=== uart_rx ===
[config.mk]
export PLATFORM = sky130hd
export DESIGN_NAME = uart_rx
export DESIGN_NICKNAME = d
export VERILOG_FILES = /design/src/rtl/uart_pkg.sv /design/src/rtl/sync_2ff.sv /design/src/rtl/uart_rx.sv
export SDC_FILE = /design/constraint.sdc
export NUM_CORES = 1
export LEC_CHECK = 0
export ABC_AREA = 0
export CORE_MARGIN = 4
export CORE_UTILIZATION = 38
export DETAILED_ROUTE_END_ITERATION = 10
export PLACE_DENSITY_LB_ADDON = 0.15
export SLEW_MARGIN = 10
export SYNTH_ARGS = -nofsm -noshare
export SYNTH_HDL_FRONTEND = slang
export SYNTH_SLANG_ARGS = --single-unit
export TNS_END_PERCENT = 50
[constraint.sdc]
create_clock -name i_clk -period 4.6 [get_ports i_clk]
set_input_delay 0.69 -clock i_clk [delete_from_list [all_inputs] [get_ports i_clk]]
set_output_delay 0.69 -clock i_clk [all_outputs]
set_load 0.1 [all_outputs]
[src/rtl/uart_pkg.sv]
// Shared UART definitions: frame defaults and receiver/transmitter state encodings.
package uart_pkg;

  localparam int unsigned NB_DATA_DEF = 8;
  localparam int unsigned N_TICKS_DEF = 16;
  localparam int unsigned N_STOP_DEF  = 1;

  typedef enum logic [1:0] {
    IDLE  = 2'd0,
    START = 2'd1,
    DATA  = 2'd2,
    STOP  = 2'd3
  } uart_state_e;

endpackage

[src/rtl/sync_2ff.sv]
// Two-flop synchronizer for a single asynchronous bit, with selectable reset value.
module sync_2ff #(
  parameter logic RST_VAL = 1'b1
) (
  input  logic clk,
  input  logic rst,
  input  logic d,
  output logic q
);

  logic meta;

  always_ff @(posedge clk or posedge rst) begin
    if (rst) begin
      meta <= RST_VAL;
      q    <= RST_VAL;
    end else begin
      meta <= d;
      q    <= meta;
    end
  end

endmodule

[src/rtl/uart_rx.sv]
// Oversampling UART receiver: start-bit glitch rejection, LSB-first data, stop-bit check.
module uart_rx
  import uart_pkg::*;
#(
  parameter int unsigned NB_DATA = NB_DATA_DEF,
  parameter int unsigned N_TICKS = N_TICKS_DEF,
  parameter int unsigned N_STOP  = N_STOP_DEF
) (
  input  logic               i_clk,
  input  logic               i_rst,
  input  logic               i_rx,
  input  logic               i_tick,
  output logic [NB_DATA-1:0] o_data,
  output logic               o_rx_done,
  output logic               o_frame_err,
  output logic               o_busy
);

  localparam int unsigned TW = $clog2(N_TICKS);
  localparam int unsigned BW = $clog2(NB_DATA) + 1;

  localparam logic [TW-1:0] TICK_MID  = TW'(N_TICKS / 2 - 1);
  localparam logic [TW-1:0] TICK_LAST = TW'(N_TICKS - 1);
  localparam logic [BW-1:0] BIT_LAST  = BW'(NB_DATA - 1);
  localparam logic [BW-1:0] STOP_LAST = BW'(N_STOP - 1);

  uart_state_e        state_q, state_d;
  logic [TW-1:0]      tick_q, tick_d;
  logic [BW-1:0]      bit_q, bit_d;
  logic [NB_DATA-1:0] shift_q, shift_d;
  logic [NB_DATA-1:0] data_q, data_d;
  logic               done_q, done_d;
  logic               ferr_q, ferr_d;
  logic               busy_q, busy_d;
  logic               rx;

  sync_2ff #(.RST_VAL(1'b1)) u_sync (
    .clk (i_clk),
    .rst (i_rst),
    .d   (i_rx),
    .q   (rx)
  );

  always_ff @(posedge i_clk or posedge i_rst) begin
    if (i_rst) begin
      state_q <= IDLE;
      tick_q  <= '0;
      bit_q   <= '0;
      shift_q <= '0;
      data_q  <= '0;
      done_q  <= 1'b0;
      ferr_q  <= 1'b0;
      busy_q  <= 1'b0;
    end else begin
      state_q <= state_d;
      tick_q  <= tick_d;
      bit_q   <= bit_d;
      shift_q <= shift_d;
      data_q  <= data_d;
      done_q  <= done_d;
      ferr_q  <= ferr_d;
      busy_q  <= busy_d;
    end
  end

  // In STOP the bit counter counts stop bits; only the last stop bit is checked.
  always_comb begin
    state_d = state_q;
    tick_d  = tick_q;
    bit_d   = bit_q;
    shift_d = shift_q;
    data_d  = data_q;
    done_d  = 1'b0;
    ferr_d  = 1'b0;

    unique case (state_q)
      IDLE: begin
        if (!rx) begin
          state_d = START;
          tick_d  = '0;
        end
      end

      START: begin
        if (i_tick) begin
          if (tick_q == TICK_MID) begin
            tick_d  = '0;
            bit_d   = '0;
            state_d = rx ? IDLE : DATA;
          end else begin
            tick_d = tick_q + TW'(1);
          end
        end
      end

      DATA: begin
        if (i_tick) begin
          if (tick_q == TICK_LAST) begin
            tick_d  = '0;
            shift_d = {rx, shift_q[NB_DATA-1:1]};
            if (bit_q == BIT_LAST) begin
              state_d = STOP;
              bit_d   = '0;
            end else begin
              bit_d = bit_q + BW'(1);
            end
          end else begin
            tick_d = tick_q + TW'(1);
          end
        end
      end

      STOP: begin
        if (i_tick) begin
          if (tick_q == TICK_LAST) begin
            tick_d = '0;
            if (bit_q == STOP_LAST) begin
              state_d = IDLE;
              bit_d   = '0;
              if (rx) begin
                data_d = shift_q;
                done_d = 1'b1;
              end else begin
                ferr_d = 1'b1;
              end
            end else begin
              bit_d = bit_q + BW'(1);
            end
          end else begin
            tick_d = tick_q + TW'(1);
          end
        end
      end

      default: state_d = IDLE;
    endcase

    busy_d = (state_d != IDLE);
  end

  assign o_data      = data_q;
  assign o_rx_done   = done_q;
  assign o_frame_err = ferr_q;
  assign o_busy      = busy_q;

endmodule

=== x3q16_uart_tx ===
$ cat src/rtl/x3q16_uart_tx.sv
// Word-oriented 8N1 UART transmitter for the x3q16 core: pushed 16-bit words are
// buffered in a FIFO and sent as two back-to-back frames, low byte first.
module x3q16_uart_tx #(
  parameter int CLKS_PER_BIT = 104,
  parameter int FIFO_DEPTH   = 8,
  parameter int CNT_W        = 4
) (
  input  logic             clk,
  input  logic             reset,
  input  logic             uart_send,
  input  logic [15:0]      data_in,
  output logic             tx,
  output logic             busy,
  output logic             fifo_full,
  output logic             fifo_empty,
  output logic [CNT_W-1:0] fifo_count,
  output logic             overflow
);

  localparam int PTR_W  = $clog2(FIFO_DEPTH);
  localparam int BAUD_W = $clog2(CLKS_PER_BIT);
  localparam logic [BAUD_W-1:0] BAUD_LAST = BAUD_W'(CLKS_PER_BIT - 1);
  localparam logic [CNT_W-1:0]  DEPTH_CNT = CNT_W'(FIFO_DEPTH);

  typedef enum logic [1:0] {IDLE, START, DATA, STOP} state_t;

  logic [15:0]       r_mem [FIFO_DEPTH];
  logic [PTR_W-1:0]  r_wrPtr;
  logic [PTR_W-1:0]  r_rdPtr;
  logic [CNT_W-1:0]  r_count;
  logic              r_full;
  logic              r_empty;
  logic              r_overflow;

  state_t            r_state;
  logic              r_tx;
  logic [7:0]        r_shift;
  logic [7:0]        r_highByte;
  logic              r_byteSel;
  logic [2:0]        r_bitCnt;
  logic [BAUD_W-1:0] r_baud;

  state_t            w_nextState;
  logic              w_nextTx;
  logic [7:0]        w_nextShift;
  logic [7:0]        w_nextHigh;
  logic              w_nextByteSel;
  logic [2:0]        w_nextBitCnt;
  logic [BAUD_W-1:0] w_nextBaud;
  logic              w_pop;
  logic              w_push;
  logic              w_baudDone;
  logic [15:0]       w_head;
  logic [CNT_W-1:0]  w_nextCount;

  assign w_head     = r_mem[r_rdPtr];
  assign w_baudDone = (r_baud == BAUD_LAST);
  // A full FIFO still accepts a push when the transmitter pops on the same edge.
  assign w_push     = uart_send & (~r_full | w_pop);

  always_comb begin
    w_nextCount = r_count;
    case ({w_push, w_pop})
      2'b10:   w_nextCount = r_count + CNT_W'(1);
      2'b01:   w_nextCount = r_count - CNT_W'(1);
      default: w_nextCount = r_count;
    endcase
  end

  always_ff @(posedge clk) begin
    if (w_push) r_mem[r_wrPtr] <= data_in;
  end

  always_ff @(posedge clk or posedge reset) begin
    if (reset) begin
      r_wrPtr    <= '0;
      r_rdPtr    <= '0;
      r_count    <= '0;
      r_full     <= 1'b0;
      r_empty    <= 1'b1;
      r_overflow <= 1'b0;
    end else begin
      if (w_push) r_wrPtr <= r_wrPtr + PTR_W'(1);
      if (w_pop)  r_rdPtr <= r_rdPtr + PTR_W'(1);
      r_count <= w_nextCount;
      r_full  <= (w_nextCount == DEPTH_CNT);
      r_empty <= (w_nextCount == '0);
      if (uart_send && r_full && !w_pop) r_overflow <= 1'b1;
    end
  end

  always_ff @(posedge clk or posedge reset) begin
    if (reset) begin
      r_state    <= IDLE;
      r_tx       <= 1'b1;
      r_shift    <= '0;
      r_highByte <= '0;
      r_byteSel  <= 1'b0;
      r_bitCnt   <= '0;
      r_baud     <= '0;
    end else begin
      r_state    <= w_nextState;
      r_tx       <= w_nextTx;
      r_shift    <= w_nextShift;
      r_highByte <= w_nextHigh;
      r_byteSel  <= w_nextByteSel;
      r_bitCnt   <= w_nextBitCnt;
      r_baud     <= w_nextBaud;
    end
  end

  always_comb begin
    w_nextState   = r_state;
    w_nextTx      = r_tx;
    w_nextShift   = r_shift;
    w_nextHigh    = r_highByte;
    w_nextByteSel = r_byteSel;
    w_nextBitCnt  = r_bitCnt;
    w_nextBaud    = r_baud;
    w_pop         = 1'b0;
    case (r_state)
      IDLE: begin
        w_nextTx = 1'b1;
        if (!r_empty) begin
          w_pop         = 1'b1;
          w_nextShift   = w_head[7:0];
          w_nextHigh    = w_head[15:8];
          w_nextByteSel = 1'b0;
          w_nextTx      = 1'b0;
          w_nextBaud    = '0;
          w_nextState   = START;
        end
      end
      START: begin
        if (w_baudDone) begin
          w_nextState  = DATA;
          w_nextTx     = r_shift[0];
          w_nextBitCnt = '0;
          w_nextBaud   = '0;
        end else begin
          w_nextBaud = r_baud + BAUD_W'(1);
        end
      end
      DATA: begin
        if (w_baudDone) begin
          w_nextBaud = '0;
          if (r_bitCnt == 3'd7) begin
            w_nextState = STOP;
            w_nextTx    = 1'b1;
          end else begin
            w_nextShift  = {1'b0, r_shift[7:1]};
            w_nextTx     = r_shift[1];
            w_nextBitCnt = r_bitCnt + 3'd1;
          end
        end else begin
          w_nextBaud = r_baud + BAUD_W'(1);
        end
      end
      STOP: begin
        if (w_baudDone) begin
          w_nextBaud = '0;
          // High byte follows with no gap; then chain straight into the next word if one waits.
          if (!r_byteSel) begin
            w_nextShift   = r_highByte;
            w_nextByteSel = 1'b1;
            w_nextTx      = 1'b0;
            w_nextState   = START;
          end else if (!r_empty) begin
            w_pop         = 1'b1;
            w_nextShift   = w_head[7:0];
            w_nextHigh    = w_head[15:8];
            w_nextByteSel = 1'b0;
            w_nextTx      = 1'b0;
            w_nextState   = START;
          end else begin
            w_nextState = IDLE;
          end
        end else begin
          w_nextBaud = r_baud + BAUD_W'(1);
        end
      end
      default: begin
        w_nextState = IDLE;
        w_nextTx    = 1'b1;
      end
    endcase
  end

  assign tx         = r_tx;
  assign busy       = (r_state != IDLE) | ~r_empty;
  assign fifo_full  = r_full;
  assign fifo_empty = r_empty;
  assign fifo_count = r_count;
  assign overflow   = r_overflow;

endmodule

$ cat config.mk
export PLATFORM = sky130hd
export DESIGN_NAME = x3q16_uart_tx
export DESIGN_NICKNAME = d
export VERILOG_FILES = /design/src/rtl/x3q16_uart_tx.sv
export SDC_FILE = /design/constraint.sdc
export NUM_CORES = 1
export LEC_CHECK = 0
export CORE_AREA = 2 2 139 141
export CTS_CLUSTER_DIAMETER = 40
export CTS_CLUSTER_SIZE = 30
export DETAILED_ROUTE_END_ITERATION = 8
export DIE_AREA = 0 0 141 143
export SLEW_MARGIN = 20
export SYNTH_ARGS = -nofsm -noshare
export SYNTH_HDL_FRONTEND = slang
export SYNTH_SLANG_ARGS = --single-unit
$ cat constraint.sdc
create_clock -name clk -period 3.84 [get_ports clk]
set_input_delay 0.768 -clock clk [delete_from_list [all_inputs] [get_ports clk]]
set_output_delay 0.768 -clock clk [all_outputs]
set_load 0.05 [all_outputs]
=== alu_share_ctrl ===
File: src/rtl/alu_share_ctrl.sv
// Two-requester round-robin front end for the shared combinational 16-bit ALU:
// registers the granted op onto the ALU bus and returns the result tagged by requester.
module alu_share_ctrl #(
    parameter int unsigned CNT_W = 16
) (
    input  logic             clk,
    input  logic             rst,
    input  logic             req0_valid,
    output logic             req0_ready,
    input  logic [15:0]      req0_a,
    input  logic [15:0]      req0_b,
    input  logic [4:0]       req0_code,
    input  logic             req0_coe,
    input  logic             req1_valid,
    output logic             req1_ready,
    input  logic [15:0]      req1_a,
    input  logic [15:0]      req1_b,
    input  logic [4:0]       req1_code,
    input  logic             req1_coe,
    output logic [15:0]      alu_a,
    output logic [15:0]      alu_b,
    output logic [4:0]       alu_code,
    output logic             alu_coe,
    input  logic [15:0]      alu_c,
    input  logic             alu_vout,
    input  logic             alu_cout,
    output logic             rsp_valid,
    input  logic             rsp_ready,
    output logic             rsp_id,
    output logic [15:0]      rsp_c,
    output logic             rsp_vout,
    output logic             rsp_cout,
    output logic             rsp_err,
    output logic [CNT_W-1:0] ops_done
);

    typedef enum logic [1:0] {IDLE, EXEC, RESP} state_t;

    state_t state;
    state_t state_nxt;
    logic   last;
    logic   gnt;
    logic   acc;
    logic   done;
    logic   op_id;

    function automatic logic code_defined(input logic [4:0] code);
        case (code)
            5'd0, 5'd1, 5'd2, 5'd3, 5'd4, 5'd5,
            5'd8, 5'd9, 5'd10, 5'd12,
            5'd16, 5'd17, 5'd18, 5'd19,
            5'd24, 5'd25, 5'd26, 5'd27, 5'd28, 5'd29: code_defined = 1'b1;
            default:                                  code_defined = 1'b0;
        endcase
    endfunction

    // On a tie the requester not served last wins; otherwise the lone valid one.
    always_comb begin
        gnt = req1_valid;
        if (req0_valid && req1_valid) begin
            gnt = ~last;
        end
    end

    always_ff @(posedge clk) begin
        if (rst) begin
            state <= IDLE;
        end else begin
            state <= state_nxt;
        end
    end

    always_comb begin
        state_nxt = state;
        case (state)
            IDLE:    if (acc) state_nxt = EXEC;
            EXEC:    state_nxt = RESP;
            RESP:    if (rsp_ready) state_nxt = IDLE;
            default: state_nxt = IDLE;
        endcase
    end

    always_comb begin
        req0_ready = 1'b0;
        req1_ready = 1'b0;
        if (!rst && state == IDLE) begin
            req0_ready = req0_valid & ~gnt;
            req1_ready = req1_valid & gnt;
        end
        acc  = req0_ready | req1_ready;
        done = (state == RESP) & rsp_ready;
    end

    // Operand, response and bookkeeping registers.
    always_ff @(posedge clk) begin
        if (rst) begin
            alu_a     <= '0;
            alu_b     <= '0;
            alu_code  <= '0;
            alu_coe   <= 1'b1;
            op_id     <= 1'b0;
            rsp_valid <= 1'b0;
            rsp_id    <= 1'b0;
            rsp_c     <= '0;
            rsp_vout  <= 1'b0;
            rsp_cout  <= 1'b0;
            rsp_err   <= 1'b0;
            ops_done  <= '0;
            last      <= 1'b1;
        end else begin
            if (acc) begin
                alu_a    <= gnt ? req1_a    : req0_a;
                alu_b    <= gnt ? req1_b    : req0_b;
                alu_code <= gnt ? req1_code : req0_code;
                alu_coe  <= gnt ? req1_coe  : req0_coe;
                op_id    <= gnt;
            end
            if (state == EXEC) begin
                rsp_valid <= 1'b1;
                rsp_id    <= op_id;
                rsp_c     <= alu_c;
                rsp_vout  <= alu_vout;
                rsp_cout  <= alu_cout;
                rsp_err   <= ~code_defined(alu_code);
            end else if (done) begin
                rsp_valid <= 1'b0;
            end
            if (done) begin
                ops_done <= ops_done + CNT_W'(1);
                last     <= rsp_id;
            end
        end
    end

endmodule

File: config.mk
export PLATFORM = sky130hd
export DESIGN_NAME = alu_share_ctrl
export DESIGN_NICKNAME = d
export VERILOG_FILES = /design/src/rtl/alu_share_ctrl.sv
export SDC_FILE = /design/constraint.sdc
export NUM_CORES = 1
export LEC_CHECK = 0
export ABC_AREA = 0
export ABC_CLOCK_PERIOD_IN_PS = 5400
export CELL_PAD_IN_SITES_DETAIL_PLACEMENT = 0
export CELL_PAD_IN_SITES_GLOBAL_PLACEMENT = 2
export CORE_UTILIZATION = 35
export DETAILED_ROUTE_END_ITERATION = 16
export DONT_BUFFER_PORTS = 1
export PLACE_DENSITY_LB_ADDON = 0.25
export SLEW_MARGIN = 25
export SYNTH_ARGS = -nofsm -noshare
export SYNTH_HDL_FRONTEND = slang
export SYNTH_SLANG_ARGS = --single-unit
File: constraint.sdc
create_clock -name clk -period 5.4 [get_ports clk]
set_input_delay 1.62 -clock clk [delete_from_list [all_inputs] [get_ports clk]]
set_output_delay 1.62 -clock clk [all_outputs]
set_load 0.01 [all_outputs]
=== serial_command_issuer ===
<file path="src/rtl/serial_command_issuer.sv">
// rtl/serial_command_issuer.sv - host-side serial command initiator (frame TX, upload, download)
//
// Purpose:
//   Takes one command request, sends its header frame byte by byte over a
//   TX handshake, then either streams local memory words out over TX (code 2)
//   or rebuilds words from RX bytes and writes them to local memory (code 3).
//
// Ports:
//   clk, rst                      clock, asynchronous active-high reset
//   cmd_valid/cmd_ready           command request handshake (ready only in IDLE)
//   cmd_code/start/end_addr       command fields, addresses word-aligned on accept
//   busy, done, error             status: busy per command, done pulse, RX timeout flag
//   TX, start_TX, TX_ready        byte transmit port
//   RX, RX_ready                  byte receive port
//   readFromMemory, writeToMemory local memory strobes
//   memoryAddress                 word-aligned byte address for the strobe
//   memoryWordIn, memoryWordOut   local memory read / write data

module serial_command_issuer #(
  parameter int MEM_READ_LATENCY = 1,
  parameter int TX_GUARD         = 2,
  parameter int RX_TIMEOUT       = 100000
) (
  input  logic        clk,
  input  logic        rst,
  input  logic        cmd_valid,
  output logic        cmd_ready,
  input  logic [31:0] cmd_code,
  input  logic [31:0] cmd_start_addr,
  input  logic [31:0] cmd_end_addr,
  output logic        busy,
  output logic        done,
  output logic        error,
  output logic [7:0]  TX,
  output logic        start_TX,
  input  logic        TX_ready,
  input  logic [7:0]  RX,
  input  logic        RX_ready,
  output logic        readFromMemory,
  output logic        writeToMemory,
  output logic [31:0] memoryAddress,
  input  logic [31:0] memoryWordIn,
  output logic [31:0] memoryWordOut
);

  typedef enum logic [2:0] {
    S_IDLE,
    S_SEND_HDR,
    S_MEM_RD,
    S_MEM_WAIT,
    S_SEND_WORD,
    S_RECV_WORD,
    S_MEM_WR,
    S_DONE
  } state_t;

  state_t      state_q;
  logic [31:0] code_q;
  logic [31:0] start_q;
  logic [31:0] end_q;
  logic [31:0] addr_q;
  logic [31:0] words_left_q;
  logic [31:0] word_q;
  logic [3:0]  byte_idx_q;
  logic [15:0] guard_q;
  logic [2:0]  lat_q;
  logic [31:0] timer_q;

  logic        cmd_ready_q;
  logic        busy_q;
  logic        done_q;
  logic        error_q;
  logic [7:0]  tx_q;
  logic        start_tx_q;
  logic        rd_q;
  logic        wr_q;
  logic [31:0] mem_addr_q;
  logic [31:0] mem_wout_q;

  // Combinational helpers feeding the state register
  logic [31:0] start_m_d;
  logic [31:0] end_m_d;
  logic [31:0] nwords_d;
  logic        is_mem_cmd_d;
  logic [3:0]  hdr_last_d;
  logic [31:0] hdr_field_d;
  logic [31:0] hdr_shift_d;
  logic [31:0] word_shift_d;
  logic [7:0]  hdr_byte_d;
  logic [7:0]  word_byte_d;
  logic        tx_go_d;
  logic        rx_timeout_d;

  always_comb begin
    start_m_d    = cmd_start_addr & 32'hFFFF_FFFC;
    end_m_d      = cmd_end_addr & 32'hFFFF_FFFC;
    nwords_d     = (end_m_d > start_m_d) ? ((end_m_d - start_m_d) >> 2) : 32'd0;
    is_mem_cmd_d = (code_q == 32'd2) || (code_q == 32'd3);
    hdr_last_d   = is_mem_cmd_d ? 4'd15 : 4'd7;

    // Header fields in frame order; words_left_q still equals nwords here
    case (byte_idx_q[3:2])
      2'd0:    hdr_field_d = is_mem_cmd_d ? words_left_q : 32'd0;
      2'd1:    hdr_field_d = code_q;
      2'd2:    hdr_field_d = start_q;
      default: hdr_field_d = end_q;
    endcase

    // MSB first: byte index 0 takes bits [31:24]
    hdr_shift_d  = hdr_field_d >> {~byte_idx_q[1:0], 3'b000};
    word_shift_d = word_q >> {~byte_idx_q[1:0], 3'b000};
    hdr_byte_d   = hdr_shift_d[7:0];
    word_byte_d  = word_shift_d[7:0];

    // start_tx_q term keeps pulses apart even with a zero guard
    tx_go_d      = TX_ready && (guard_q == 16'd0) && !start_tx_q;
    rx_timeout_d = (RX_TIMEOUT != 0) && ((timer_q + 32'd1) >= 32'(RX_TIMEOUT));
  end

  always_ff @(posedge clk or posedge rst) begin
    if (rst) begin
      state_q      <= S_IDLE;
      code_q       <= 32'd0;
      start_q      <= 32'd0;
      end_q        <= 32'd0;
      addr_q       <= 32'd0;
      words_left_q <= 32'd0;
      word_q       <= 32'd0;
      byte_idx_q   <= 4'd0;
      guard_q      <= 16'd0;
      lat_q        <= 3'd0;
      timer_q      <= 32'd0;
      cmd_ready_q  <= 1'b1;
      busy_q       <= 1'b0;
      done_q       <= 1'b0;
      error_q      <= 1'b0;
      tx_q         <= 8'd0;
      start_tx_q   <= 1'b0;
      rd_q         <= 1'b0;
      wr_q         <= 1'b0;
      mem_addr_q   <= 32'd0;
      mem_wout_q   <= 32'd0;
    end else begin
      start_tx_q <= 1'b0;
      rd_q       <= 1'b0;
      wr_q       <= 1'b0;
      done_q     <= 1'b0;
      if (guard_q != 16'd0) begin
        guard_q <= guard_q - 16'd1;
      end

      case (state_q)
        S_IDLE: begin
          if (cmd_valid && cmd_ready_q) begin
            code_q       <= cmd_code;
            start_q      <= start_m_d;
            end_q        <= end_m_d;
            addr_q       <= start_m_d;
            words_left_q <= nwords_d;
            byte_idx_q   <= 4'd0;
            cmd_ready_q  <= 1'b0;
            busy_q       <= 1'b1;
            error_q      <= 1'b0;
            state_q      <= S_SEND_HDR;
          end
        end

        S_SEND_HDR: begin
          if (tx_go_d) begin
            tx_q       <= hdr_byte_d;
            start_tx_q <= 1'b1;
            guard_q    <= 16'(TX_GUARD);
            if (byte_idx_q == hdr_last_d) begin
              byte_idx_q <= 4'd0;
              if (!is_mem_cmd_d || (words_left_q == 32'd0)) begin
                // done is raised on entry so it is high while in DONE
                done_q  <= 1'b1;
                busy_q  <= 1'b0;
                state_q <= S_DONE;
              end else if (code_q == 32'd2) begin
                state_q <= S_MEM_RD;
              end else begin
                timer_q <= 32'd1;
                state_q <= S_RECV_WORD;
              end
            end else begin
              byte_idx_q <= byte_idx_q + 4'd1;
            end
          end
        end

        S_MEM_RD: begin
          rd_q       <= 1'b1;
          mem_addr_q <= addr_q;
          lat_q      <= 3'(MEM_READ_LATENCY);
          state_q    <= S_MEM_WAIT;
        end

        S_MEM_WAIT: begin
          // First MEM_WAIT cycle is the strobe cycle; data is valid lat cycles later
          if (lat_q == 3'd0) begin
            word_q     <= memoryWordIn;
            byte_idx_q <= 4'd0;
            state_q    <= S_SEND_WORD;
          end else begin
            lat_q <= lat_q - 3'd1;
          end
        end

        S_SEND_WORD: begin
          if (tx_go_d) begin
            tx_q       <= word_byte_d;
            start_tx_q <= 1'b1;
            guard_q    <= 16'(TX_GUARD);
            if (byte_idx_q == 4'd3) begin
              byte_idx_q   <= 4'd0;
              addr_q       <= addr_q + 32'd4;
              words_left_q <= words_left_q - 32'd1;
              if (words_left_q == 32'd1) begin
                done_q  <= 1'b1;
                busy_q  <= 1'b0;
                state_q <= S_DONE;
              end else begin
                state_q <= S_MEM_RD;
              end
            end else begin
              byte_idx_q <= byte_idx_q + 4'd1;
            end
          end
        end

        S_RECV_WORD: begin
          if (RX_ready) begin
            word_q  <= {word_q[23:0], RX};
            timer_q <= 32'd1;
            if (byte_idx_q == 4'd3) begin
              byte_idx_q <= 4'd0;
              state_q    <= S_MEM_WR;
            end else begin
              byte_idx_q <= byte_idx_q + 4'd1;
            end
          end else if (rx_timeout_d) begin
            // timer_q counts cycles since the last byte, so done lands
            // exactly RX_TIMEOUT cycles after that byte's strobe
            error_q <= 1'b1;
            done_q  <= 1'b1;
            busy_q  <= 1'b0;
            state_q <= S_DONE;
          end else begin
            timer_q <= timer_q + 32'd1;
          end
        end

        S_MEM_WR: begin
          wr_q         <= 1'b1;
          mem_addr_q   <= addr_q;
          mem_wout_q   <= word_q;
          addr_q       <= addr_q + 32'd4;
          words_left_q <= words_left_q - 32'd1;
          if (words_left_q == 32'd1) begin
            done_q  <= 1'b1;
            busy_q  <= 1'b0;
            state_q <= S_DONE;
          end else begin
            timer_q <= 32'd1;
            state_q <= S_RECV_WORD;
          end
        end

        S_DONE: begin
          cmd_ready_q <= 1'b1;
          state_q     <= S_IDLE;
        end

        default: begin
          state_q <= S_IDLE;
        end
      endcase
    end
  end

  assign cmd_ready      = cmd_ready_q;
  assign busy           = busy_q;
  assign done           = done_q;
  assign error          = error_q;
  assign TX             = tx_q;
  assign start_TX       = start_tx_q;
  assign readFromMemory = rd_q;
  assign writeToMemory  = wr_q;
  assign memoryAddress  = mem_addr_q;
  assign memoryWordOut  = mem_wout_q;

endmodule

</file>
<file path="config.mk">
export PLATFORM = sky130hd
export DESIGN_NAME = serial_command_issuer
export DESIGN_NICKNAME = d
export VERILOG_FILES = /design/src/rtl/serial_command_issuer.sv
export SDC_FILE = /design/constraint.sdc
export NUM_CORES = 1
export LEC_CHECK = 0
export ABC_AREA = 1
export CORE_AREA = 2 2 240 242
export CTS_CLUSTER_DIAMETER = 120
export DETAILED_ROUTE_END_ITERATION = 7
export DIE_AREA = 0 0 242 244
export GPL_TIMING_DRIVEN = 0
export PLACE_DENSITY = 0.63
export SKIP_LAST_GASP = 1
export SYNTH_ARGS = -nofsm -noshare
export SYNTH_HDL_FRONTEND = slang
export SYNTH_SLANG_ARGS = --single-unit
</file>
<file path="constraint.sdc">
create_clock -name clk -period 12.42 [get_ports clk]
set_input_delay 1.242 -clock clk [delete_from_list [all_inputs] [get_ports clk]]
set_output_delay 1.242 -clock clk [all_outputs]
set_load 0.01 [all_outputs]
</file>
**uart_rx: sequential cells grouped by signal name**

Scale: 4 px per um.
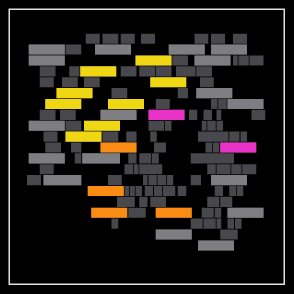
[magenta] `state_q` | sequential cells: 2
[orange] `bit_q` | sequential cells: 4
[yellow] `shift_q` | sequential cells: 8
Seq. pwr: 337 uW
Final Core Density: 0.4861
flop share of the area: 0.4687

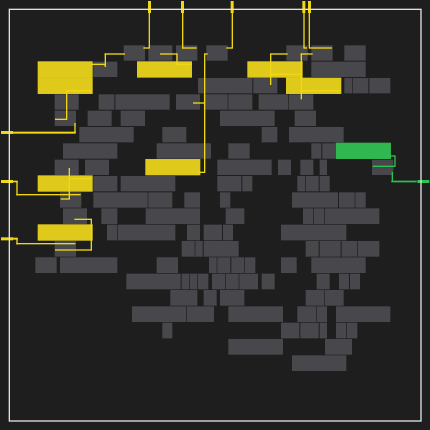
**Above:** uart_rx (I/O nets highlighted).
Scale: 6 px per um.
[green] `o_busy` | bits: 1 | direction: output | end cells: 1 | buffers: 1 | wire: 11.7 um
[yellow] `o_data` | bits: 8 | direction: output | end cells: 8 | buffers: 8 | wire: 176 um
Port Buf Inserts: 14
io pins: 15

==> results.py, uart_rx <==
# Physical implementation metrics
metrics = {
    "logic_synthesis": {
        "most_common_cell": "dfrtp_1",
        "ff_type": "dfrtp_1",
        "simple_gate_share": 0.1301,
    },
    "final_layout": {
        "logic_gates": 67,
        "n_all_buffers": 15,
        "lay_top_count": "dfrtp_1",
        "mi_logic_area_um2": 564.3,
    },
    "pwr": {
        "total_power_uw": 662.5,
        "p_int_uw": 479.2,
        "p_per_area_nw_per_um2": 399.0,
    },
    "global_route": {
        "track_usage": 0.1208,
    },
    "drt": {
        "via_per_inst": 5.178,
        "drt_wl_total_mm": 2.361,
        "route.detailed.drc": 0,
        "routedWlPerCell_um": 13.57,
    },
    "run_status": {
        "outcome": "complete, no violations",
    },
    "sta": {
        "hold_viol": 0,
        "max_freq_mhz": 398.7,
        "relSlewSlack": 0.3398,
    },
    "min_path": {
        "min_path_type": "flip-flop to flip-flop",
        "min_to": "u_sync.q",
    },
    "flow_run": {
        "warning_count": 27,
    },
    "critical_path": {
        "path_buffers": 1,
    },
    "floorplan": {
        "die-height_um": 68.38,
    },
    "placed_design": {
        "postPlaceCellArea_um2": 1574,
    },
}
uart_rx: routing by layer:
metal,part of all wire,wire [um],track usage
met5,0,0,0
met4,0.022,53,0.06700
met3,0.043,101,0.04105
met1,0.48,1127,0.1451
met2,0.46,1079,0.1889
uart_rx: logic make-up after synthesis:
family / after synthesis
AND-OR/OR-AND: 21
XOR/XNOR: 2
adder cells (fa/ha/maj): 3
AND/OR/NAND/NOR: 24
multiplexers: 17
buffers and inverters: 10
flip-flops: 31
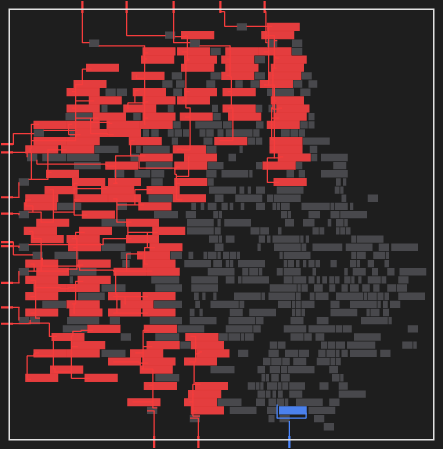
**Above:** x3q16_uart_tx (I/O nets highlighted).
Scale: 3 px per um.
[blue] `overflow` | bits: 1 | direction: output | end cells: 1 | buffers: 1 | wire: 21.4 um
[red] `data_in` | bits: 16 | direction: input | end cells: 128 | buffers: 16 | wire: 1,250 um
io pins: 28
Port Buf Inserts: 27

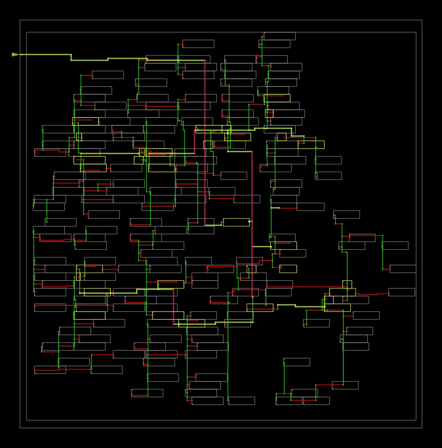
**Above:** x3q16_uart_tx (clock nets).
Late-Pin Clk Latency: 0.42 ns
Clk. pwr: 1.77 mW
Num Clock Sinks: 171
CTS Buf Count: 17
Flop Count: 171

==> results.py, x3q16_uart_tx <==
# Physical implementation metrics
metrics = {
    "logic_synthesis": {
        "ys_area_um2": 7327,
        "synth.distinct_cells": 58,
        "synth.logic.top_family": "multiplexers",
        "synthAdderAreaFrac": 0.02220,
        "xor_share": 0.01315,
        "mux_area_frac": 0.09836,
        "yosys_cells": 473,
    },
    "drt": {
        "antenna_left": 0,
    },
    "final_layout": {
        "regArea_um2": 4923,
        "lay_top_cells": "edfxtp_1, dfrtp_1, nor2_1",
        "buffer_area_frac": 0.04246,
        "syn_to_final_growth_pct": 15.83,
        "final_cell_count_no_fill": 759,
        "n_antenna_cell": 0,
        "seq-cell-share": 0.5801,
        "design_area_um2": 8487,
        "mi_logic_area_um2": 2262,
    },
    "critical_path": {
        "cp_max_fo": 23,
        "crit_type": "flip-flop to output port",
        "crit_arrival_ns": 2.53,
        "crit_path_end": "busy",
        "slowest_delay_ns": 0.91,
        "cp-start-kind": "flip-flop",
    },
    "cts": {
        "postCtsHoldBufs": 0,
        "cts-resized-gates": 0,
    },
    "sta": {
        "fin_crit_sh": 0.8585,
        "fin_crit_ns": 3.297,
        "tightest_slew_ns": 0.9209,
        "setup_tns_ns": 0,
        "setup_slack_ns": 0.5434,
    },
    "flow_run": {
        "drv_cap": 0,
    },
    "placed_design": {
        "postPlaceCellArea_um2": 7873,
    },
    "global_route": {
        "grt_use_met1": 0.1962,
    },
    "pwr": {
        "p_int_mw": 4.412,
        "combPwrFrac": 0.340,
    },
    "min_path": {
        "min_to": "overflow",
    },
    "floorplan": {
        "die_w_um": 141,
        "core_util_floorplan": 0.3943,
    },
    "run_status": {
        "outcome": "complete, no violations",
    },
}
==> x3q16_uart_tx: per-layer routing <==
metal / wire length (um) / vias up
met4: 158 / 0
met2: 7258 / 66
met5: 0 / -
met1: 6534 / 2070
li1: - / 1923
met3: 436 / 12
==> x3q16_uart_tx: through the flow <==
| step | utilization | hold WS (ns) |
|---|---|---|
| 3_5_place_dp | 0.4237 | 0.4675 |
| 2_1_floorplan | - | 0.4743 |
| 3_3_place_gp | 0.4237 | 0.4681 |
| 4_1_cts | 0.4568 | 0.4871 |
| 5_1_grt | 0.4568 | 0.5131 |
| 6_report | 0.4568 | 0.4774 |
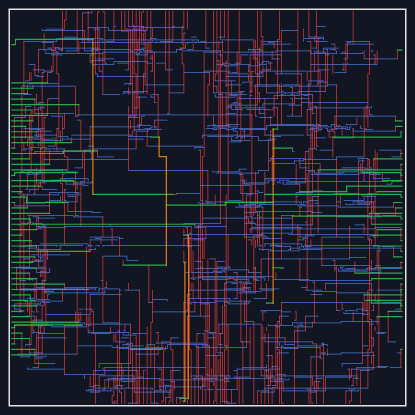
**Above:** alu_share_ctrl (wiring by layer).
Scale: 4 px per um.
[blue] metal 1 | wire length: 3,660 um
[red] metal 2 | wire length: 3,940 um
[green] metal 3 | wire length: 812 um
[orange] metal 4 | wire length: 192 um
drt wl/cell: 17.03 um
routed vias: 2,693
DRT Wirelength: 8.600 mm
GR Util All Layers: 0.1783

==> results.py, alu_share_ctrl <==
# Physical implementation metrics
metrics = {
    "logic_synthesis": {
        "syn_nets": 506,
        "postSynthSeqShare": 0.4885,
        "yosysWarnings": 0,
        "xor_share": 0.04008,
        "topCellsByArea": "dfxtp_1, nand2_1, a311oi_1",
        "syn-cell-area_um2": 3278,
        "ys.flops": 80,
        "top_area_frac": 0.4885,
    },
    "critical_path": {
        "r2r_start": "state[1]",
        "crit_chain": "or3b_1 -> nor3_1",
        "cp_num_cells": 2,
        "crit_path_end": "req0_ready",
    },
    "final_layout": {
        "regArea_um2": 1602,
        "seq-cell-share": 0.4533,
        "final_cell_count_no_fill": 505,
        "n_clock_buffer": 11,
        "lay_top_cells": "nand2_1, dfxtp_1, nor2_1",
        "n_antenna_cell": 4,
        "lay_top_count": "nand2_1",
    },
    "pwr": {
        "p_leak_nw": 1.308,
    },
    "run_status": {
        "outcome": "complete, no violations",
    },
    "min_path": {
        "min_path_type": "flip-flop to flip-flop",
    },
    "sta": {
        "tightest_slew_ns": 0.7813,
        "relSlewSlack": 0.4792,
        "hold_viol": 0,
        "rsz0062_at_grt": "false",
        "whs_ns": 0.4029,
    },
    "global_route": {
        "antenna_found_initial": 2,
        "grt_max_degree": 79,
    },
    "placed_design": {
        "postPlaceCellArea_um2": 3317,
        "hpwl_mm": 5.806,
    },
    "cts": {
        "post-cts-setup-buffers": 0,
    },
    "floorplan": {
        "boundaryPins": 176,
    },
    "drt": {
        "antenna_left": 0,
    },
}
-- alu_share_ctrl: routing by layer --
layer | GRT usage | share of wire | vias up
met4 | 0.09414 | 0.022 | 0
li1 | - | - | 1347
met1 | 0.2113 | 0.43 | 1229
met2 | 0.2781 | 0.46 | 103
met3 | 0.07021 | 0.094 | 14
met5 | 0 | 0 | -
-- alu_share_ctrl: where the power goes --
| group | leakage [nW] | total, mW | internal (mW) | switching, mW |
|---|---|---|---|---|
| logic | 0.549 | 0.133 | 0.0501 | 0.0828 |
| clock network | 0.101 | 0.457 | 0.237 | 0.219 |
| registers | 0.657 | 0.696 | 0.639 | 0.0568 |
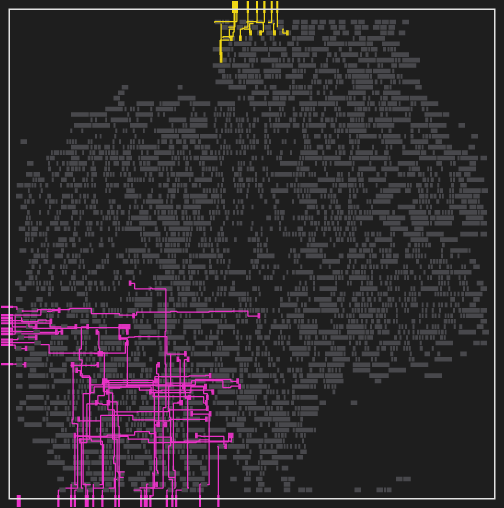
**Above:** serial_command_issuer (I/O nets highlighted).
Scale: 2 px per um.
[magenta] `cmd_start_addr` | bits: 32 | direction: input | end cells: 58 | buffers: 30 | wire: 2,460 um
[yellow] `RX` | bits: 8 | direction: input | end cells: 8 | buffers: 8 | wire: 168 um
io pins: 220
Port Buf Inserts: 213

==> results.py, serial_command_issuer <==
# Physical implementation metrics
metrics = {
    "run_status": {
        "outcome": "complete, no violations",
    },
    "logic_synthesis": {
        "mux_area_frac": 0,
        "synthAdderAreaFrac": 0.02600,
        "top_area_frac": 0.4099,
        "postSynthAreaPerCell_um2": 7.012,
        "ys.flops": 321,
    },
    "sta": {
        "setup_slack_ns": 8.509,
        "tightest_slew_ns": 0.9202,
        "fin_skew_ns": 0.04139,
        "setup_viol": 0,
        "fin_crit_sh": 0.3149,
    },
    "cts": {
        "clk_latency_ns": 0.58,
        "cts-resized-gates": 0,
        "root_buffer": "clkbuf_16",
        "post-cts-setup-buffers": 0,
    },
    "placed_design": {
        "hpwl_mm": 57.76,
        "placedCellCount": 3758,
    },
    "critical_path": {
        "crit_arrival_ns": 4.31,
        "cp-start-kind": "input port",
        "crit_family": "buffers and inverters",
        "r2r_start": "byte_idx_q[2]",
        "reg2regPathDepth": 10,
        "path_buffers": 4,
    },
    "global_route": {
        "grt_use_met1": 0.3300,
        "grt_max_degree": 119,
        "grt_pass1_wl_mm": 110.2,
    },
    "final_layout": {
        "layout-drive-gt1-share": 0.04424,
        "design_area_um2": 24030,
        "seq_cell_count": 321,
        "nFillCells": 5942,
        "n_clock_buffer": 60,
    },
    "pwr": {
        "p_per_area_nw_per_um2": 214.5,
        "p_int_mw": 2.942,
        "total_power_mw": 5.155,
        "seq-power_mw": 1.82,
        "clkPwrFrac": 0.230,
    },
    "drt": {
        "dr.max_layer_used": "met4",
    },
    "floorplan": {
        "fp-row-count": 87,
    },
}
[serial_command_issuer: flip-flops by register name, indices dropped and copies added (netlist names), 4 cells and up]
| name | flops |
|---|---|
| TX | 8 |
| words_left_q | 32 |
| addr_q | 30 |
| memoryWordOut | 32 |
| code_q | 32 |
| guard_q | 16 |
| timer_q | 32 |
| memoryAddress | 30 |
| start_q | 30 |
| end_q | 30 |
| byte_idx_q | 4 |
| word_q | 32 |

==> layout pictures side by side <==
Logic cells by family.
Plate I
Scale: 6 px per um.
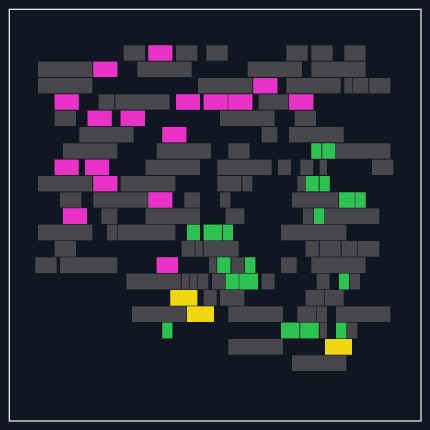
Plate II
Scale: 4 px per um.
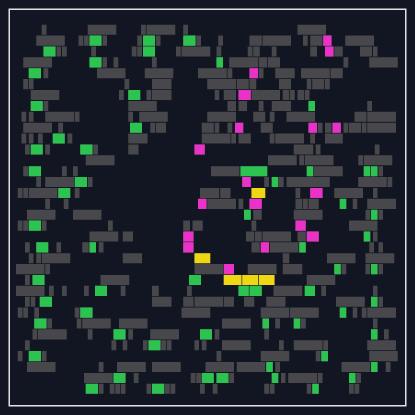
Plate III
Scale: 1.5 px per um.
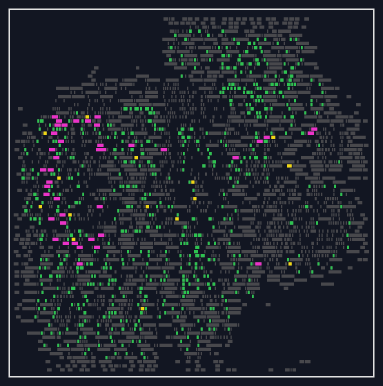
Plate IV
Scale: 2 px per um.
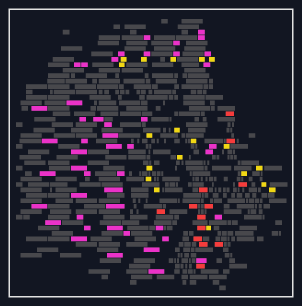
Of these, fewest cells: Plate I
Of these, most cells: Plate III
alu_share_ctrl: Plate II
serial_command_issuer: Plate III
x3q16_uart_tx: Plate IV
uart_rx: Plate I


=== load_store_unit ===
**load_store_unit: logic cells by family**

Scale: 3 px per um.
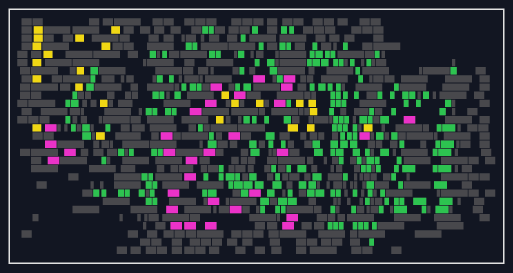

### config.mk
export PLATFORM = sky130hd
export DESIGN_NAME = load_store_unit
export DESIGN_NICKNAME = d
export VERILOG_FILES = /design/src/rtl/load_store_unit.sv
export SDC_FILE = /design/constraint.sdc
export NUM_CORES = 1
export LEC_CHECK = 0
export CORE_ASPECT_RATIO = 0.5
export CORE_MARGIN = 2
export CORE_UTILIZATION = 45
export CTS_BUF_LIST = sky130_fd_sc_hd__clkbuf_8
export CTS_CLUSTER_DIAMETER = 120
export DETAILED_ROUTE_END_ITERATION = 7
export PLACE_DENSITY = 0.79
export SYNTH_ARGS = -nofsm -noshare
export SYNTH_HDL_FRONTEND = slang
export SYNTH_SLANG_ARGS = --single-unit
export TNS_END_PERCENT = 20
### constraint.sdc
create_clock -name clk -period 3.48 [get_ports clk]
set_clock_uncertainty 0.05 [all_clocks]
set_input_delay 0.522 -clock clk [delete_from_list [all_inputs] [get_ports clk]]
set_output_delay 0.522 -clock clk [all_outputs]
set_load 0.1 [all_outputs]
### src/rtl/load_store_unit.sv
// Load/store unit: byte/half/word accesses to a word-addressed synchronous data memory,
// with read-modify-write for sub-word stores and big-endian lane numbering.
module load_store_unit #(
  parameter int ADDR_W = 10
) (
  input  logic              clk,
  input  logic              clr,
  input  logic              req,
  input  logic              we,
  input  logic [1:0]        size,
  input  logic              sign_ext,
  input  logic [ADDR_W+1:0] byte_addr,
  input  logic [31:0]       wdata,
  output logic [31:0]       rdata,
  output logic              busy,
  output logic              done,
  output logic              err,
  output logic              mem_sel,
  output logic              mem_str,
  output logic              mem_ld,
  output logic [ADDR_W-1:0] mem_addr,
  output logic [31:0]       mem_wdata,
  input  logic [31:0]       mem_rdata
);

  typedef enum logic [2:0] {IDLE, RD, CAP, WR, DONE} state_t;

  state_t            state;
  logic              l_we;
  logic              l_sext;
  logic [1:0]        l_size;
  logic [1:0]        l_lane;
  logic [15:0]       l_wdata;
  logic              bad;
  logic [7:0]        lane_byte;
  logic [15:0]       lane_half;
  logic [31:0]       load_val;
  logic [31:0]       merged;

  always_comb begin
    bad = (size == 2'b11) ||
          (size == 2'b01 && byte_addr[0]) ||
          (size == 2'b10 && byte_addr[1:0] != 2'b00);
  end

  // Lane 0 is the most significant byte/half of the word.
  always_comb begin
    lane_byte = mem_rdata[7:0];
    case (l_lane)
      2'd0:    lane_byte = mem_rdata[31:24];
      2'd1:    lane_byte = mem_rdata[23:16];
      2'd2:    lane_byte = mem_rdata[15:8];
      default: lane_byte = mem_rdata[7:0];
    endcase
    lane_half = l_lane[1] ? mem_rdata[15:0] : mem_rdata[31:16];

    case (l_size)
      2'b00:   load_val = {{24{l_sext & lane_byte[7]}}, lane_byte};
      2'b01:   load_val = {{16{l_sext & lane_half[15]}}, lane_half};
      default: load_val = mem_rdata;
    endcase

    merged = mem_rdata;
    if (l_size == 2'b00) begin
      case (l_lane)
        2'd0:    merged[31:24] = l_wdata[7:0];
        2'd1:    merged[23:16] = l_wdata[7:0];
        2'd2:    merged[15:8]  = l_wdata[7:0];
        default: merged[7:0]   = l_wdata[7:0];
      endcase
    end else if (l_size == 2'b01) begin
      if (l_lane[1]) merged[15:0]  = l_wdata;
      else           merged[31:16] = l_wdata;
    end
  end

  always_ff @(posedge clk or posedge clr) begin
    if (clr) begin
      state     <= IDLE;
      l_we      <= 1'b0;
      l_sext    <= 1'b0;
      l_size    <= 2'b00;
      l_lane    <= 2'b00;
      l_wdata   <= '0;
      rdata     <= '0;
      busy      <= 1'b0;
      done      <= 1'b0;
      err       <= 1'b0;
      mem_sel   <= 1'b0;
      mem_str   <= 1'b0;
      mem_ld    <= 1'b0;
      mem_addr  <= '0;
      mem_wdata <= '0;
    end else begin
      done <= 1'b0;
      err  <= 1'b0;
      case (state)
        IDLE: if (req) begin
          l_we    <= we;
          l_sext  <= sign_ext;
          l_size  <= size;
          l_lane  <= byte_addr[1:0];
          l_wdata <= wdata[15:0];
          busy    <= 1'b1;
          if (bad) begin
            state <= DONE;
            done  <= 1'b1;
            err   <= 1'b1;
          end else if (we && size == 2'b10) begin
            // Full-word store needs no read of the old word.
            state     <= WR;
            mem_sel   <= 1'b1;
            mem_str   <= 1'b1;
            mem_addr  <= byte_addr[ADDR_W+1:2];
            mem_wdata <= wdata;
          end else begin
            state    <= RD;
            mem_sel  <= 1'b1;
            mem_ld   <= 1'b1;
            mem_addr <= byte_addr[ADDR_W+1:2];
          end
        end
        RD: state <= CAP;
        CAP: begin
          mem_ld <= 1'b0;
          if (l_we) begin
            state     <= WR;
            mem_str   <= 1'b1;
            mem_wdata <= merged;
          end else begin
            state    <= DONE;
            rdata    <= load_val;
            mem_sel  <= 1'b0;
            mem_addr <= '0;
            done     <= 1'b1;
          end
        end
        WR: begin
          state     <= DONE;
          mem_sel   <= 1'b0;
          mem_str   <= 1'b0;
          mem_addr  <= '0;
          mem_wdata <= '0;
          done      <= 1'b1;
        end
        DONE: begin
          state <= IDLE;
          busy  <= 1'b0;
        end
        default: state <= IDLE;
      endcase
    end
  end

endmodule

=== decoder_scan_sequencer ===
--- src/rtl/decoder_scan_sequencer.sv ---
// Row-scan sequencer for a 3-to-8 active-low decoder: blank gap, then a timed dwell per enabled row.
// Select lines only move while en is low, so decoder outputs never glitch between rows.
module decoder_scan_sequencer #(
   parameter int unsigned DWELL_W   = 8,
   parameter int unsigned BLANK_CYC = 2
) (
   input  logic               clk,
   input  logic               rst_n,
   input  logic               start,
   input  logic               stop,
   input  logic [DWELL_W-1:0] dwell,
   input  logic [7:0]         row_mask,
   output logic               A,
   output logic               B,
   output logic               C,
   output logic               en,
   output logic               busy,
   output logic               frame_done
);

   // Row-to-row gaps need at least one en-low cycle even without a blank guard.
   localparam int unsigned BLEN = (BLANK_CYC == 0) ? 1 : BLANK_CYC;
   localparam int unsigned BW   = (BLEN > 1) ? $clog2(BLEN) : 1;
   localparam logic [BW-1:0] BLANK_LOAD = BW'(BLEN - 1);

   typedef enum logic [1:0] {StIdle, StBlank, StDwell} state_t;

   state_t             state_q, state_d;
   logic [2:0]         sel_q, sel_d;
   logic [7:0]         mask_q, mask_d;
   logic               stop_pend_q, stop_pend_d;
   logic [DWELL_W-1:0] dcnt_q, dcnt_d;
   logic [BW-1:0]      bcnt_q, bcnt_d;
   logic               en_q, en_d;
   logic               busy_q, busy_d;
   logic               fd_q, fd_d;

   logic [2:0]         first_row;
   logic [2:0]         next_row;
   logic               next_valid;
   logic [DWELL_W-1:0] dwell_load;
   logic               stop_now;

   always_comb begin
      first_row = 3'd0;
      for (int i = 7; i >= 0; i--) begin
         if (row_mask[i]) first_row = 3'(i);
      end
   end

   always_comb begin
      next_row   = 3'd0;
      next_valid = 1'b0;
      for (int i = 7; i >= 0; i--) begin
         if (mask_q[i] && (i > int'(sel_q))) begin
            next_row   = 3'(i);
            next_valid = 1'b1;
         end
      end
   end

   assign dwell_load = (dwell == '0) ? '0 : dwell - DWELL_W'(1);
   assign stop_now   = stop_pend_q | stop;

   always_comb begin
      state_d     = state_q;
      sel_d       = sel_q;
      mask_d      = mask_q;
      stop_pend_d = stop_pend_q;
      dcnt_d      = dcnt_q;
      bcnt_d      = bcnt_q;
      fd_d        = 1'b0;

      unique case (state_q)
         StIdle: begin
            if (start && !stop && (row_mask != 8'h00)) begin
               mask_d      = row_mask;
               sel_d       = first_row;
               stop_pend_d = 1'b0;
               if (BLANK_CYC == 0) begin
                  state_d = StDwell;
                  dcnt_d  = dwell_load;
               end else begin
                  state_d = StBlank;
                  bcnt_d  = BLANK_LOAD;
               end
            end
         end
         StBlank: begin
            stop_pend_d = stop_now;
            if (bcnt_q == '0) begin
               state_d = StDwell;
               dcnt_d  = dwell_load;
            end else begin
               bcnt_d = bcnt_q - BW'(1);
            end
         end
         StDwell: begin
            stop_pend_d = stop_now;
            if (dcnt_q != '0) begin
               dcnt_d = dcnt_q - DWELL_W'(1);
            end else if (next_valid) begin
               sel_d   = next_row;
               state_d = StBlank;
               bcnt_d  = BLANK_LOAD;
            end else begin
               // Frame boundary: the only point where row_mask and stop are acted on.
               fd_d = 1'b1;
               if (stop_now || (row_mask == 8'h00)) begin
                  state_d     = StIdle;
                  sel_d       = 3'd0;
                  stop_pend_d = 1'b0;
               end else begin
                  mask_d  = row_mask;
                  sel_d   = first_row;
                  state_d = StBlank;
                  bcnt_d  = BLANK_LOAD;
               end
            end
         end
         default: begin
            state_d = StIdle;
            sel_d   = 3'd0;
         end
      endcase

      en_d   = (state_d == StDwell);
      busy_d = (state_d != StIdle);
   end

   always_ff @(posedge clk or negedge rst_n) begin
      if (!rst_n) begin
         state_q     <= StIdle;
         sel_q       <= 3'd0;
         mask_q      <= 8'h00;
         stop_pend_q <= 1'b0;
         dcnt_q      <= '0;
         bcnt_q      <= '0;
         en_q        <= 1'b0;
         busy_q      <= 1'b0;
         fd_q        <= 1'b0;
      end else begin
         state_q     <= state_d;
         sel_q       <= sel_d;
         mask_q      <= mask_d;
         stop_pend_q <= stop_pend_d;
         dcnt_q      <= dcnt_d;
         bcnt_q      <= bcnt_d;
         en_q        <= en_d;
         busy_q      <= busy_d;
         fd_q        <= fd_d;
      end
   end

   assign A          = sel_q[2];
   assign B          = sel_q[1];
   assign C          = sel_q[0];
   assign en         = en_q;
   assign busy       = busy_q;
   assign frame_done = fd_q;

endmodule

--- config.mk ---
export PLATFORM = sky130hd
export DESIGN_NAME = decoder_scan_sequencer
export DESIGN_NICKNAME = d
export VERILOG_FILES = /design/src/rtl/decoder_scan_sequencer.sv
export SDC_FILE = /design/constraint.sdc
export NUM_CORES = 1
export LEC_CHECK = 0
export CORE_MARGIN = 5
export CORE_UTILIZATION = 25
export DETAILED_ROUTE_END_ITERATION = 12
export PLACE_DENSITY = 0.44
export SETUP_SLACK_MARGIN = 0.5
export SYNTH_ARGS = -nofsm -noshare
export SYNTH_HDL_FRONTEND = slang
export SYNTH_SLANG_ARGS = --single-unit
--- constraint.sdc ---
create_clock -name clk -period 6 [get_ports clk]
set_clock_uncertainty 0.05 [all_clocks]
set_input_delay 0.6 -clock clk [delete_from_list [all_inputs] [get_ports clk]]
set_output_delay 0.6 -clock clk [all_outputs]
set_load 0.03 [all_outputs]
=== freq_meter ===
File: src/rtl/freq_meter.sv
// ---------------------------------------------------------------------------
// freq_meter
//
// Measures a slow periodic signal in units of clk cycles. It reports the
// number of clk cycles between the last two rising edges of sig_in (period)
// and how many of those cycles sig_in was high (high_cycles). valid strobes
// for one cycle whenever a new result is published. timeout is a sticky flag
// that is raised when the period counter saturates without seeing an edge.
//
// Ports:
//   clk          system clock, all logic on its rising edge
//   rst          asynchronous active-low reset, clears all state and outputs
//   sig_in       signal under measurement, asynchronous to clk
//   enable       1 = measure, 0 = idle (results and flag are held)
//   period       clk cycles between the last two rising edges of sig_in
//   high_cycles  clk cycles sig_in was high within that period
//   valid        one-cycle pulse when period/high_cycles update
//   timeout      sticky: period counter saturated with no rising edge;
//                cleared by reset or by the next valid
//
// SYNC_STAGES must be at least 2.
// ---------------------------------------------------------------------------
module freq_meter #(
    parameter int CNT_W       = 32,
    parameter int SYNC_STAGES = 2
) (
    input  logic             clk,
    input  logic             rst,
    input  logic             sig_in,
    input  logic             enable,
    output logic [CNT_W-1:0] period,
    output logic [CNT_W-1:0] high_cycles,
    output logic             valid,
    output logic             timeout
);

    typedef enum logic [1:0] {
        IDLE    = 2'd0,
        ARM     = 2'd1,
        MEASURE = 2'd2
    } state_t;

    localparam logic [CNT_W-1:0] CNT_ZERO = {CNT_W{1'b0}};
    localparam logic [CNT_W-1:0] CNT_ONE  = {{(CNT_W-1){1'b0}}, 1'b1};
    localparam logic [CNT_W-1:0] CNT_MAX  = {CNT_W{1'b1}};

    logic [SYNC_STAGES-1:0] sync_r;
    logic                   prev_r;
    logic                   sig_s;
    logic                   rise_s;

    state_t                 state_r;
    state_t                 state_nx_s;
    logic [CNT_W-1:0]       per_cnt_r;
    logic [CNT_W-1:0]       hi_cnt_r;
    logic [CNT_W-1:0]       per_nx_s;
    logic [CNT_W-1:0]       hi_nx_s;
    logic                   capture_s;
    logic                   saturate_s;

    logic [CNT_W-1:0]       period_r;
    logic [CNT_W-1:0]       high_r;
    logic                   valid_r;
    logic                   timeout_r;

    // The last synchronizer stage is the clean sample; prev_r lags it by one.
    assign sig_s  = sync_r[SYNC_STAGES-1];
    assign rise_s = sig_s & ~prev_r;

    // Synchronizer chain and previous-sample flop for edge detection.
    always_ff @(posedge clk or negedge rst) begin
        if (!rst) begin
            sync_r <= {SYNC_STAGES{1'b0}};
            prev_r <= 1'b0;
        end else begin
            sync_r <= {sync_r[SYNC_STAGES-2:0], sig_in};
            prev_r <= sig_s;
        end
    end

    // Next-state and counter update; enable low has priority over everything,
    // and a rising edge wins over saturation in the same cycle.
    always_comb begin
        state_nx_s = state_r;
        per_nx_s   = per_cnt_r;
        hi_nx_s    = hi_cnt_r;
        capture_s  = 1'b0;
        saturate_s = 1'b0;
        case (state_r)
            IDLE: begin
                per_nx_s = CNT_ZERO;
                hi_nx_s  = CNT_ZERO;
                if (enable) begin
                    state_nx_s = ARM;
                end else begin
                    state_nx_s = IDLE;
                end
            end
            ARM: begin
                if (!enable) begin
                    state_nx_s = IDLE;
                    per_nx_s   = CNT_ZERO;
                    hi_nx_s    = CNT_ZERO;
                end else if (rise_s) begin
                    // The rise cycle itself is the first (high) cycle counted.
                    state_nx_s = MEASURE;
                    per_nx_s   = CNT_ONE;
                    hi_nx_s    = CNT_ONE;
                end else begin
                    per_nx_s = CNT_ZERO;
                    hi_nx_s  = CNT_ZERO;
                end
            end
            MEASURE: begin
                if (!enable) begin
                    state_nx_s = IDLE;
                    per_nx_s   = CNT_ZERO;
                    hi_nx_s    = CNT_ZERO;
                end else if (rise_s) begin
                    capture_s = 1'b1;
                    per_nx_s  = CNT_ONE;
                    hi_nx_s   = CNT_ONE;
                end else if (per_cnt_r == CNT_MAX) begin
                    // No edge within the counter range: restart from ARM.
                    saturate_s = 1'b1;
                    state_nx_s = ARM;
                    per_nx_s   = CNT_ZERO;
                    hi_nx_s    = CNT_ZERO;
                end else begin
                    // hi_cnt_r can never pass per_cnt_r, so it needs no clamp.
                    per_nx_s = per_cnt_r + CNT_ONE;
                    hi_nx_s  = hi_cnt_r + {{(CNT_W-1){1'b0}}, sig_s};
                end
            end
            default: begin
                state_nx_s = IDLE;
                per_nx_s   = CNT_ZERO;
                hi_nx_s    = CNT_ZERO;
            end
        endcase
    end

    // State and measurement counter registers.
    always_ff @(posedge clk or negedge rst) begin
        if (!rst) begin
            state_r   <= IDLE;
            per_cnt_r <= CNT_ZERO;
            hi_cnt_r  <= CNT_ZERO;
        end else begin
            state_r   <= state_nx_s;
            per_cnt_r <= per_nx_s;
            hi_cnt_r  <= hi_nx_s;
        end
    end

    // Registered results, valid strobe and sticky timeout flag.
    always_ff @(posedge clk or negedge rst) begin
        if (!rst) begin
            period_r  <= CNT_ZERO;
            high_r    <= CNT_ZERO;
            valid_r   <= 1'b0;
            timeout_r <= 1'b0;
        end else begin
            valid_r <= capture_s;
            if (capture_s) begin
                period_r  <= per_cnt_r;
                high_r    <= hi_cnt_r;
                timeout_r <= 1'b0;
            end else if (saturate_s) begin
                timeout_r <= 1'b1;
            end else begin
                timeout_r <= timeout_r;
            end
        end
    end

    assign period      = period_r;
    assign high_cycles = high_r;
    assign valid       = valid_r;
    assign timeout     = timeout_r;

endmodule
File: config.mk
export PLATFORM = sky130hd
export DESIGN_NAME = freq_meter
export DESIGN_NICKNAME = d
export VERILOG_FILES = /design/src/rtl/freq_meter.sv
export SDC_FILE = /design/constraint.sdc
export NUM_CORES = 1
export LEC_CHECK = 0
export CAP_MARGIN = 10
export CORE_MARGIN = 1.5
export CORE_UTILIZATION = 50
export DETAILED_ROUTE_END_ITERATION = 8
export PLACE_DENSITY = 0.78
export SKIP_LAST_GASP = 1
export SYNTH_ARGS = -nofsm -noshare
export SYNTH_HDL_FRONTEND = slang
export SYNTH_SLANG_ARGS = --single-unit
File: constraint.sdc
create_clock -name clk -period 2 [get_ports clk]
set_clock_uncertainty 0.05 [all_clocks]
set_input_delay 0.4 -clock clk [delete_from_list [all_inputs] [get_ports clk]]
set_output_delay 0.4 -clock clk [all_outputs]
set_load 0.02 [all_outputs]
=== user_wb_page_sequencer ===
<file path="src/rtl/user_wb_page_sequencer.sv">
`timescale 1ns/1ps
// Wishbone user-window page sequencer: decodes A[19:16] onto one of NUM_SLV page-mapped
// slaves, and always closes the bus with a normal ack, an unmapped error-ack or a watchdog ack.
module user_wb_page_sequencer #(
  parameter int                   NUM_SLV  = 2,
  parameter logic [4*NUM_SLV-1:0] PAGE_LO  = 8'h80,
  parameter logic [4*NUM_SLV-1:0] PAGE_HI  = 8'hC7,
  parameter int                   TIMEOUT  = 255,
  parameter logic [31:0]          ERR_DATA = 32'hDEAD_BEEF
) (
  input  logic                    wb_clk_i,
  input  logic                    wb_rst_n_i,
  input  logic                    wbs_cyc_i,
  input  logic                    wbs_stb_i,
  input  logic                    wbs_we_i,
  input  logic [3:0]              wbs_sel_i,
  input  logic [31:0]             wbs_adr_i,
  input  logic [31:0]             wbs_dat_i,
  output logic                    wbs_ack_o,
  output logic [31:0]             wbs_dat_o,
  output logic                    slv_cyc_o,
  output logic [NUM_SLV-1:0]      slv_stb_o,
  output logic                    slv_we_o,
  output logic [3:0]              slv_sel_o,
  output logic [31:0]             slv_adr_o,
  output logic [31:0]             slv_dat_o,
  input  logic [NUM_SLV-1:0]      slv_ack_i,
  input  logic [32*NUM_SLV-1:0]   slv_dat_i,
  input  logic                    err_clr_i,
  output logic                    err_unmap_o,
  output logic                    err_tmo_o,
  output logic [3:0]              err_page_o
);

  typedef enum logic [2:0] {
    S_IDLE   = 3'd0,
    S_ACTIVE = 3'd1,
    S_RESP   = 3'd2,
    S_ERR    = 3'd3,
    S_TMO    = 3'd4
  } state_t;

  localparam logic [15:0] TMO_LAST = 16'(TIMEOUT - 1);

  state_t               r_state;
  state_t               w_next;
  logic [15:0]          r_cnt;
  logic [NUM_SLV-1:0]   r_sel_oh;
  logic                 r_we;
  logic [3:0]           r_sel;
  logic [31:0]          r_adr;
  logic [31:0]          r_dat;
  logic [31:0]          r_rdat;
  logic                 r_err_unmap;
  logic                 r_err_tmo;
  logic [3:0]           r_err_page;

  logic                 w_req;
  logic [3:0]           w_page;
  logic [NUM_SLV-1:0]   w_dec_oh;
  logic                 w_dec_hit;
  logic                 w_sel_ack;
  logic [31:0]          w_sel_dat;

  assign w_req  = wbs_cyc_i & wbs_stb_i;
  assign w_page = wbs_adr_i[19:16];

  // Ranges may overlap: scanning upward and stopping at the first hit gives the lowest index priority.
  always_comb begin
    w_dec_oh  = '0;
    w_dec_hit = 1'b0;
    for (int k = 0; k < NUM_SLV; k++) begin
      if (!w_dec_hit && (w_page >= PAGE_LO[4*k +: 4]) && (w_page <= PAGE_HI[4*k +: 4])) begin
        w_dec_oh[k] = 1'b1;
        w_dec_hit   = 1'b1;
      end
    end
  end

  // Only the latched slave's ack and data are observed; strays from other slaves are masked here.
  always_comb begin
    w_sel_ack = |(slv_ack_i & r_sel_oh);
    w_sel_dat = '0;
    for (int k = 0; k < NUM_SLV; k++) begin
      if (r_sel_oh[k]) w_sel_dat = w_sel_dat | slv_dat_i[32*k +: 32];
    end
  end

  always_comb begin
    w_next    = r_state;
    slv_cyc_o = 1'b0;
    slv_stb_o = '0;
    wbs_ack_o = 1'b0;
    wbs_dat_o = '0;
    case (r_state)
      S_IDLE: begin
        if (w_req) w_next = w_dec_hit ? S_ACTIVE : S_ERR;
      end
      S_ACTIVE: begin
        slv_cyc_o = 1'b1;
        slv_stb_o = r_sel_oh;
        if (w_sel_ack)              w_next = S_RESP;
        else if (r_cnt == TMO_LAST) w_next = S_TMO;
        else if (!wbs_cyc_i)        w_next = S_IDLE;
      end
      S_RESP: begin
        wbs_ack_o = 1'b1;
        wbs_dat_o = r_rdat;
        w_next    = S_IDLE;
      end
      S_ERR, S_TMO: begin
        wbs_ack_o = 1'b1;
        wbs_dat_o = ERR_DATA;
        w_next    = S_IDLE;
      end
      default: w_next = S_IDLE;
    endcase
  end

  always_ff @(posedge wb_clk_i) begin
    if (!wb_rst_n_i) begin
      r_state     <= S_IDLE;
      r_cnt       <= '0;
      r_sel_oh    <= '0;
      r_we        <= 1'b0;
      r_sel       <= '0;
      r_adr       <= '0;
      r_dat       <= '0;
      r_rdat      <= '0;
      r_err_unmap <= 1'b0;
      r_err_tmo   <= 1'b0;
      r_err_page  <= '0;
    end else begin
      r_state <= w_next;
      case (r_state)
        S_IDLE: begin
          r_cnt <= '0;
          if (w_req) begin
            r_sel_oh <= w_dec_oh;
            r_we     <= wbs_we_i;
            r_sel    <= wbs_sel_i;
            r_adr    <= wbs_adr_i;
            r_dat    <= wbs_dat_i;
          end
        end
        S_ACTIVE: begin
          r_cnt <= r_cnt + 16'd1;
          if (w_sel_ack) r_rdat <= r_we ? 32'd0 : w_sel_dat;
        end
        default: ;
      endcase

      // Clear first so that an error reported in the same cycle overrides it.
      if (err_clr_i) begin
        r_err_unmap <= 1'b0;
        r_err_tmo   <= 1'b0;
      end
      if (r_state == S_ERR) begin
        r_err_unmap <= 1'b1;
        r_err_page  <= r_adr[19:16];
      end
      if (r_state == S_TMO) begin
        r_err_tmo  <= 1'b1;
        r_err_page <= r_adr[19:16];
      end
    end
  end

  assign slv_we_o    = r_we;
  assign slv_sel_o   = r_sel;
  assign slv_adr_o   = r_adr;
  assign slv_dat_o   = r_dat;
  assign err_unmap_o = r_err_unmap;
  assign err_tmo_o   = r_err_tmo;
  assign err_page_o  = r_err_page;

endmodule

</file>
<file path="config.mk">
export PLATFORM = sky130hd
export DESIGN_NAME = user_wb_page_sequencer
export DESIGN_NICKNAME = d
export VERILOG_FILES = /design/src/rtl/user_wb_page_sequencer.sv
export SDC_FILE = /design/constraint.sdc
export NUM_CORES = 1
export LEC_CHECK = 0
export CORE_MARGIN = 1
export CORE_UTILIZATION = 26
export CTS_CLUSTER_SIZE = 14
export DETAILED_ROUTE_END_ITERATION = 10
export HOLD_SLACK_MARGIN = 0.08
export PLACE_DENSITY = 0.58
export SKIP_LAST_GASP = 1
export SYNTH_ARGS = -nofsm -noshare
export SYNTH_HDL_FRONTEND = slang
export SYNTH_SLANG_ARGS = --single-unit
export TNS_END_PERCENT = 5
</file>
<file path="constraint.sdc">
create_clock -name wb_clk_i -period 2.4 [get_ports wb_clk_i]
set_clock_uncertainty 0.1 [all_clocks]
set_input_delay 0.48 -clock wb_clk_i [delete_from_list [all_inputs] [get_ports wb_clk_i]]
set_output_delay 0.48 -clock wb_clk_i [all_outputs]
set_load 0.03 [all_outputs]
</file>
**decoder_scan_sequencer: sequential cells grouped by signal name**

Scale: 3 px per um.
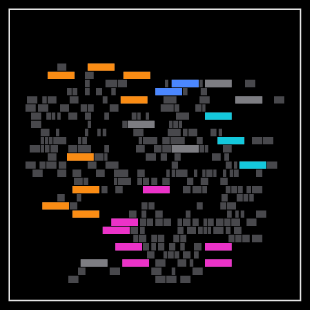
[blue] `state_q` | sequential cells: 2
[orange] `dcnt_q` | sequential cells: 8
[magenta] `mask_q` | sequential cells: 7 | where: bottom center
[cyan] `sel_q` | sequential cells: 3
not colored: 5
register area: 625.6 um^2
flop share of the area: 0.2758
Final Core Density: 0.3111

==> results.py, decoder_scan_sequencer <==
# Physical implementation metrics
metrics = {
    "logic_synthesis": {
        "topCellsByArea": "dfrtp_1, ha_1, a31oi_1",
        "most_common_cell": "dfrtp_1",
        "synth_area_leader_cell": "dfrtp_1",
        "simple_gate_share": 0.2650,
        "xor_share": 0.02336,
        "synth.logic.top_family": "AND-OR/OR-AND gates",
        "syn_nets": 249,
        "syn_inst": 223,
        "common_cells": "dfrtp_1, inv_1, nor2_1",
    },
    "final_layout": {
        "n_antenna_cell": 0,
        "clkCellAreaFrac": 0.01986,
        "buffer_area_frac": 0.1136,
        "layout.nets": 272,
        "design_area_um2": 2268,
    },
    "min_path": {
        "worstHoldPathCells": 1,
        "min_path_type": "flip-flop to flip-flop",
        "min_to": "dcnt_q[5]",
    },
    "sta": {
        "tightest_slew_ns": 1.076,
        "relSlewSlack": 0.2825,
        "max_freq_mhz": 346.7,
    },
    "flow_run": {
        "warning_count": 29,
    },
    "drt": {
        "wl_met3_um": 303,
        "drt-met1-wl_mm": 2.502,
    },
    "critical_path": {
        "crit_path_end": "stop_pend_q",
        "cp_data_required_time_ns": 6.13,
        "crit_family": "simple AND/OR/NAND/NOR gates",
    },
    "cts": {
        "cts.htree.levels": 1,
    },
    "floorplan": {
        "die_area_um2": 9329,
        "core_util_floorplan": 0.2570,
    },
    "run_status": {
        "outcome": "complete, no violations",
    },
}
decoder_scan_sequencer: stage by stage:
step                      hold slack [ns]  instances
final                              0.4635        344
after global placement             0.4448        340
after global routing               0.5124        344
after CTS                          0.4682        344
after detailed placement           0.4448        340
after floorplan                    0.2544        223
decoder_scan_sequencer: sequential cells by signal, indices dropped and copies added (netlist names):
name and cells:
dcnt_q 8, sel_q 3, busy 1, state_q 2
frame_done 1, bcnt_q 1, en 1, mask_q 7
stop_pend_q 1
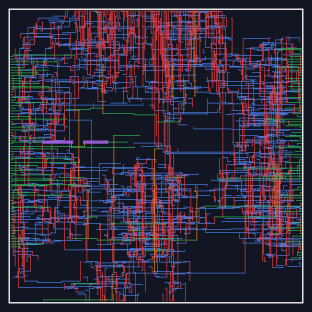
**Above:** user_wb_page_sequencer (wiring by layer).
Scale: 2 px per um.
[green] metal 3 | wire length: 1,630 um
[red] metal 2 | wire length: 8,450 um
[orange] metal 4 | wire length: 434 um
[purple] metal 5 | wire length: 24.8 um
[blue] metal 1 | wire length: 8,420 um
drt wl/cell: 15.70 um
DRT Wirelength: 18.95 mm

==> results.py, user_wb_page_sequencer <==
# Physical implementation metrics
metrics = {
    "placed_design": {
        "placedCellCount": 1171,
        "pre_cts_ws_ns": 0.2395,
    },
    "logic_synthesis": {
        "postSynthAreaPerCell_um2": 7.857,
        "ff_type": "dfxtp_1",
    },
    "drt": {
        "dr.pass1.iters": 4,
        "dr.max_layer_used": "met5",
    },
    "sta": {
        "setup_viol": 0,
    },
    "critical_path": {
        "cp_data_required_time_ns": 1.82,
        "r2r_slack_ns": 0.20,
    },
    "cts": {
        "clk_latency_ns": 0.41,
        "cts-resized-gates": 2,
        "cts.sinks": 128,
    },
    "run_status": {
        "outcome": "complete, no violations",
    },
    "global_route": {
        "grt_max_degree": 71,
    },
    "final_layout": {
        "layout.nets": 1066,
        "lay_top_count": "clkdlybuf4s50_1",
    },
}
user_wb_page_sequencer: cells by family after synthesis:
kind of cell             count (synthesis)  synth area share
buffers and inverters                   63           0.05014
multiplexers                             1          0.001857
AND-OR/OR-AND                          195            0.2196
adder cells (fa/ha/maj)                  2          0.004642
flip-flops                             128            0.4754
AND/OR/NAND/NOR                        297            0.2484
user_wb_page_sequencer: per-layer routing:
layer	vias to the layer above	GRT usage
met1	2602	0.2221
li1	2844	-
met5	-	0
met4	4	0.06979
met3	33	0.06646
met2	209	0.2732
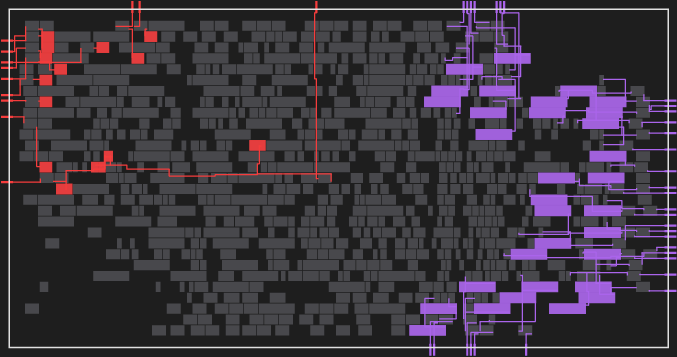
**Above:** load_store_unit (I/O nets highlighted).
Scale: 4 px per um.
[purple] `rdata` | bits: 32 | direction: output | end cells: 32 | buffers: 32 | wire: 854 um
[red] `byte_addr` | bits: 12 | direction: input | end cells: 15 | buffers: 12 | wire: 269 um

Notes on 'logic cells by family' of load_store_unit above:
[yellow] AND-OR and OR-AND gates | cells: 24
[magenta] multiplexers | cells: 31
[green] inverting AOI/OAI gates | cells: 222

==> results.py, load_store_unit <==
# Physical implementation metrics
metrics = {
    "sta": {
        "tightest_slew_ns": 1.035,
        "setup_slack_ns": 0.9517,
        "relSlewSlack": 0.3102,
    },
    "logic_synthesis": {
        "topCellsByArea": "dfrtp_1, a21oi_1, mux2_2",
        "syn_nets": 710,
        "synth-compound-area-share": 0.2708,
        "async_flop_share": 1.000,
        "ys.flops": 105,
        "synth.logic.top_family": "AND-OR/OR-AND gates",
    },
    "global_route": {
        "gr-total-overflow": 0,
        "grt_max_degree": 53,
        "antenna_found_initial": 0,
        "grt_pass1_vias": 5228,
        "grt_pass1_wl_mm": 28.57,
        "grt_use_met1": 0.3957,
    },
    "critical_path": {
        "cp_data_required_time_ns": 2.91,
        "cp-end-kind": "output port",
        "reg2regPathDepth": 4,
        "crit_chain": "clkdlybuf4s50_1",
        "path_buffers": 1,
        "crit_start": "mem_wdata[18]",
        "crit_arrival_ns": 1.96,
    },
    "final_layout": {
        "post-route-util": 0.6108,
        "comb_area_frac": 0.3713,
        "layout-drive-gt1-share": 0.1126,
        "n_clock_buffer": 9,
        "n_all_buffers": 181,
        "regArea_um2": 2628,
        "nFillCells": 1103,
        "seq_cell_count": 105,
    },
    "floorplan": {
        "die-height_um": 84.18,
        "coreArea_um2": 12590,
        "die_area_um2": 13830,
    },
    "min_path": {
        "worstHoldPathCells": 2,
        "min_to": "rdata[4]",
    },
    "drt": {
        "drt_iter0_markers": 625,
        "wl_met3_mm": 1.741,
        "route.detailed.drc": 0,
        "drt-met1-wl_mm": 8.173,
    },
    "cts": {
        "cts.sinks": 105,
        "cts.htree.levels": 3,
        "numCtsBuffers": 9,
        "cts_tree": "done",
    },
    "run_status": {
        "outcome": "complete, no violations",
    },
    "placed_design": {
        "hpwl_mm": 13.33,
        "placedCellCount": 918,
    },
}
## load_store_unit: tightest hold or removal path, cell delays in order, from the launching register on
cell and delay, ns:
dfrtp_1 0.35, nand2_1 0.05, o21ai_0 0.06
## load_store_unit: sequential cells by signal, summed over array words and instances (netlist names)
register	cells
busy	1
done	1
err	1
l_lane	2
l_sext	1
l_size	2
l_wdata	16
l_we	1
mem_addr	10
mem_ld	1
mem_sel	1
mem_str	1
mem_wdata	32
rdata	32
state	3
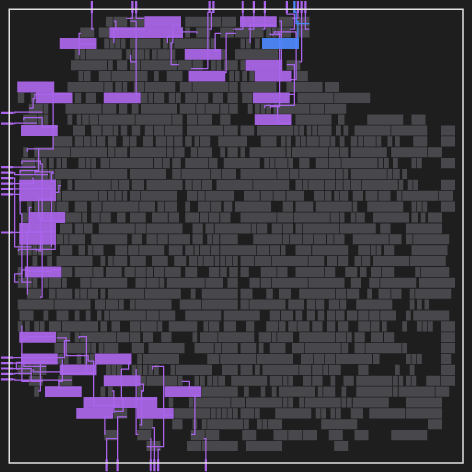
**Above:** freq_meter (I/O nets highlighted).
Scale: 4 px per um.
[blue] `valid` | bits: 1 | direction: output | end cells: 1 | buffers: 1 | wire: 12.1 um
[purple] `period` | bits: 32 | direction: output | end cells: 32 | buffers: 32 | wire: 909 um
io pins: 70
Port Buf Inserts: 69

==> results.py, freq_meter <==
# Physical implementation metrics
metrics = {
    "final_layout": {
        "regArea_um2": 3379,
        "design_area_um2": 8541,
        "logic_gates": 474,
    },
    "min_path": {
        "min_path_type": "flip-flop to flip-flop",
    },
    "cts": {
        "cts.htree.levels": 4,
    },
    "logic_synthesis": {
        "yosysWarnings": 0,
        "syn_inst": 648,
        "common_cells": "nand2_1, dfrtp_1, nor2_1",
    },
    "sta": {
        "setup_viol": 58,
        "hold_viol": 0,
        "slew_viol_final": 0,
        "setup_slack_ns": -0.1137,
        "max_freq_mhz": 473.1,
    },
    "critical_path": {
        "crit_chain": "buf_6 -> nand4_1 -> or4_4 -> or4_1 -> a21oi_2",
    },
    "global_route": {
        "track_usage": 0.2521,
    },
    "run_status": {
        "outcome": "complete, but fails checks",
        "violations": "negative setup slack",
    },
}
[freq_meter: routing by layer]
layer / GRT usage / routed length, um / vias to the layer above
li1: - / - / 2519
met1: 0.2998 / 6697 / 2817
met2: 0.4444 / 9042 / 194
met3: 0.06320 / 805 / 34
met4: 0.09167 / 403 / 0
met5: 0 / 0 / -
[freq_meter: critical path: cells and delay by family, from the launching register on]
kind / cells / cell delay (ns)
simple gates: 3 / 1.29
buf+inv: 1 / 0.13
flops: 1 / 0.41
compound gates: 1 / 0.15

=== logic8_pipe ===
**logic8_pipe: wiring by layer**

Scale: 3 px per um.
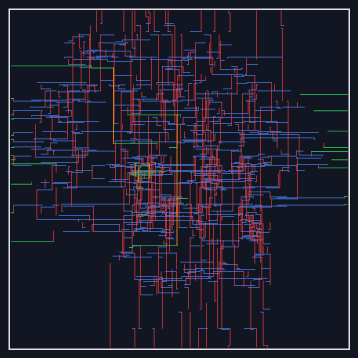

[src/rtl/logic8_pipe.sv]
// logic8_pipe: two-stage valid/ready pipeline computing an 8-bit bitwise logic op plus result flags.
//   clk        rising-edge clock
//   rst_n      asynchronous active-low reset
//   in_valid   upstream offers op/e1/e2
//   in_ready   operation is accepted this cycle (combinational from out_ready)
//   op         000 NOT e1, 001 AND, 010 OR, 011 XOR, 100 NAND, 101 NOR, 110 XNOR, 111 pass e1
//   e1, e2     operands (e2 unused by NOT and pass)
//   out_valid  s and flags hold a valid result
//   out_ready  downstream consumes the result this cycle
//   s          result
//   zero       s == 0
//   parity     XOR-reduction of s
//   ones       population count of s
//   count      results consumed since reset, wraps at 256
module logic8_pipe (
    input  logic       clk,
    input  logic       rst_n,
    input  logic       in_valid,
    output logic       in_ready,
    input  logic [2:0] op,
    input  logic [7:0] e1,
    input  logic [7:0] e2,
    output logic       out_valid,
    input  logic       out_ready,
    output logic [7:0] s,
    output logic       zero,
    output logic       parity,
    output logic [3:0] ones,
    output logic [7:0] count
);
    logic       r_v1;
    logic [2:0] r_op;
    logic [7:0] r_a;
    logic [7:0] r_b;
    logic       r_v2;
    logic [7:0] r_s;
    logic       r_zero;
    logic       r_par;
    logic [3:0] r_ones;
    logic [7:0] r_count;
    logic       w_adv2;
    logic       w_acc;
    logic       w_con;
    logic [7:0] w_res;
    logic [3:0] w_ones;

    assign w_adv2    = r_v1 & (~r_v2 | out_ready);
    assign in_ready  = ~r_v1 | w_adv2;
    assign w_acc     = in_valid & in_ready;
    assign w_con     = r_v2 & out_ready;
    assign out_valid = r_v2;
    assign s         = r_s;
    assign zero      = r_zero;
    assign parity    = r_par;
    assign ones      = r_ones;
    assign count     = r_count;

    always_comb begin
        w_res = 8'h00;
        case (r_op)
            3'b000:  w_res = ~r_a;
            3'b001:  w_res = r_a & r_b;
            3'b010:  w_res = r_a | r_b;
            3'b011:  w_res = r_a ^ r_b;
            3'b100:  w_res = ~(r_a & r_b);
            3'b101:  w_res = ~(r_a | r_b);
            3'b110:  w_res = ~(r_a ^ r_b);
            default: w_res = r_a;
        endcase
    end

    always_comb begin
        w_ones = 4'd0;
        for (int i = 0; i < 8; i++)
            w_ones = w_ones + {3'b000, w_res[i]};
    end

    always_ff @(posedge clk or negedge rst_n) begin
        if (!rst_n) begin
            r_v1 <= 1'b0;
            r_op <= 3'b000;
            r_a  <= 8'h00;
            r_b  <= 8'h00;
        end else if (w_acc) begin
            r_v1 <= 1'b1;
            r_op <= op;
            r_a  <= e1;
            r_b  <= e2;
        end else if (w_adv2) begin
            r_v1 <= 1'b0;
        end
    end

    // Flags are computed from the same stage-1 value as s, so they always describe s.
    always_ff @(posedge clk or negedge rst_n) begin
        if (!rst_n) begin
            r_v2   <= 1'b0;
            r_s    <= 8'h00;
            r_zero <= 1'b1;
            r_par  <= 1'b0;
            r_ones <= 4'd0;
        end else if (w_adv2) begin
            r_v2   <= 1'b1;
            r_s    <= w_res;
            r_zero <= (w_res == 8'h00);
            r_par  <= ^w_res;
            r_ones <= w_ones;
        end else if (w_con) begin
            r_v2 <= 1'b0;
        end
    end

    always_ff @(posedge clk or negedge rst_n) begin
        if (!rst_n)
            r_count <= 8'h00;
        else if (w_con)
            r_count <= r_count + 8'd1;
    end
endmodule

[config.mk]
export PLATFORM = sky130hd
export DESIGN_NAME = logic8_pipe
export DESIGN_NICKNAME = d
export VERILOG_FILES = /design/src/rtl/logic8_pipe.sv
export SDC_FILE = /design/constraint.sdc
export NUM_CORES = 1
export LEC_CHECK = 0
export CAP_MARGIN = 30
export CORE_MARGIN = 4
export CORE_UTILIZATION = 25
export DETAILED_ROUTE_END_ITERATION = 6
export PLACE_DENSITY = 0.51
export RECOVER_POWER = 25
export SYNTH_ARGS = -nofsm -noshare
export SYNTH_HDL_FRONTEND = slang
export SYNTH_SLANG_ARGS = --single-unit
[constraint.sdc]
create_clock -name clk -period 7.7 [get_ports clk]
set_input_delay 0.77 -clock clk [delete_from_list [all_inputs] [get_ports clk]]
set_output_delay 0.77 -clock clk [all_outputs]
set_load 0.02 [all_outputs]
=== pit_table ===
[src/rtl/pit_table.sv]
// Pending Interest Table: records interests, forwards new ones to the FIB,
// buffers returning data packets and streams matched data back to spi_mcu.
module pit_table #(
  parameter int unsigned DEPTH      = 4,
  parameter int unsigned PREFIX_W   = 64,
  parameter int unsigned DATA_BYTES = 32
) (
  input  logic                        clk,
  input  logic                        rst,
  input  logic                        SPI_to_PIT_bit,
  input  logic [$clog2(PREFIX_W)-1:0] SPI_to_PIT_length,
  input  logic [PREFIX_W-1:0]         SPI_to_PIT_prefix,
  output logic                        PIT_to_FIB_bit,
  output logic [$clog2(PREFIX_W)-1:0] PIT_to_FIB_length,
  output logic [PREFIX_W-1:0]         PIT_to_FIB_prefix,
  input  logic                        net_to_PIT_start,
  input  logic [PREFIX_W-1:0]         net_to_PIT_prefix,
  input  logic                        net_to_PIT_byte_valid,
  input  logic [7:0]                  net_to_PIT_byte,
  output logic                        PIT_to_SPI_bit,
  output logic [7:0]                  PIT_to_SPI_data,
  output logic [PREFIX_W-1:0]         PIT_to_SPI_prefix,
  output logic                        pit_full_drop,
  output logic                        data_drop
);

  localparam int unsigned LEN_W = $clog2(PREFIX_W);
  localparam int unsigned IDX_W = $clog2(DEPTH);
  localparam int unsigned BUF_W = $clog2(DATA_BYTES);
  localparam int unsigned CNT_W = BUF_W + 1;

  typedef enum logic [2:0] {
    S_IDLE   = 3'd0,
    S_MATCH  = 3'd1,
    S_DRAIN  = 3'd2,
    S_BUFFER = 3'd3,
    S_SEND   = 3'd4
  } state_e;

  // Top-L-bit prefix compare; a length of 0 means the full prefix width.
  function automatic logic prefix_eq(input logic [PREFIX_W-1:0] a,
                                     input logic [PREFIX_W-1:0] b,
                                     input logic [LEN_W-1:0]    len);
    logic [LEN_W:0]    eff;
    logic [PREFIX_W-1:0] mask;
    eff  = (len == '0) ? (LEN_W+1)'(PREFIX_W) : {1'b0, len};
    mask = ~({PREFIX_W{1'b1}} >> eff);
    return ((a ^ b) & mask) == '0;
  endfunction

  state_e              state_q, state_d;
  logic [DEPTH-1:0]    valid_q, valid_d;
  logic [DEPTH-1:0]    lock_q, lock_d;
  logic [LEN_W-1:0]    len_q [DEPTH];
  logic [PREFIX_W-1:0] pfx_q [DEPTH];
  logic [PREFIX_W-1:0] dpfx_q, dpfx_d;
  logic [IDX_W-1:0]    sel_q, sel_d;
  logic [CNT_W-1:0]    cnt_q, cnt_d;
  logic [7:0]          buf_q [DATA_BYTES];

  logic                fib_bit_q, fib_bit_d;
  logic [LEN_W-1:0]    fib_len_q, fib_len_d;
  logic [PREFIX_W-1:0] fib_pfx_q, fib_pfx_d;
  logic                full_drop_q, full_drop_d;
  logic                spi_bit_q, spi_bit_d;
  logic [7:0]          spi_data_q, spi_data_d;
  logic [PREFIX_W-1:0] spi_pfx_q, spi_pfx_d;
  logic                data_drop_q, data_drop_d;

  logic                int_hit_c;
  logic                free_any_c;
  logic [IDX_W-1:0]    free_idx_c;
  logic                dmatch_any_c;
  logic [IDX_W-1:0]    dmatch_idx_c;
  logic                ins_we_c;
  logic                buf_we_c;

  // Interest lookup: aggregate on equal-length match, else find lowest free entry.
  always_comb begin
    int_hit_c  = 1'b0;
    free_any_c = 1'b0;
    free_idx_c = '0;
    for (int i = DEPTH - 1; i >= 0; i--) begin
      if (!valid_q[i]) begin
        free_any_c = 1'b1;
        free_idx_c = IDX_W'(i);
      end
      if (valid_q[i] && (len_q[i] == SPI_to_PIT_length) &&
          prefix_eq(pfx_q[i], SPI_to_PIT_prefix, SPI_to_PIT_length)) begin
        int_hit_c = 1'b1;
      end
    end
  end

  // Data lookup: lowest-index valid, unlocked entry matching under its own length.
  always_comb begin
    dmatch_any_c = 1'b0;
    dmatch_idx_c = '0;
    for (int i = DEPTH - 1; i >= 0; i--) begin
      if (valid_q[i] && !lock_q[i] && prefix_eq(pfx_q[i], dpfx_q, len_q[i])) begin
        dmatch_any_c = 1'b1;
        dmatch_idx_c = IDX_W'(i);
      end
    end
  end

  // Next-state for the interest path, the data FSM and all registered outputs.
  always_comb begin
    state_d     = state_q;
    valid_d     = valid_q;
    lock_d      = lock_q;
    dpfx_d      = dpfx_q;
    sel_d       = sel_q;
    cnt_d       = cnt_q;
    ins_we_c    = 1'b0;
    buf_we_c    = 1'b0;
    fib_bit_d   = 1'b0;
    fib_len_d   = fib_len_q;
    fib_pfx_d   = fib_pfx_q;
    full_drop_d = 1'b0;
    spi_bit_d   = 1'b0;
    spi_data_d  = '0;
    spi_pfx_d   = spi_pfx_q;
    data_drop_d = 1'b0;

    if (SPI_to_PIT_bit && !int_hit_c) begin
      if (free_any_c) begin
        ins_we_c            = 1'b1;
        valid_d[free_idx_c] = 1'b1;
        fib_bit_d           = 1'b1;
        fib_len_d           = SPI_to_PIT_length;
        fib_pfx_d           = SPI_to_PIT_prefix;
      end else begin
        full_drop_d = 1'b1;
      end
    end

    if (net_to_PIT_start && (state_q != S_IDLE)) begin
      data_drop_d = 1'b1;
    end

    unique case (state_q)
      S_IDLE: begin
        if (net_to_PIT_start) begin
          dpfx_d  = net_to_PIT_prefix;
          state_d = S_MATCH;
        end
      end
      S_MATCH: begin
        cnt_d = '0;
        if (dmatch_any_c) begin
          lock_d[dmatch_idx_c] = 1'b1;
          sel_d                = dmatch_idx_c;
          state_d              = S_BUFFER;
        end else begin
          data_drop_d = 1'b1;
          state_d     = S_DRAIN;
        end
      end
      S_BUFFER: begin
        if (net_to_PIT_byte_valid) begin
          buf_we_c = 1'b1;
          cnt_d    = cnt_q + CNT_W'(1);
          if (cnt_q == CNT_W'(DATA_BYTES - 1)) begin
            cnt_d   = '0;
            state_d = S_SEND;
          end
        end
      end
      S_DRAIN: begin
        if (net_to_PIT_byte_valid) begin
          cnt_d = cnt_q + CNT_W'(1);
          if (cnt_q == CNT_W'(DATA_BYTES - 1)) begin
            cnt_d   = '0;
            state_d = S_IDLE;
          end
        end
      end
      S_SEND: begin
        if (cnt_q == '0) begin
          spi_bit_d = 1'b1;
          spi_pfx_d = pfx_q[sel_q];
          cnt_d     = CNT_W'(1);
        end else begin
          spi_data_d = buf_q[BUF_W'(cnt_q - CNT_W'(1))];
          cnt_d      = cnt_q + CNT_W'(1);
          if (cnt_q == CNT_W'(DATA_BYTES)) begin
            valid_d[sel_q] = 1'b0;
            lock_d[sel_q]  = 1'b0;
            cnt_d          = '0;
            state_d        = S_IDLE;
          end
        end
      end
      default: state_d = S_IDLE;
    endcase
  end

  // Control state and registered outputs with synchronous reset.
  always_ff @(posedge clk) begin
    if (rst) begin
      state_q     <= S_IDLE;
      valid_q     <= '0;
      lock_q      <= '0;
      dpfx_q      <= '0;
      sel_q       <= '0;
      cnt_q       <= '0;
      fib_bit_q   <= 1'b0;
      fib_len_q   <= '0;
      fib_pfx_q   <= '0;
      full_drop_q <= 1'b0;
      spi_bit_q   <= 1'b0;
      spi_data_q  <= '0;
      spi_pfx_q   <= '0;
      data_drop_q <= 1'b0;
    end else begin
      state_q     <= state_d;
      valid_q     <= valid_d;
      lock_q      <= lock_d;
      dpfx_q      <= dpfx_d;
      sel_q       <= sel_d;
      cnt_q       <= cnt_d;
      fib_bit_q   <= fib_bit_d;
      fib_len_q   <= fib_len_d;
      fib_pfx_q   <= fib_pfx_d;
      full_drop_q <= full_drop_d;
      spi_bit_q   <= spi_bit_d;
      spi_data_q  <= spi_data_d;
      spi_pfx_q   <= spi_pfx_d;
      data_drop_q <= data_drop_d;
    end
  end

  // Entry payload and packet buffer storage; qualified by valid, so no reset.
  always_ff @(posedge clk) begin
    if (ins_we_c && !rst) begin
      len_q[free_idx_c] <= SPI_to_PIT_length;
      pfx_q[free_idx_c] <= SPI_to_PIT_prefix;
    end
    if (buf_we_c && !rst) begin
      buf_q[BUF_W'(cnt_q)] <= net_to_PIT_byte;
    end
  end

  assign PIT_to_FIB_bit    = fib_bit_q;
  assign PIT_to_FIB_length = fib_len_q;
  assign PIT_to_FIB_prefix = fib_pfx_q;
  assign pit_full_drop     = full_drop_q;
  assign PIT_to_SPI_bit    = spi_bit_q;
  assign PIT_to_SPI_data   = spi_data_q;
  assign PIT_to_SPI_prefix = spi_pfx_q;
  assign data_drop         = data_drop_q;

endmodule

[config.mk]
export PLATFORM = sky130hd
export DESIGN_NAME = pit_table
export DESIGN_NICKNAME = d
export VERILOG_FILES = /design/src/rtl/pit_table.sv
export SDC_FILE = /design/constraint.sdc
export NUM_CORES = 2
export LEC_CHECK = 0
export CAP_MARGIN = 20
export CORE_MARGIN = 2
export CORE_UTILIZATION = 45
export DETAILED_ROUTE_END_ITERATION = 8
export GPL_TIMING_DRIVEN = 0
export PLACE_DENSITY = 0.63
export REMOVE_ABC_BUFFERS = 1
export SYNTH_ARGS = -nofsm -noshare
export SYNTH_HDL_FRONTEND = slang
export SYNTH_SLANG_ARGS = --single-unit
[constraint.sdc]
create_clock -name clk -period 14 [get_ports clk]
set_input_delay 2.1 -clock clk [delete_from_list [all_inputs] [get_ports clk]]
set_output_delay 2.1 -clock clk [all_outputs]
set_load 0.01 [all_outputs]
=== if_to_id ===
--- src/rtl/if_to_id.sv ---
// IF/ID pipeline register with load-use hazard detection and branch squash.
// Optional IF_TO_ID_STATS_EN adds stall_count/flush_count event counters.
module if_to_id #(
  parameter logic [31:0] NOP_INSTR    = 32'h00000013,
  parameter int          FLUSH_CYCLES = 1
) (
  input  logic        clk,
  input  logic        rst,
  input  logic [31:0] PCIn,
  input  logic [31:0] InstrIn,
  input  logic        ex_memread,
  input  logic [4:0]  ex_rd,
  input  logic        branch_taken,
  input  logic        ext_stall,
  output logic [31:0] PC,
  output logic [31:0] Instr,
  output logic        valid,
  output logic        pc_write,
`ifdef IF_TO_ID_STATS_EN
  output logic [31:0] stall_count,
  output logic [31:0] flush_count,
`endif
  output logic        bubble
);

  localparam logic [6:0] OP_LUI    = 7'b0110111;
  localparam logic [6:0] OP_AUIPC  = 7'b0010111;
  localparam logic [6:0] OP_JAL    = 7'b1101111;
  localparam logic [6:0] OP_REG    = 7'b0110011;
  localparam logic [6:0] OP_STORE  = 7'b0100011;
  localparam logic [6:0] OP_BRANCH = 7'b1100011;

  localparam logic [2:0] FLUSH_RELOAD = 3'(FLUSH_CYCLES - 1);

  logic [6:0]  opcode;
  logic [4:0]  rs1;
  logic [4:0]  rs2;
  logic        is_lui;
  logic        is_auipc;
  logic        is_jal;
  logic        is_reg;
  logic        is_store;
  logic        is_branch;
  logic        uses_rs1;
  logic        uses_rs2;
  logic        rs1_hit;
  logic        rs2_hit;
  logic        hz;
  logic        hold;

  logic [2:0]  flush_cnt;
  logic [2:0]  flush_cnt_d;
  logic [31:0] pc_d;
  logic [31:0] instr_d;
  logic        valid_d;

  assign opcode    = Instr[6:0];
  assign rs1       = Instr[19:15];
  assign rs2       = Instr[24:20];

  assign is_lui    = (opcode == OP_LUI);
  assign is_auipc  = (opcode == OP_AUIPC);
  assign is_jal    = (opcode == OP_JAL);
  assign is_reg    = (opcode == OP_REG);
  assign is_store  = (opcode == OP_STORE);
  assign is_branch = (opcode == OP_BRANCH);

  always_comb begin
    uses_rs1 = 1'b1;
    uses_rs2 = 1'b0;
    unique case (1'b1)
      is_lui, is_auipc, is_jal: begin
        uses_rs1 = 1'b0;
      end
      is_reg, is_store, is_branch: begin
        uses_rs2 = 1'b1;
      end
      default: begin
      end
    endcase
  end

  assign rs1_hit = uses_rs1 & (ex_rd == rs1);
  assign rs2_hit = uses_rs2 & (ex_rd == rs2);

  // Squashed slots never stall: valid gates the whole compare.
  assign hz = valid & ex_memread & (ex_rd != 5'd0)
            & (rs1_hit | rs2_hit);

  assign hold = ext_stall | hz;

  // Reset forces the PC to advance so fetch restarts cleanly.
  assign pc_write = ~rst | branch_taken | ~hold;
  assign bubble   = ~rst | branch_taken | hold | ~valid;

  always_comb begin
    pc_d        = PC;
    instr_d     = Instr;
    valid_d     = valid;
    flush_cnt_d = flush_cnt;
    if (branch_taken) begin
      pc_d        = PCIn;
      instr_d     = NOP_INSTR;
      valid_d     = 1'b0;
      flush_cnt_d = FLUSH_RELOAD;
    end else if (hold) begin
      pc_d        = PC;
    end else if (flush_cnt != 3'd0) begin
      pc_d        = PCIn;
      instr_d     = NOP_INSTR;
      valid_d     = 1'b0;
      flush_cnt_d = flush_cnt - 3'd1;
    end else begin
      pc_d        = PCIn;
      instr_d     = InstrIn;
      valid_d     = 1'b1;
    end
  end

  always_ff @(posedge clk or negedge rst) begin
    if (!rst) begin
      PC        <= 32'd0;
      Instr     <= NOP_INSTR;
      valid     <= 1'b0;
      flush_cnt <= 3'd0;
    end else begin
      PC        <= pc_d;
      Instr     <= instr_d;
      valid     <= valid_d;
      flush_cnt <= flush_cnt_d;
    end
  end

`ifdef IF_TO_ID_STATS_EN
  always_ff @(posedge clk or negedge rst) begin
    if (!rst) begin
      stall_count <= 32'd0;
      flush_count <= 32'd0;
    end else begin
      if (hz && !branch_taken) begin
        stall_count <= stall_count + 32'd1;
      end
      if (branch_taken) begin
        flush_count <= flush_count + 32'd1;
      end
    end
  end
`endif

endmodule

--- config.mk ---
export PLATFORM = sky130hd
export DESIGN_NAME = if_to_id
export DESIGN_NICKNAME = d
export VERILOG_FILES = /design/src/rtl/if_to_id.sv
export SDC_FILE = /design/constraint.sdc
export NUM_CORES = 1
export LEC_CHECK = 0
export CORE_MARGIN = 5
export CORE_UTILIZATION = 44
export CTS_CLUSTER_SIZE = 25
export DETAILED_ROUTE_END_ITERATION = 16
export GPL_TIMING_DRIVEN = 0
export PLACE_DENSITY = 0.85
export SYNTH_ARGS = -nofsm -noshare
export SYNTH_HDL_FRONTEND = slang
export SYNTH_SLANG_ARGS = --single-unit
export TNS_END_PERCENT = 20
--- constraint.sdc ---
create_clock -name clk -period 3.8 [get_ports clk]
set_input_delay 0.57 -clock clk [delete_from_list [all_inputs] [get_ports clk]]
set_output_delay 0.57 -clock clk [all_outputs]
set_load 0.05 [all_outputs]
=== fifo_rd_stream ===
$ cat src/rtl/fifo_rd_stream.sv
// Read-side adapter for fifo_syn: turns the fixed-latency rd_en/rd_valid port into a
// valid/ready stream, prefetching under a credit limit into a small register skid buffer.
module fifo_rd_stream #(
  parameter int unsigned DATA_WIDTH = 36,
  parameter int unsigned RD_LATENCY = 2,
  parameter int unsigned SKID_DEPTH = 4
) (
  input  logic                            clk,
  input  logic                            rst,
  output logic                            fifo_rd_en,
  input  logic                            fifo_empty,
  input  logic [DATA_WIDTH-1:0]           fifo_rd_data,
  input  logic                            fifo_rd_valid,
  output logic [DATA_WIDTH-1:0]           m_data,
  output logic                            m_valid,
  input  logic                            m_ready,
  output logic [$clog2(SKID_DEPTH+1)-1:0] buf_level,
  output logic                            err
);

  localparam int unsigned CntW = $clog2(SKID_DEPTH + 1);
  localparam int unsigned PtrW = (SKID_DEPTH > 1) ? $clog2(SKID_DEPTH) : 1;
  localparam logic [CntW:0]   DepthExt = (CntW + 1)'(SKID_DEPTH);
  localparam logic [CntW-1:0] Depth    = CntW'(SKID_DEPTH);
  localparam logic [PtrW-1:0] LastPtr  = PtrW'(SKID_DEPTH - 1);

  if (RD_LATENCY < 1) begin : g_bad_rd_latency
    $error("fifo_rd_stream: RD_LATENCY must be at least 1");
  end

  logic [CntW-1:0]       outstanding_q, outstanding_d;
  logic [CntW-1:0]       occ_q, occ_d;
  logic [PtrW-1:0]       wr_ptr_q, wr_ptr_d;
  logic [PtrW-1:0]       rd_ptr_q, rd_ptr_d;
  logic                  err_q, err_d;
  logic [DATA_WIDTH-1:0] mem_q [SKID_DEPTH];

  logic pop, ret_ok, full, wr;

  function automatic logic [PtrW-1:0] ptr_inc(input logic [PtrW-1:0] p);
    return (p == LastPtr) ? '0 : p + 1'b1;
  endfunction

  always_comb begin
    pop        = (occ_q != '0) && m_ready;
    ret_ok     = fifo_rd_valid && (outstanding_q != '0);
    full       = (occ_q == Depth);
    wr         = ret_ok && (!full || pop);
    // Credit check uses registered counts only, so m_ready never reaches fifo_rd_en.
    fifo_rd_en = !rst && !fifo_empty &&
                 (({1'b0, outstanding_q} + {1'b0, occ_q}) < DepthExt);

    outstanding_d = outstanding_q;
    unique case ({fifo_rd_en, ret_ok})
      2'b10:   outstanding_d = outstanding_q + 1'b1;
      2'b01:   outstanding_d = outstanding_q - 1'b1;
      default: outstanding_d = outstanding_q;
    endcase

    occ_d = occ_q;
    if (wr && !pop) begin
      occ_d = occ_q + 1'b1;
    end else if (!wr && pop) begin
      occ_d = occ_q - 1'b1;
    end

    wr_ptr_d = wr ? ptr_inc(wr_ptr_q) : wr_ptr_q;
    rd_ptr_d = pop ? ptr_inc(rd_ptr_q) : rd_ptr_q;
    err_d    = err_q || (fifo_rd_valid && ((outstanding_q == '0) || (full && !pop)));
  end

  always_ff @(posedge clk or posedge rst) begin
    if (rst) begin
      outstanding_q <= '0;
      occ_q         <= '0;
      wr_ptr_q      <= '0;
      rd_ptr_q      <= '0;
      err_q         <= 1'b0;
      for (int i = 0; i < int'(SKID_DEPTH); i++) begin
        mem_q[i] <= '0;
      end
    end else begin
      outstanding_q <= outstanding_d;
      occ_q         <= occ_d;
      wr_ptr_q      <= wr_ptr_d;
      rd_ptr_q      <= rd_ptr_d;
      err_q         <= err_d;
      if (wr) begin
        mem_q[wr_ptr_q] <= fifo_rd_data;
      end
    end
  end

  assign m_valid   = (occ_q != '0);
  assign m_data    = mem_q[rd_ptr_q];
  assign buf_level = occ_q;
  assign err       = err_q;

endmodule
$ cat config.mk
export PLATFORM = sky130hd
export DESIGN_NAME = fifo_rd_stream
export DESIGN_NICKNAME = d
export VERILOG_FILES = /design/src/rtl/fifo_rd_stream.sv
export SDC_FILE = /design/constraint.sdc
export NUM_CORES = 1
export LEC_CHECK = 0
export CAP_MARGIN = 15
export CORE_ASPECT_RATIO = 0.5
export CORE_UTILIZATION = 45
export DETAILED_ROUTE_END_ITERATION = 12
export HOLD_SLACK_MARGIN = 0.06
export PLACE_DENSITY = 0.72
export SYNTH_ARGS = -nofsm -noshare
export SYNTH_HDL_FRONTEND = slang
export SYNTH_SLANG_ARGS = --single-unit
$ cat constraint.sdc
create_clock -name clk -period 13.95 [get_ports clk]
set_input_delay 2.79 -clock clk [delete_from_list [all_inputs] [get_ports clk]]
set_output_delay 2.79 -clock clk [all_outputs]
set_load 0.05 [all_outputs]

==> layout pictures side by side <==
Wiring by layer.
picture 1
Scale: 4 px per um.
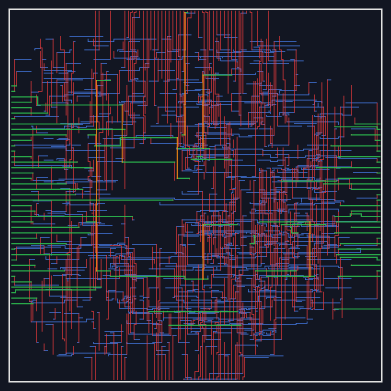
picture 2
Scale: 3 px per um.
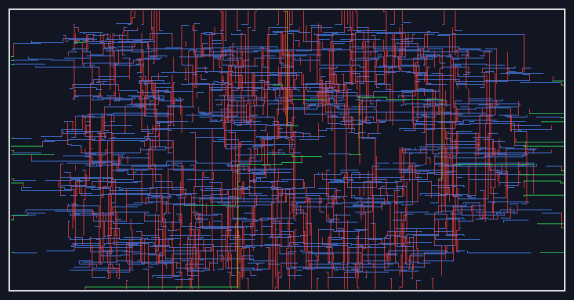
picture 3
Scale: 1 px per um.
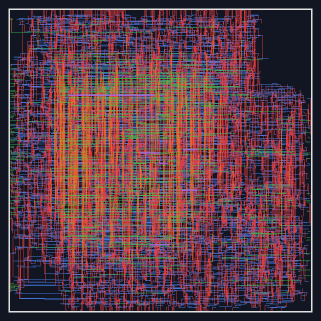
The one with the most wire is picture 3.
The one with the smallest die is picture 1.
Picture 1 comes from if_to_id.
Picture 2 comes from fifo_rd_stream.
Picture 3 comes from pit_table.

**logic8_pipe: clock nets**

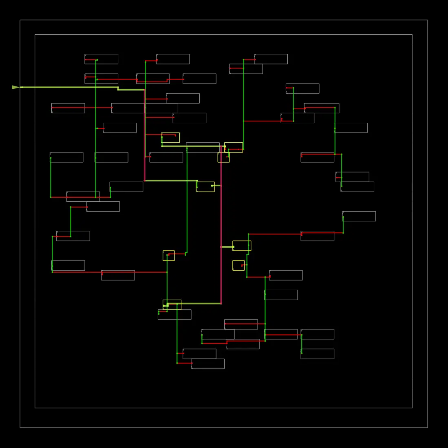
Setup Skew: 0.009105 ns
Late-Pin Clk Latency: 0.31 ns
Flop Count: 43
Clock buffer cells: 5
Num Clock Sinks: 43

Notes on 'wiring by layer' of logic8_pipe above:
[green] metal 3 | wire length: 237 um
[blue] metal 1 | wire length: 2,790 um
[red] metal 2 | wire length: 2,860 um
[orange] metal 4 | wire length: 82.3 um
drt wl/cell: 13.38 um
routed vias: 1,990
GR Util All Layers: 0.09851
DRT Wirelength: 5.967 mm

==> results.py, logic8_pipe <==
# Physical implementation metrics
metrics = {
    "final_layout": {
        "regArea_um2": 1077,
        "num-nonclk-inverters": 28,
        "clkCellAreaFrac": 0.02766,
        "lay_top_count": "clkdlybuf4s50_1",
        "largest_cell_class": "multi-input combinational cells",
        "n_antenna_cell": 0,
        "buffer_area_frac": 0.1412,
        "seq-cell-share": 0.3133,
    },
    "logic_synthesis": {
        "most_common_cell": "dfrtp_1",
        "postSynthAreaPerCell_um2": 10.52,
        "synth.distinct_cells": 49,
        "yosysWarnings": 0,
        "xor_share": 0.03508,
        "ff_type": "dfrtp_1",
        "ys.flops": 43,
        "synth_area_leader_cell": "dfrtp_1",
    },
    "floorplan": {
        "boundaryPins": 47,
        "core_util_floorplan": 0.2545,
        "die-height_um": 112.8,
        "die_area_um2": 12730,
        "fp-row-count": 38,
    },
    "min_path": {
        "min_to": "count[7]",
    },
    "cts": {
        "post-cts-setup-buffers": 0,
        "cts-resized-gates": 0,
        "root_buffer": "clkbuf_8",
    },
    "sta": {
        "setup_slack_ns": 3.279,
        "fin_crit_ns": 4.421,
        "hold_viol": 0,
        "whs_ns": 0.4837,
    },
    "drt": {
        "dr.pass1.iters": 4,
        "antenna_left": 0,
    },
    "critical_path": {
        "crit_family": "adder cells",
        "r2r_slack_ns": 3.28,
        "crit_start": "r_op[1]",
        "cp-end-kind": "flip-flop",
    },
    "global_route": {
        "grt_pass1_vias": 2089,
        "grt_max_degree": 35,
    },
    "flow_run": {
        "warning_count": 34,
    },
    "run_status": {
        "outcome": "complete, no violations",
    },
}
logic8_pipe: stage by stage:
step	cell area (um^2)	utilization
finish	3438	0.3186
global route	3438	0.3186
CTS	3428	0.3176
detailed placement	3333	0.3088
global placement	3313	0.3070
floorplan	2746	-
logic8_pipe: per-layer routing:
layer,vias to the layer above,GRT usage,routed length [um]
met1,952,0.1270,2788
met5,-,0,0
met2,44,0.1627,2859
li1,982,-,-
met3,12,0.02727,237
met4,0,0.02644,82
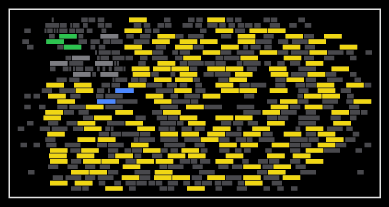
**Above:** fifo_rd_stream (sequential cells grouped by signal name).
Scale: 2 px per um.
[green] `outstanding_q` | sequential cells: 3
[yellow] `mem_q` | sequential cells: 144 | where: spread over the die
[blue] `rd_ptr_q` | sequential cells: 2
not colored: 6

==> results.py, fifo_rd_stream <==
# Physical implementation metrics
metrics = {
    "sta": {
        "whs_ns": 0.4587,
        "slew_viol_final": 0,
        "setup_tns_ns": 0,
        "fin_crit_sh": 0.5572,
        "tightest_slew_ns": 1.079,
        "setup_viol": 0,
    },
    "logic_synthesis": {
        "syn_nets": 459,
        "yosysWarnings": 0,
        "synth_area_leader_cell": "dfrtp_1",
        "common_cells": "dfrtp_1, mux2_4, mux4_2",
        "synth-compound-area-share": 0.005830,
        "xor_share": 0.006997,
        "synthAdderAreaFrac": 0.02032,
    },
    "critical_path": {
        "cp-start-kind": "input port",
        "path_buffers": 3,
        "cp_max_fo": 2,
        "cp_data_required_time_ns": 11.16,
        "crit_chain": "clkdlybuf4s50_1 -> or4_1 -> a311o_1 -> inv_1 -> clkdlybuf4s50_1",
        "reg2regPathDepth": 3,
    },
    "drt": {
        "antenna_left": 0,
        "dr.max_layer_used": "met4",
        "drt-met1-wl_mm": 6.985,
        "wl_met3_um": 343,
        "via_per_inst": 5.144,
        "drt_wl_total_mm": 13.73,
        "dr_wl_met2_mm": 6.273,
        "dr.pass1.iters": 4,
        "drt_iter0_markers": 193,
    },
    "placed_design": {
        "pre_cts_ws_ns": 6.195,
        "io_buffers": 82,
        "routabilityCongestion": 0.7016,
        "postPlaceCellArea_um2": 8338,
    },
    "global_route": {
        "use_met2": 0.2642,
        "grt_use_met1": 0.2641,
        "grtUsageMet3": 0.03583,
        "grt_pass1_wl_mm": 23.06,
        "gr-total-overflow": 0,
    },
    "final_layout": {
        "final_cell_count_no_fill": 722,
        "design_area_um2": 8950,
        "lay_top_cells": "dfrtp_1, mux2_4, clkdlybuf4s50_1",
        "comb_area_frac": 0.3698,
        "lay_top_count": "dfrtp_1",
        "buffer_area_frac": 0.09339,
    },
    "cts": {
        "cts.htree.levels": 4,
        "numCtsBuffers": 17,
        "cts.sinks": 155,
        "cts-resized-gates": 0,
    },
    "floorplan": {
        "fp-row-count": 32,
        "core_util_floorplan": 0.4737,
    },
    "run_status": {
        "outcome": "complete, no violations",
    },
}
==> fifo_rd_stream: worst paths after layout <==
check | slack (ns) | endpoint | from
max in group asynchronous | 9.71 | mem_q[19] | rst
setup / recovery | 6.18 | fifo_rd_en | rst
hold / removal | 0.46 | err | err
setup reg to reg | 11.48 | mem_q[124] | outstanding_q[0]
hold reg to reg | 0.46 | err | err
min in group asynchronous | 3.01 | outstanding_q[1] | rst
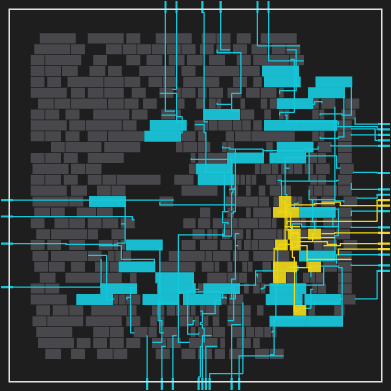
**Above:** if_to_id (I/O nets highlighted).
Scale: 4 px per um.
[cyan] `Instr` | bits: 32 | direction: output | end cells: 32 | buffers: 32 | wire: 1,310 um
[yellow] `ex_rd` | bits: 5 | direction: input | end cells: 12 | buffers: 5 | wire: 222 um
io pins: 141
Port Buf Inserts: 139

==> results.py, if_to_id <==
# Physical implementation metrics
metrics = {
    "logic_synthesis": {
        "synthAdderAreaFrac": 0.008302,
        "synth-compound-area-share": 0.08510,
        "most_common_cell": "dfrtp_1",
        "syn_nets": 342,
        "async_flop_share": 1.000,
    },
    "final_layout": {
        "design_area_um2": 4761,
        "n_antenna_cell": 0,
        "logic_gates": 172,
        "largest_cell_class": "flip-flops and latches",
    },
    "critical_path": {
        "cp_num_cells": 9,
        "crit_arrival_ns": 3.09,
    },
    "placed_design": {
        "placedCellCount": 485,
        "hpwl_mm": 6.521,
    },
    "sta": {
        "setup_viol": 0,
        "setup_slack_ns": 0.1390,
    },
    "floorplan": {
        "coreArea_um2": 6719,
        "tapCellCount": 80,
        "fp-row-count": 30,
    },
    "global_route": {
        "grt_max_degree": 71,
    },
    "flow_run": {
        "warning_count": 27,
    },
    "run_status": {
        "outcome": "complete, no violations",
    },
}
if_to_id: flip-flops by register name, summed over array words and instances, names as in the netlist:
| signal | flops |
|---|---|
| valid | 1 |
| flush_cnt | 3 |
| Instr | 32 |
| PC | 32 |
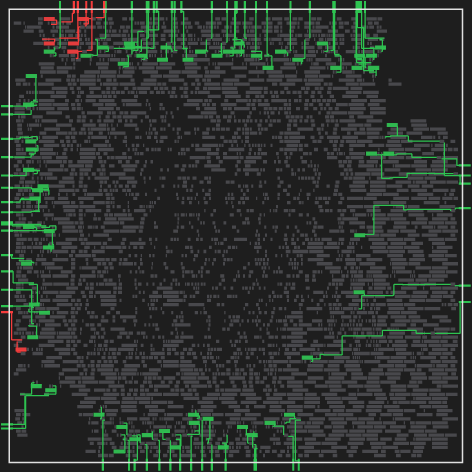
**Above:** pit_table (I/O nets highlighted).
Scale: 1.5 px per um.
[green] `PIT_to_SPI_prefix` | bits: 64 | direction: output | end cells: 64 | buffers: 64 | wire: 2,660 um
[red] `PIT_to_FIB_length` | bits: 6 | direction: output | end cells: 6 | buffers: 6 | wire: 188 um
io pins: 293
Port Buf Inserts: 292

==> results.py, pit_table <==
# Physical implementation metrics
metrics = {
    "global_route": {
        "grt_max_degree": 126,
        "track_usage": 0.3407,
        "gr-total-overflow": 0,
        "grt_pass1_vias": 29430,
        "grt_use_met1": 0.4342,
        "grt_pass1_wl_mm": 220.5,
    },
    "logic_synthesis": {
        "mux_area_frac": 0.08418,
        "most_common_cell": "edfxtp_1",
        "ys.flops": 765,
        "topCellsByArea": "edfxtp_1, dfxtp_1, xnor2_1",
        "postSynthAreaPerCell_um2": 11.18,
        "xor_share": 0.1211,
        "yosys_cells": 3554,
    },
    "sta": {
        "setup_slack_ns": 5.976,
        "slew_viol_final": 0,
        "rsz0062_at_grt": "false",
        "relSlewSlack": 0.2104,
    },
    "final_layout": {
        "post-route-util": 0.5385,
        "regArea_um2": 20690,
        "lay_top_cells": "edfxtp_1, xnor2_1, a21oi_1",
        "design_area_um2": 46930,
        "num-nonclk-inverters": 19,
    },
    "floorplan": {
        "die-height_um": 301.1,
        "core_util_floorplan": 0.4557,
    },
    "cts": {
        "cts.sinks": 765,
        "cts.htree.levels": 3,
        "cts-resized-gates": 0,
    },
    "critical_path": {
        "crit_type": "input port to flip-flop",
        "crit_path_end": "len_q[3][2]",
        "cp_data_required_time_ns": 14.37,
        "cp-end-kind": "flip-flop",
        "crit_arrival_ns": 8.39,
        "reg2regPathDepth": 10,
    },
    "run_status": {
        "outcome": "complete, no violations",
    },
    "drt": {
        "antenna_left": 0,
        "wl_met3_mm": 12.80,
        "route.detailed.drc": 0,
        "dr_wl_met2_mm": 72.50,
    },
    "placed_design": {
        "hpwl_mm": 119.6,
        "pre_cts_ws_ns": 5.421,
    },
}
## pit_table: critical path, cell delays in order
cell and delay, ns:
buf_2 0.32, buf_12 0.29, nor2_4 0.77, a22oi_1 0.42
o22ai_1 0.93, nor3_1 0.19, nand4_1 0.36, o41ai_1 0.16
nor4_4 0.70, nand2_1 0.20, nor4b_2 0.73, buf_4 0.31
buf_4 0.19, buf_4 0.19, buf_4 0.21, buf_4 0.21


==> layout pictures side by side <==
Logic cells by family.
panel A
Scale: 4 px per um.
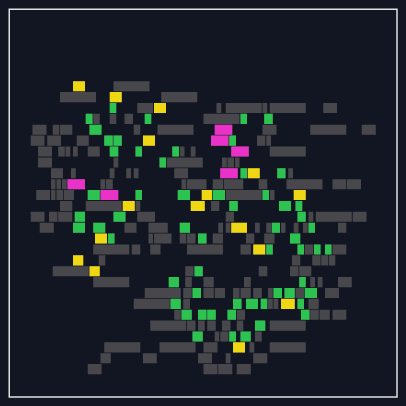
panel B
Scale: 4 px per um.
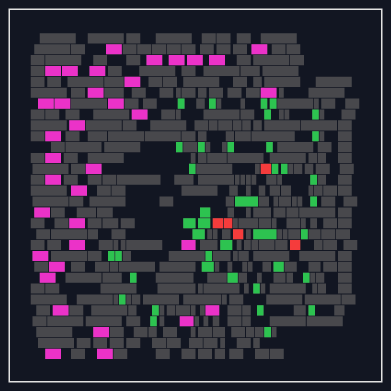
panel C
Scale: 2 px per um.
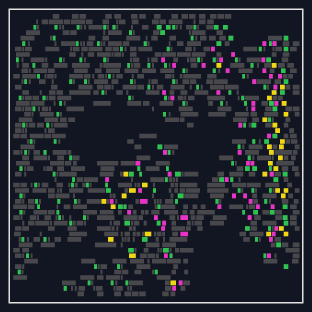
panel D
Scale: 3 px per um.
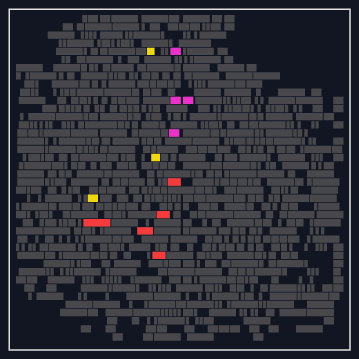
panel E
Scale: 3 px per um.
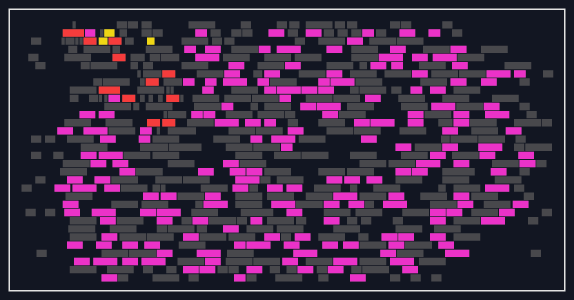
panel F
Scale: 3 px per um.
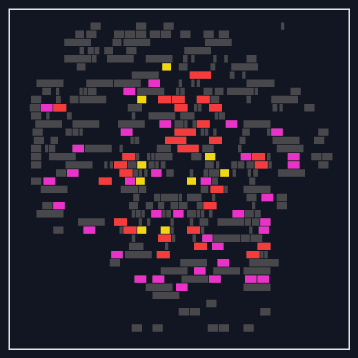
| picture | from |
|---|---|
| panel E | fifo_rd_stream |
| panel C | user_wb_page_sequencer |
| panel F | logic8_pipe |
| panel B | if_to_id |
| panel D | freq_meter |
| panel A | decoder_scan_sequencer |
Of these, largest die: panel C

Key to panel B:
[green] inverting AOI/OAI gates | cells: 39
[magenta] multiplexers | cells: 35
[red] AND and OR gates | cells: 5 | where: center


==> screenshots <==
I/O nets highlighted.
(a)
Scale: 3 px per um.
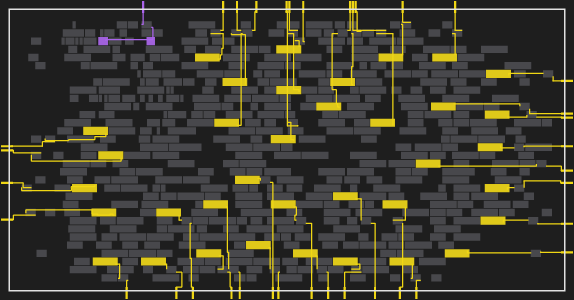
(b)
Scale: 4 px per um.
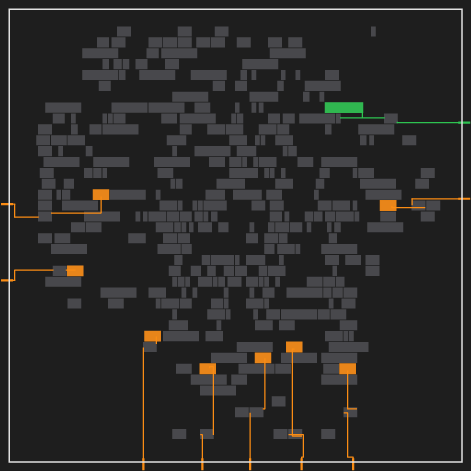
(c)
Scale: 3 px per um.
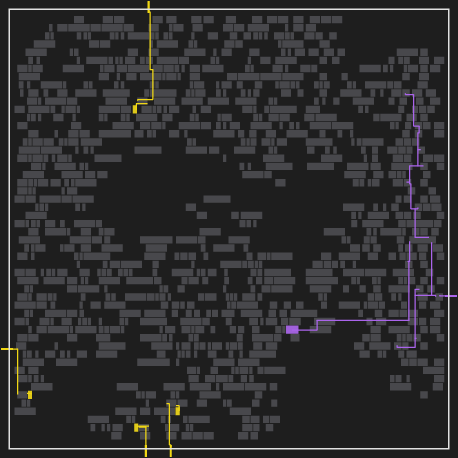
(d)
Scale: 4 px per um.
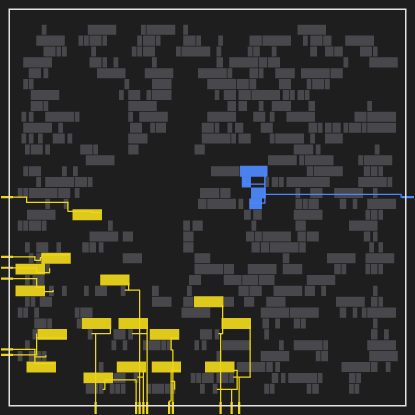
(e)
Scale: 4 px per um.
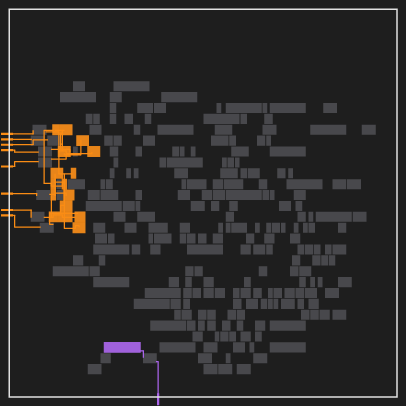
- largest die: (c)
(b) is logic8_pipe.
(a) is fifo_rd_stream.
(e) is decoder_scan_sequencer.
(c) is user_wb_page_sequencer.
(d) is alu_share_ctrl.

No activity file was given, so power comes from the tool's default toggle rates.
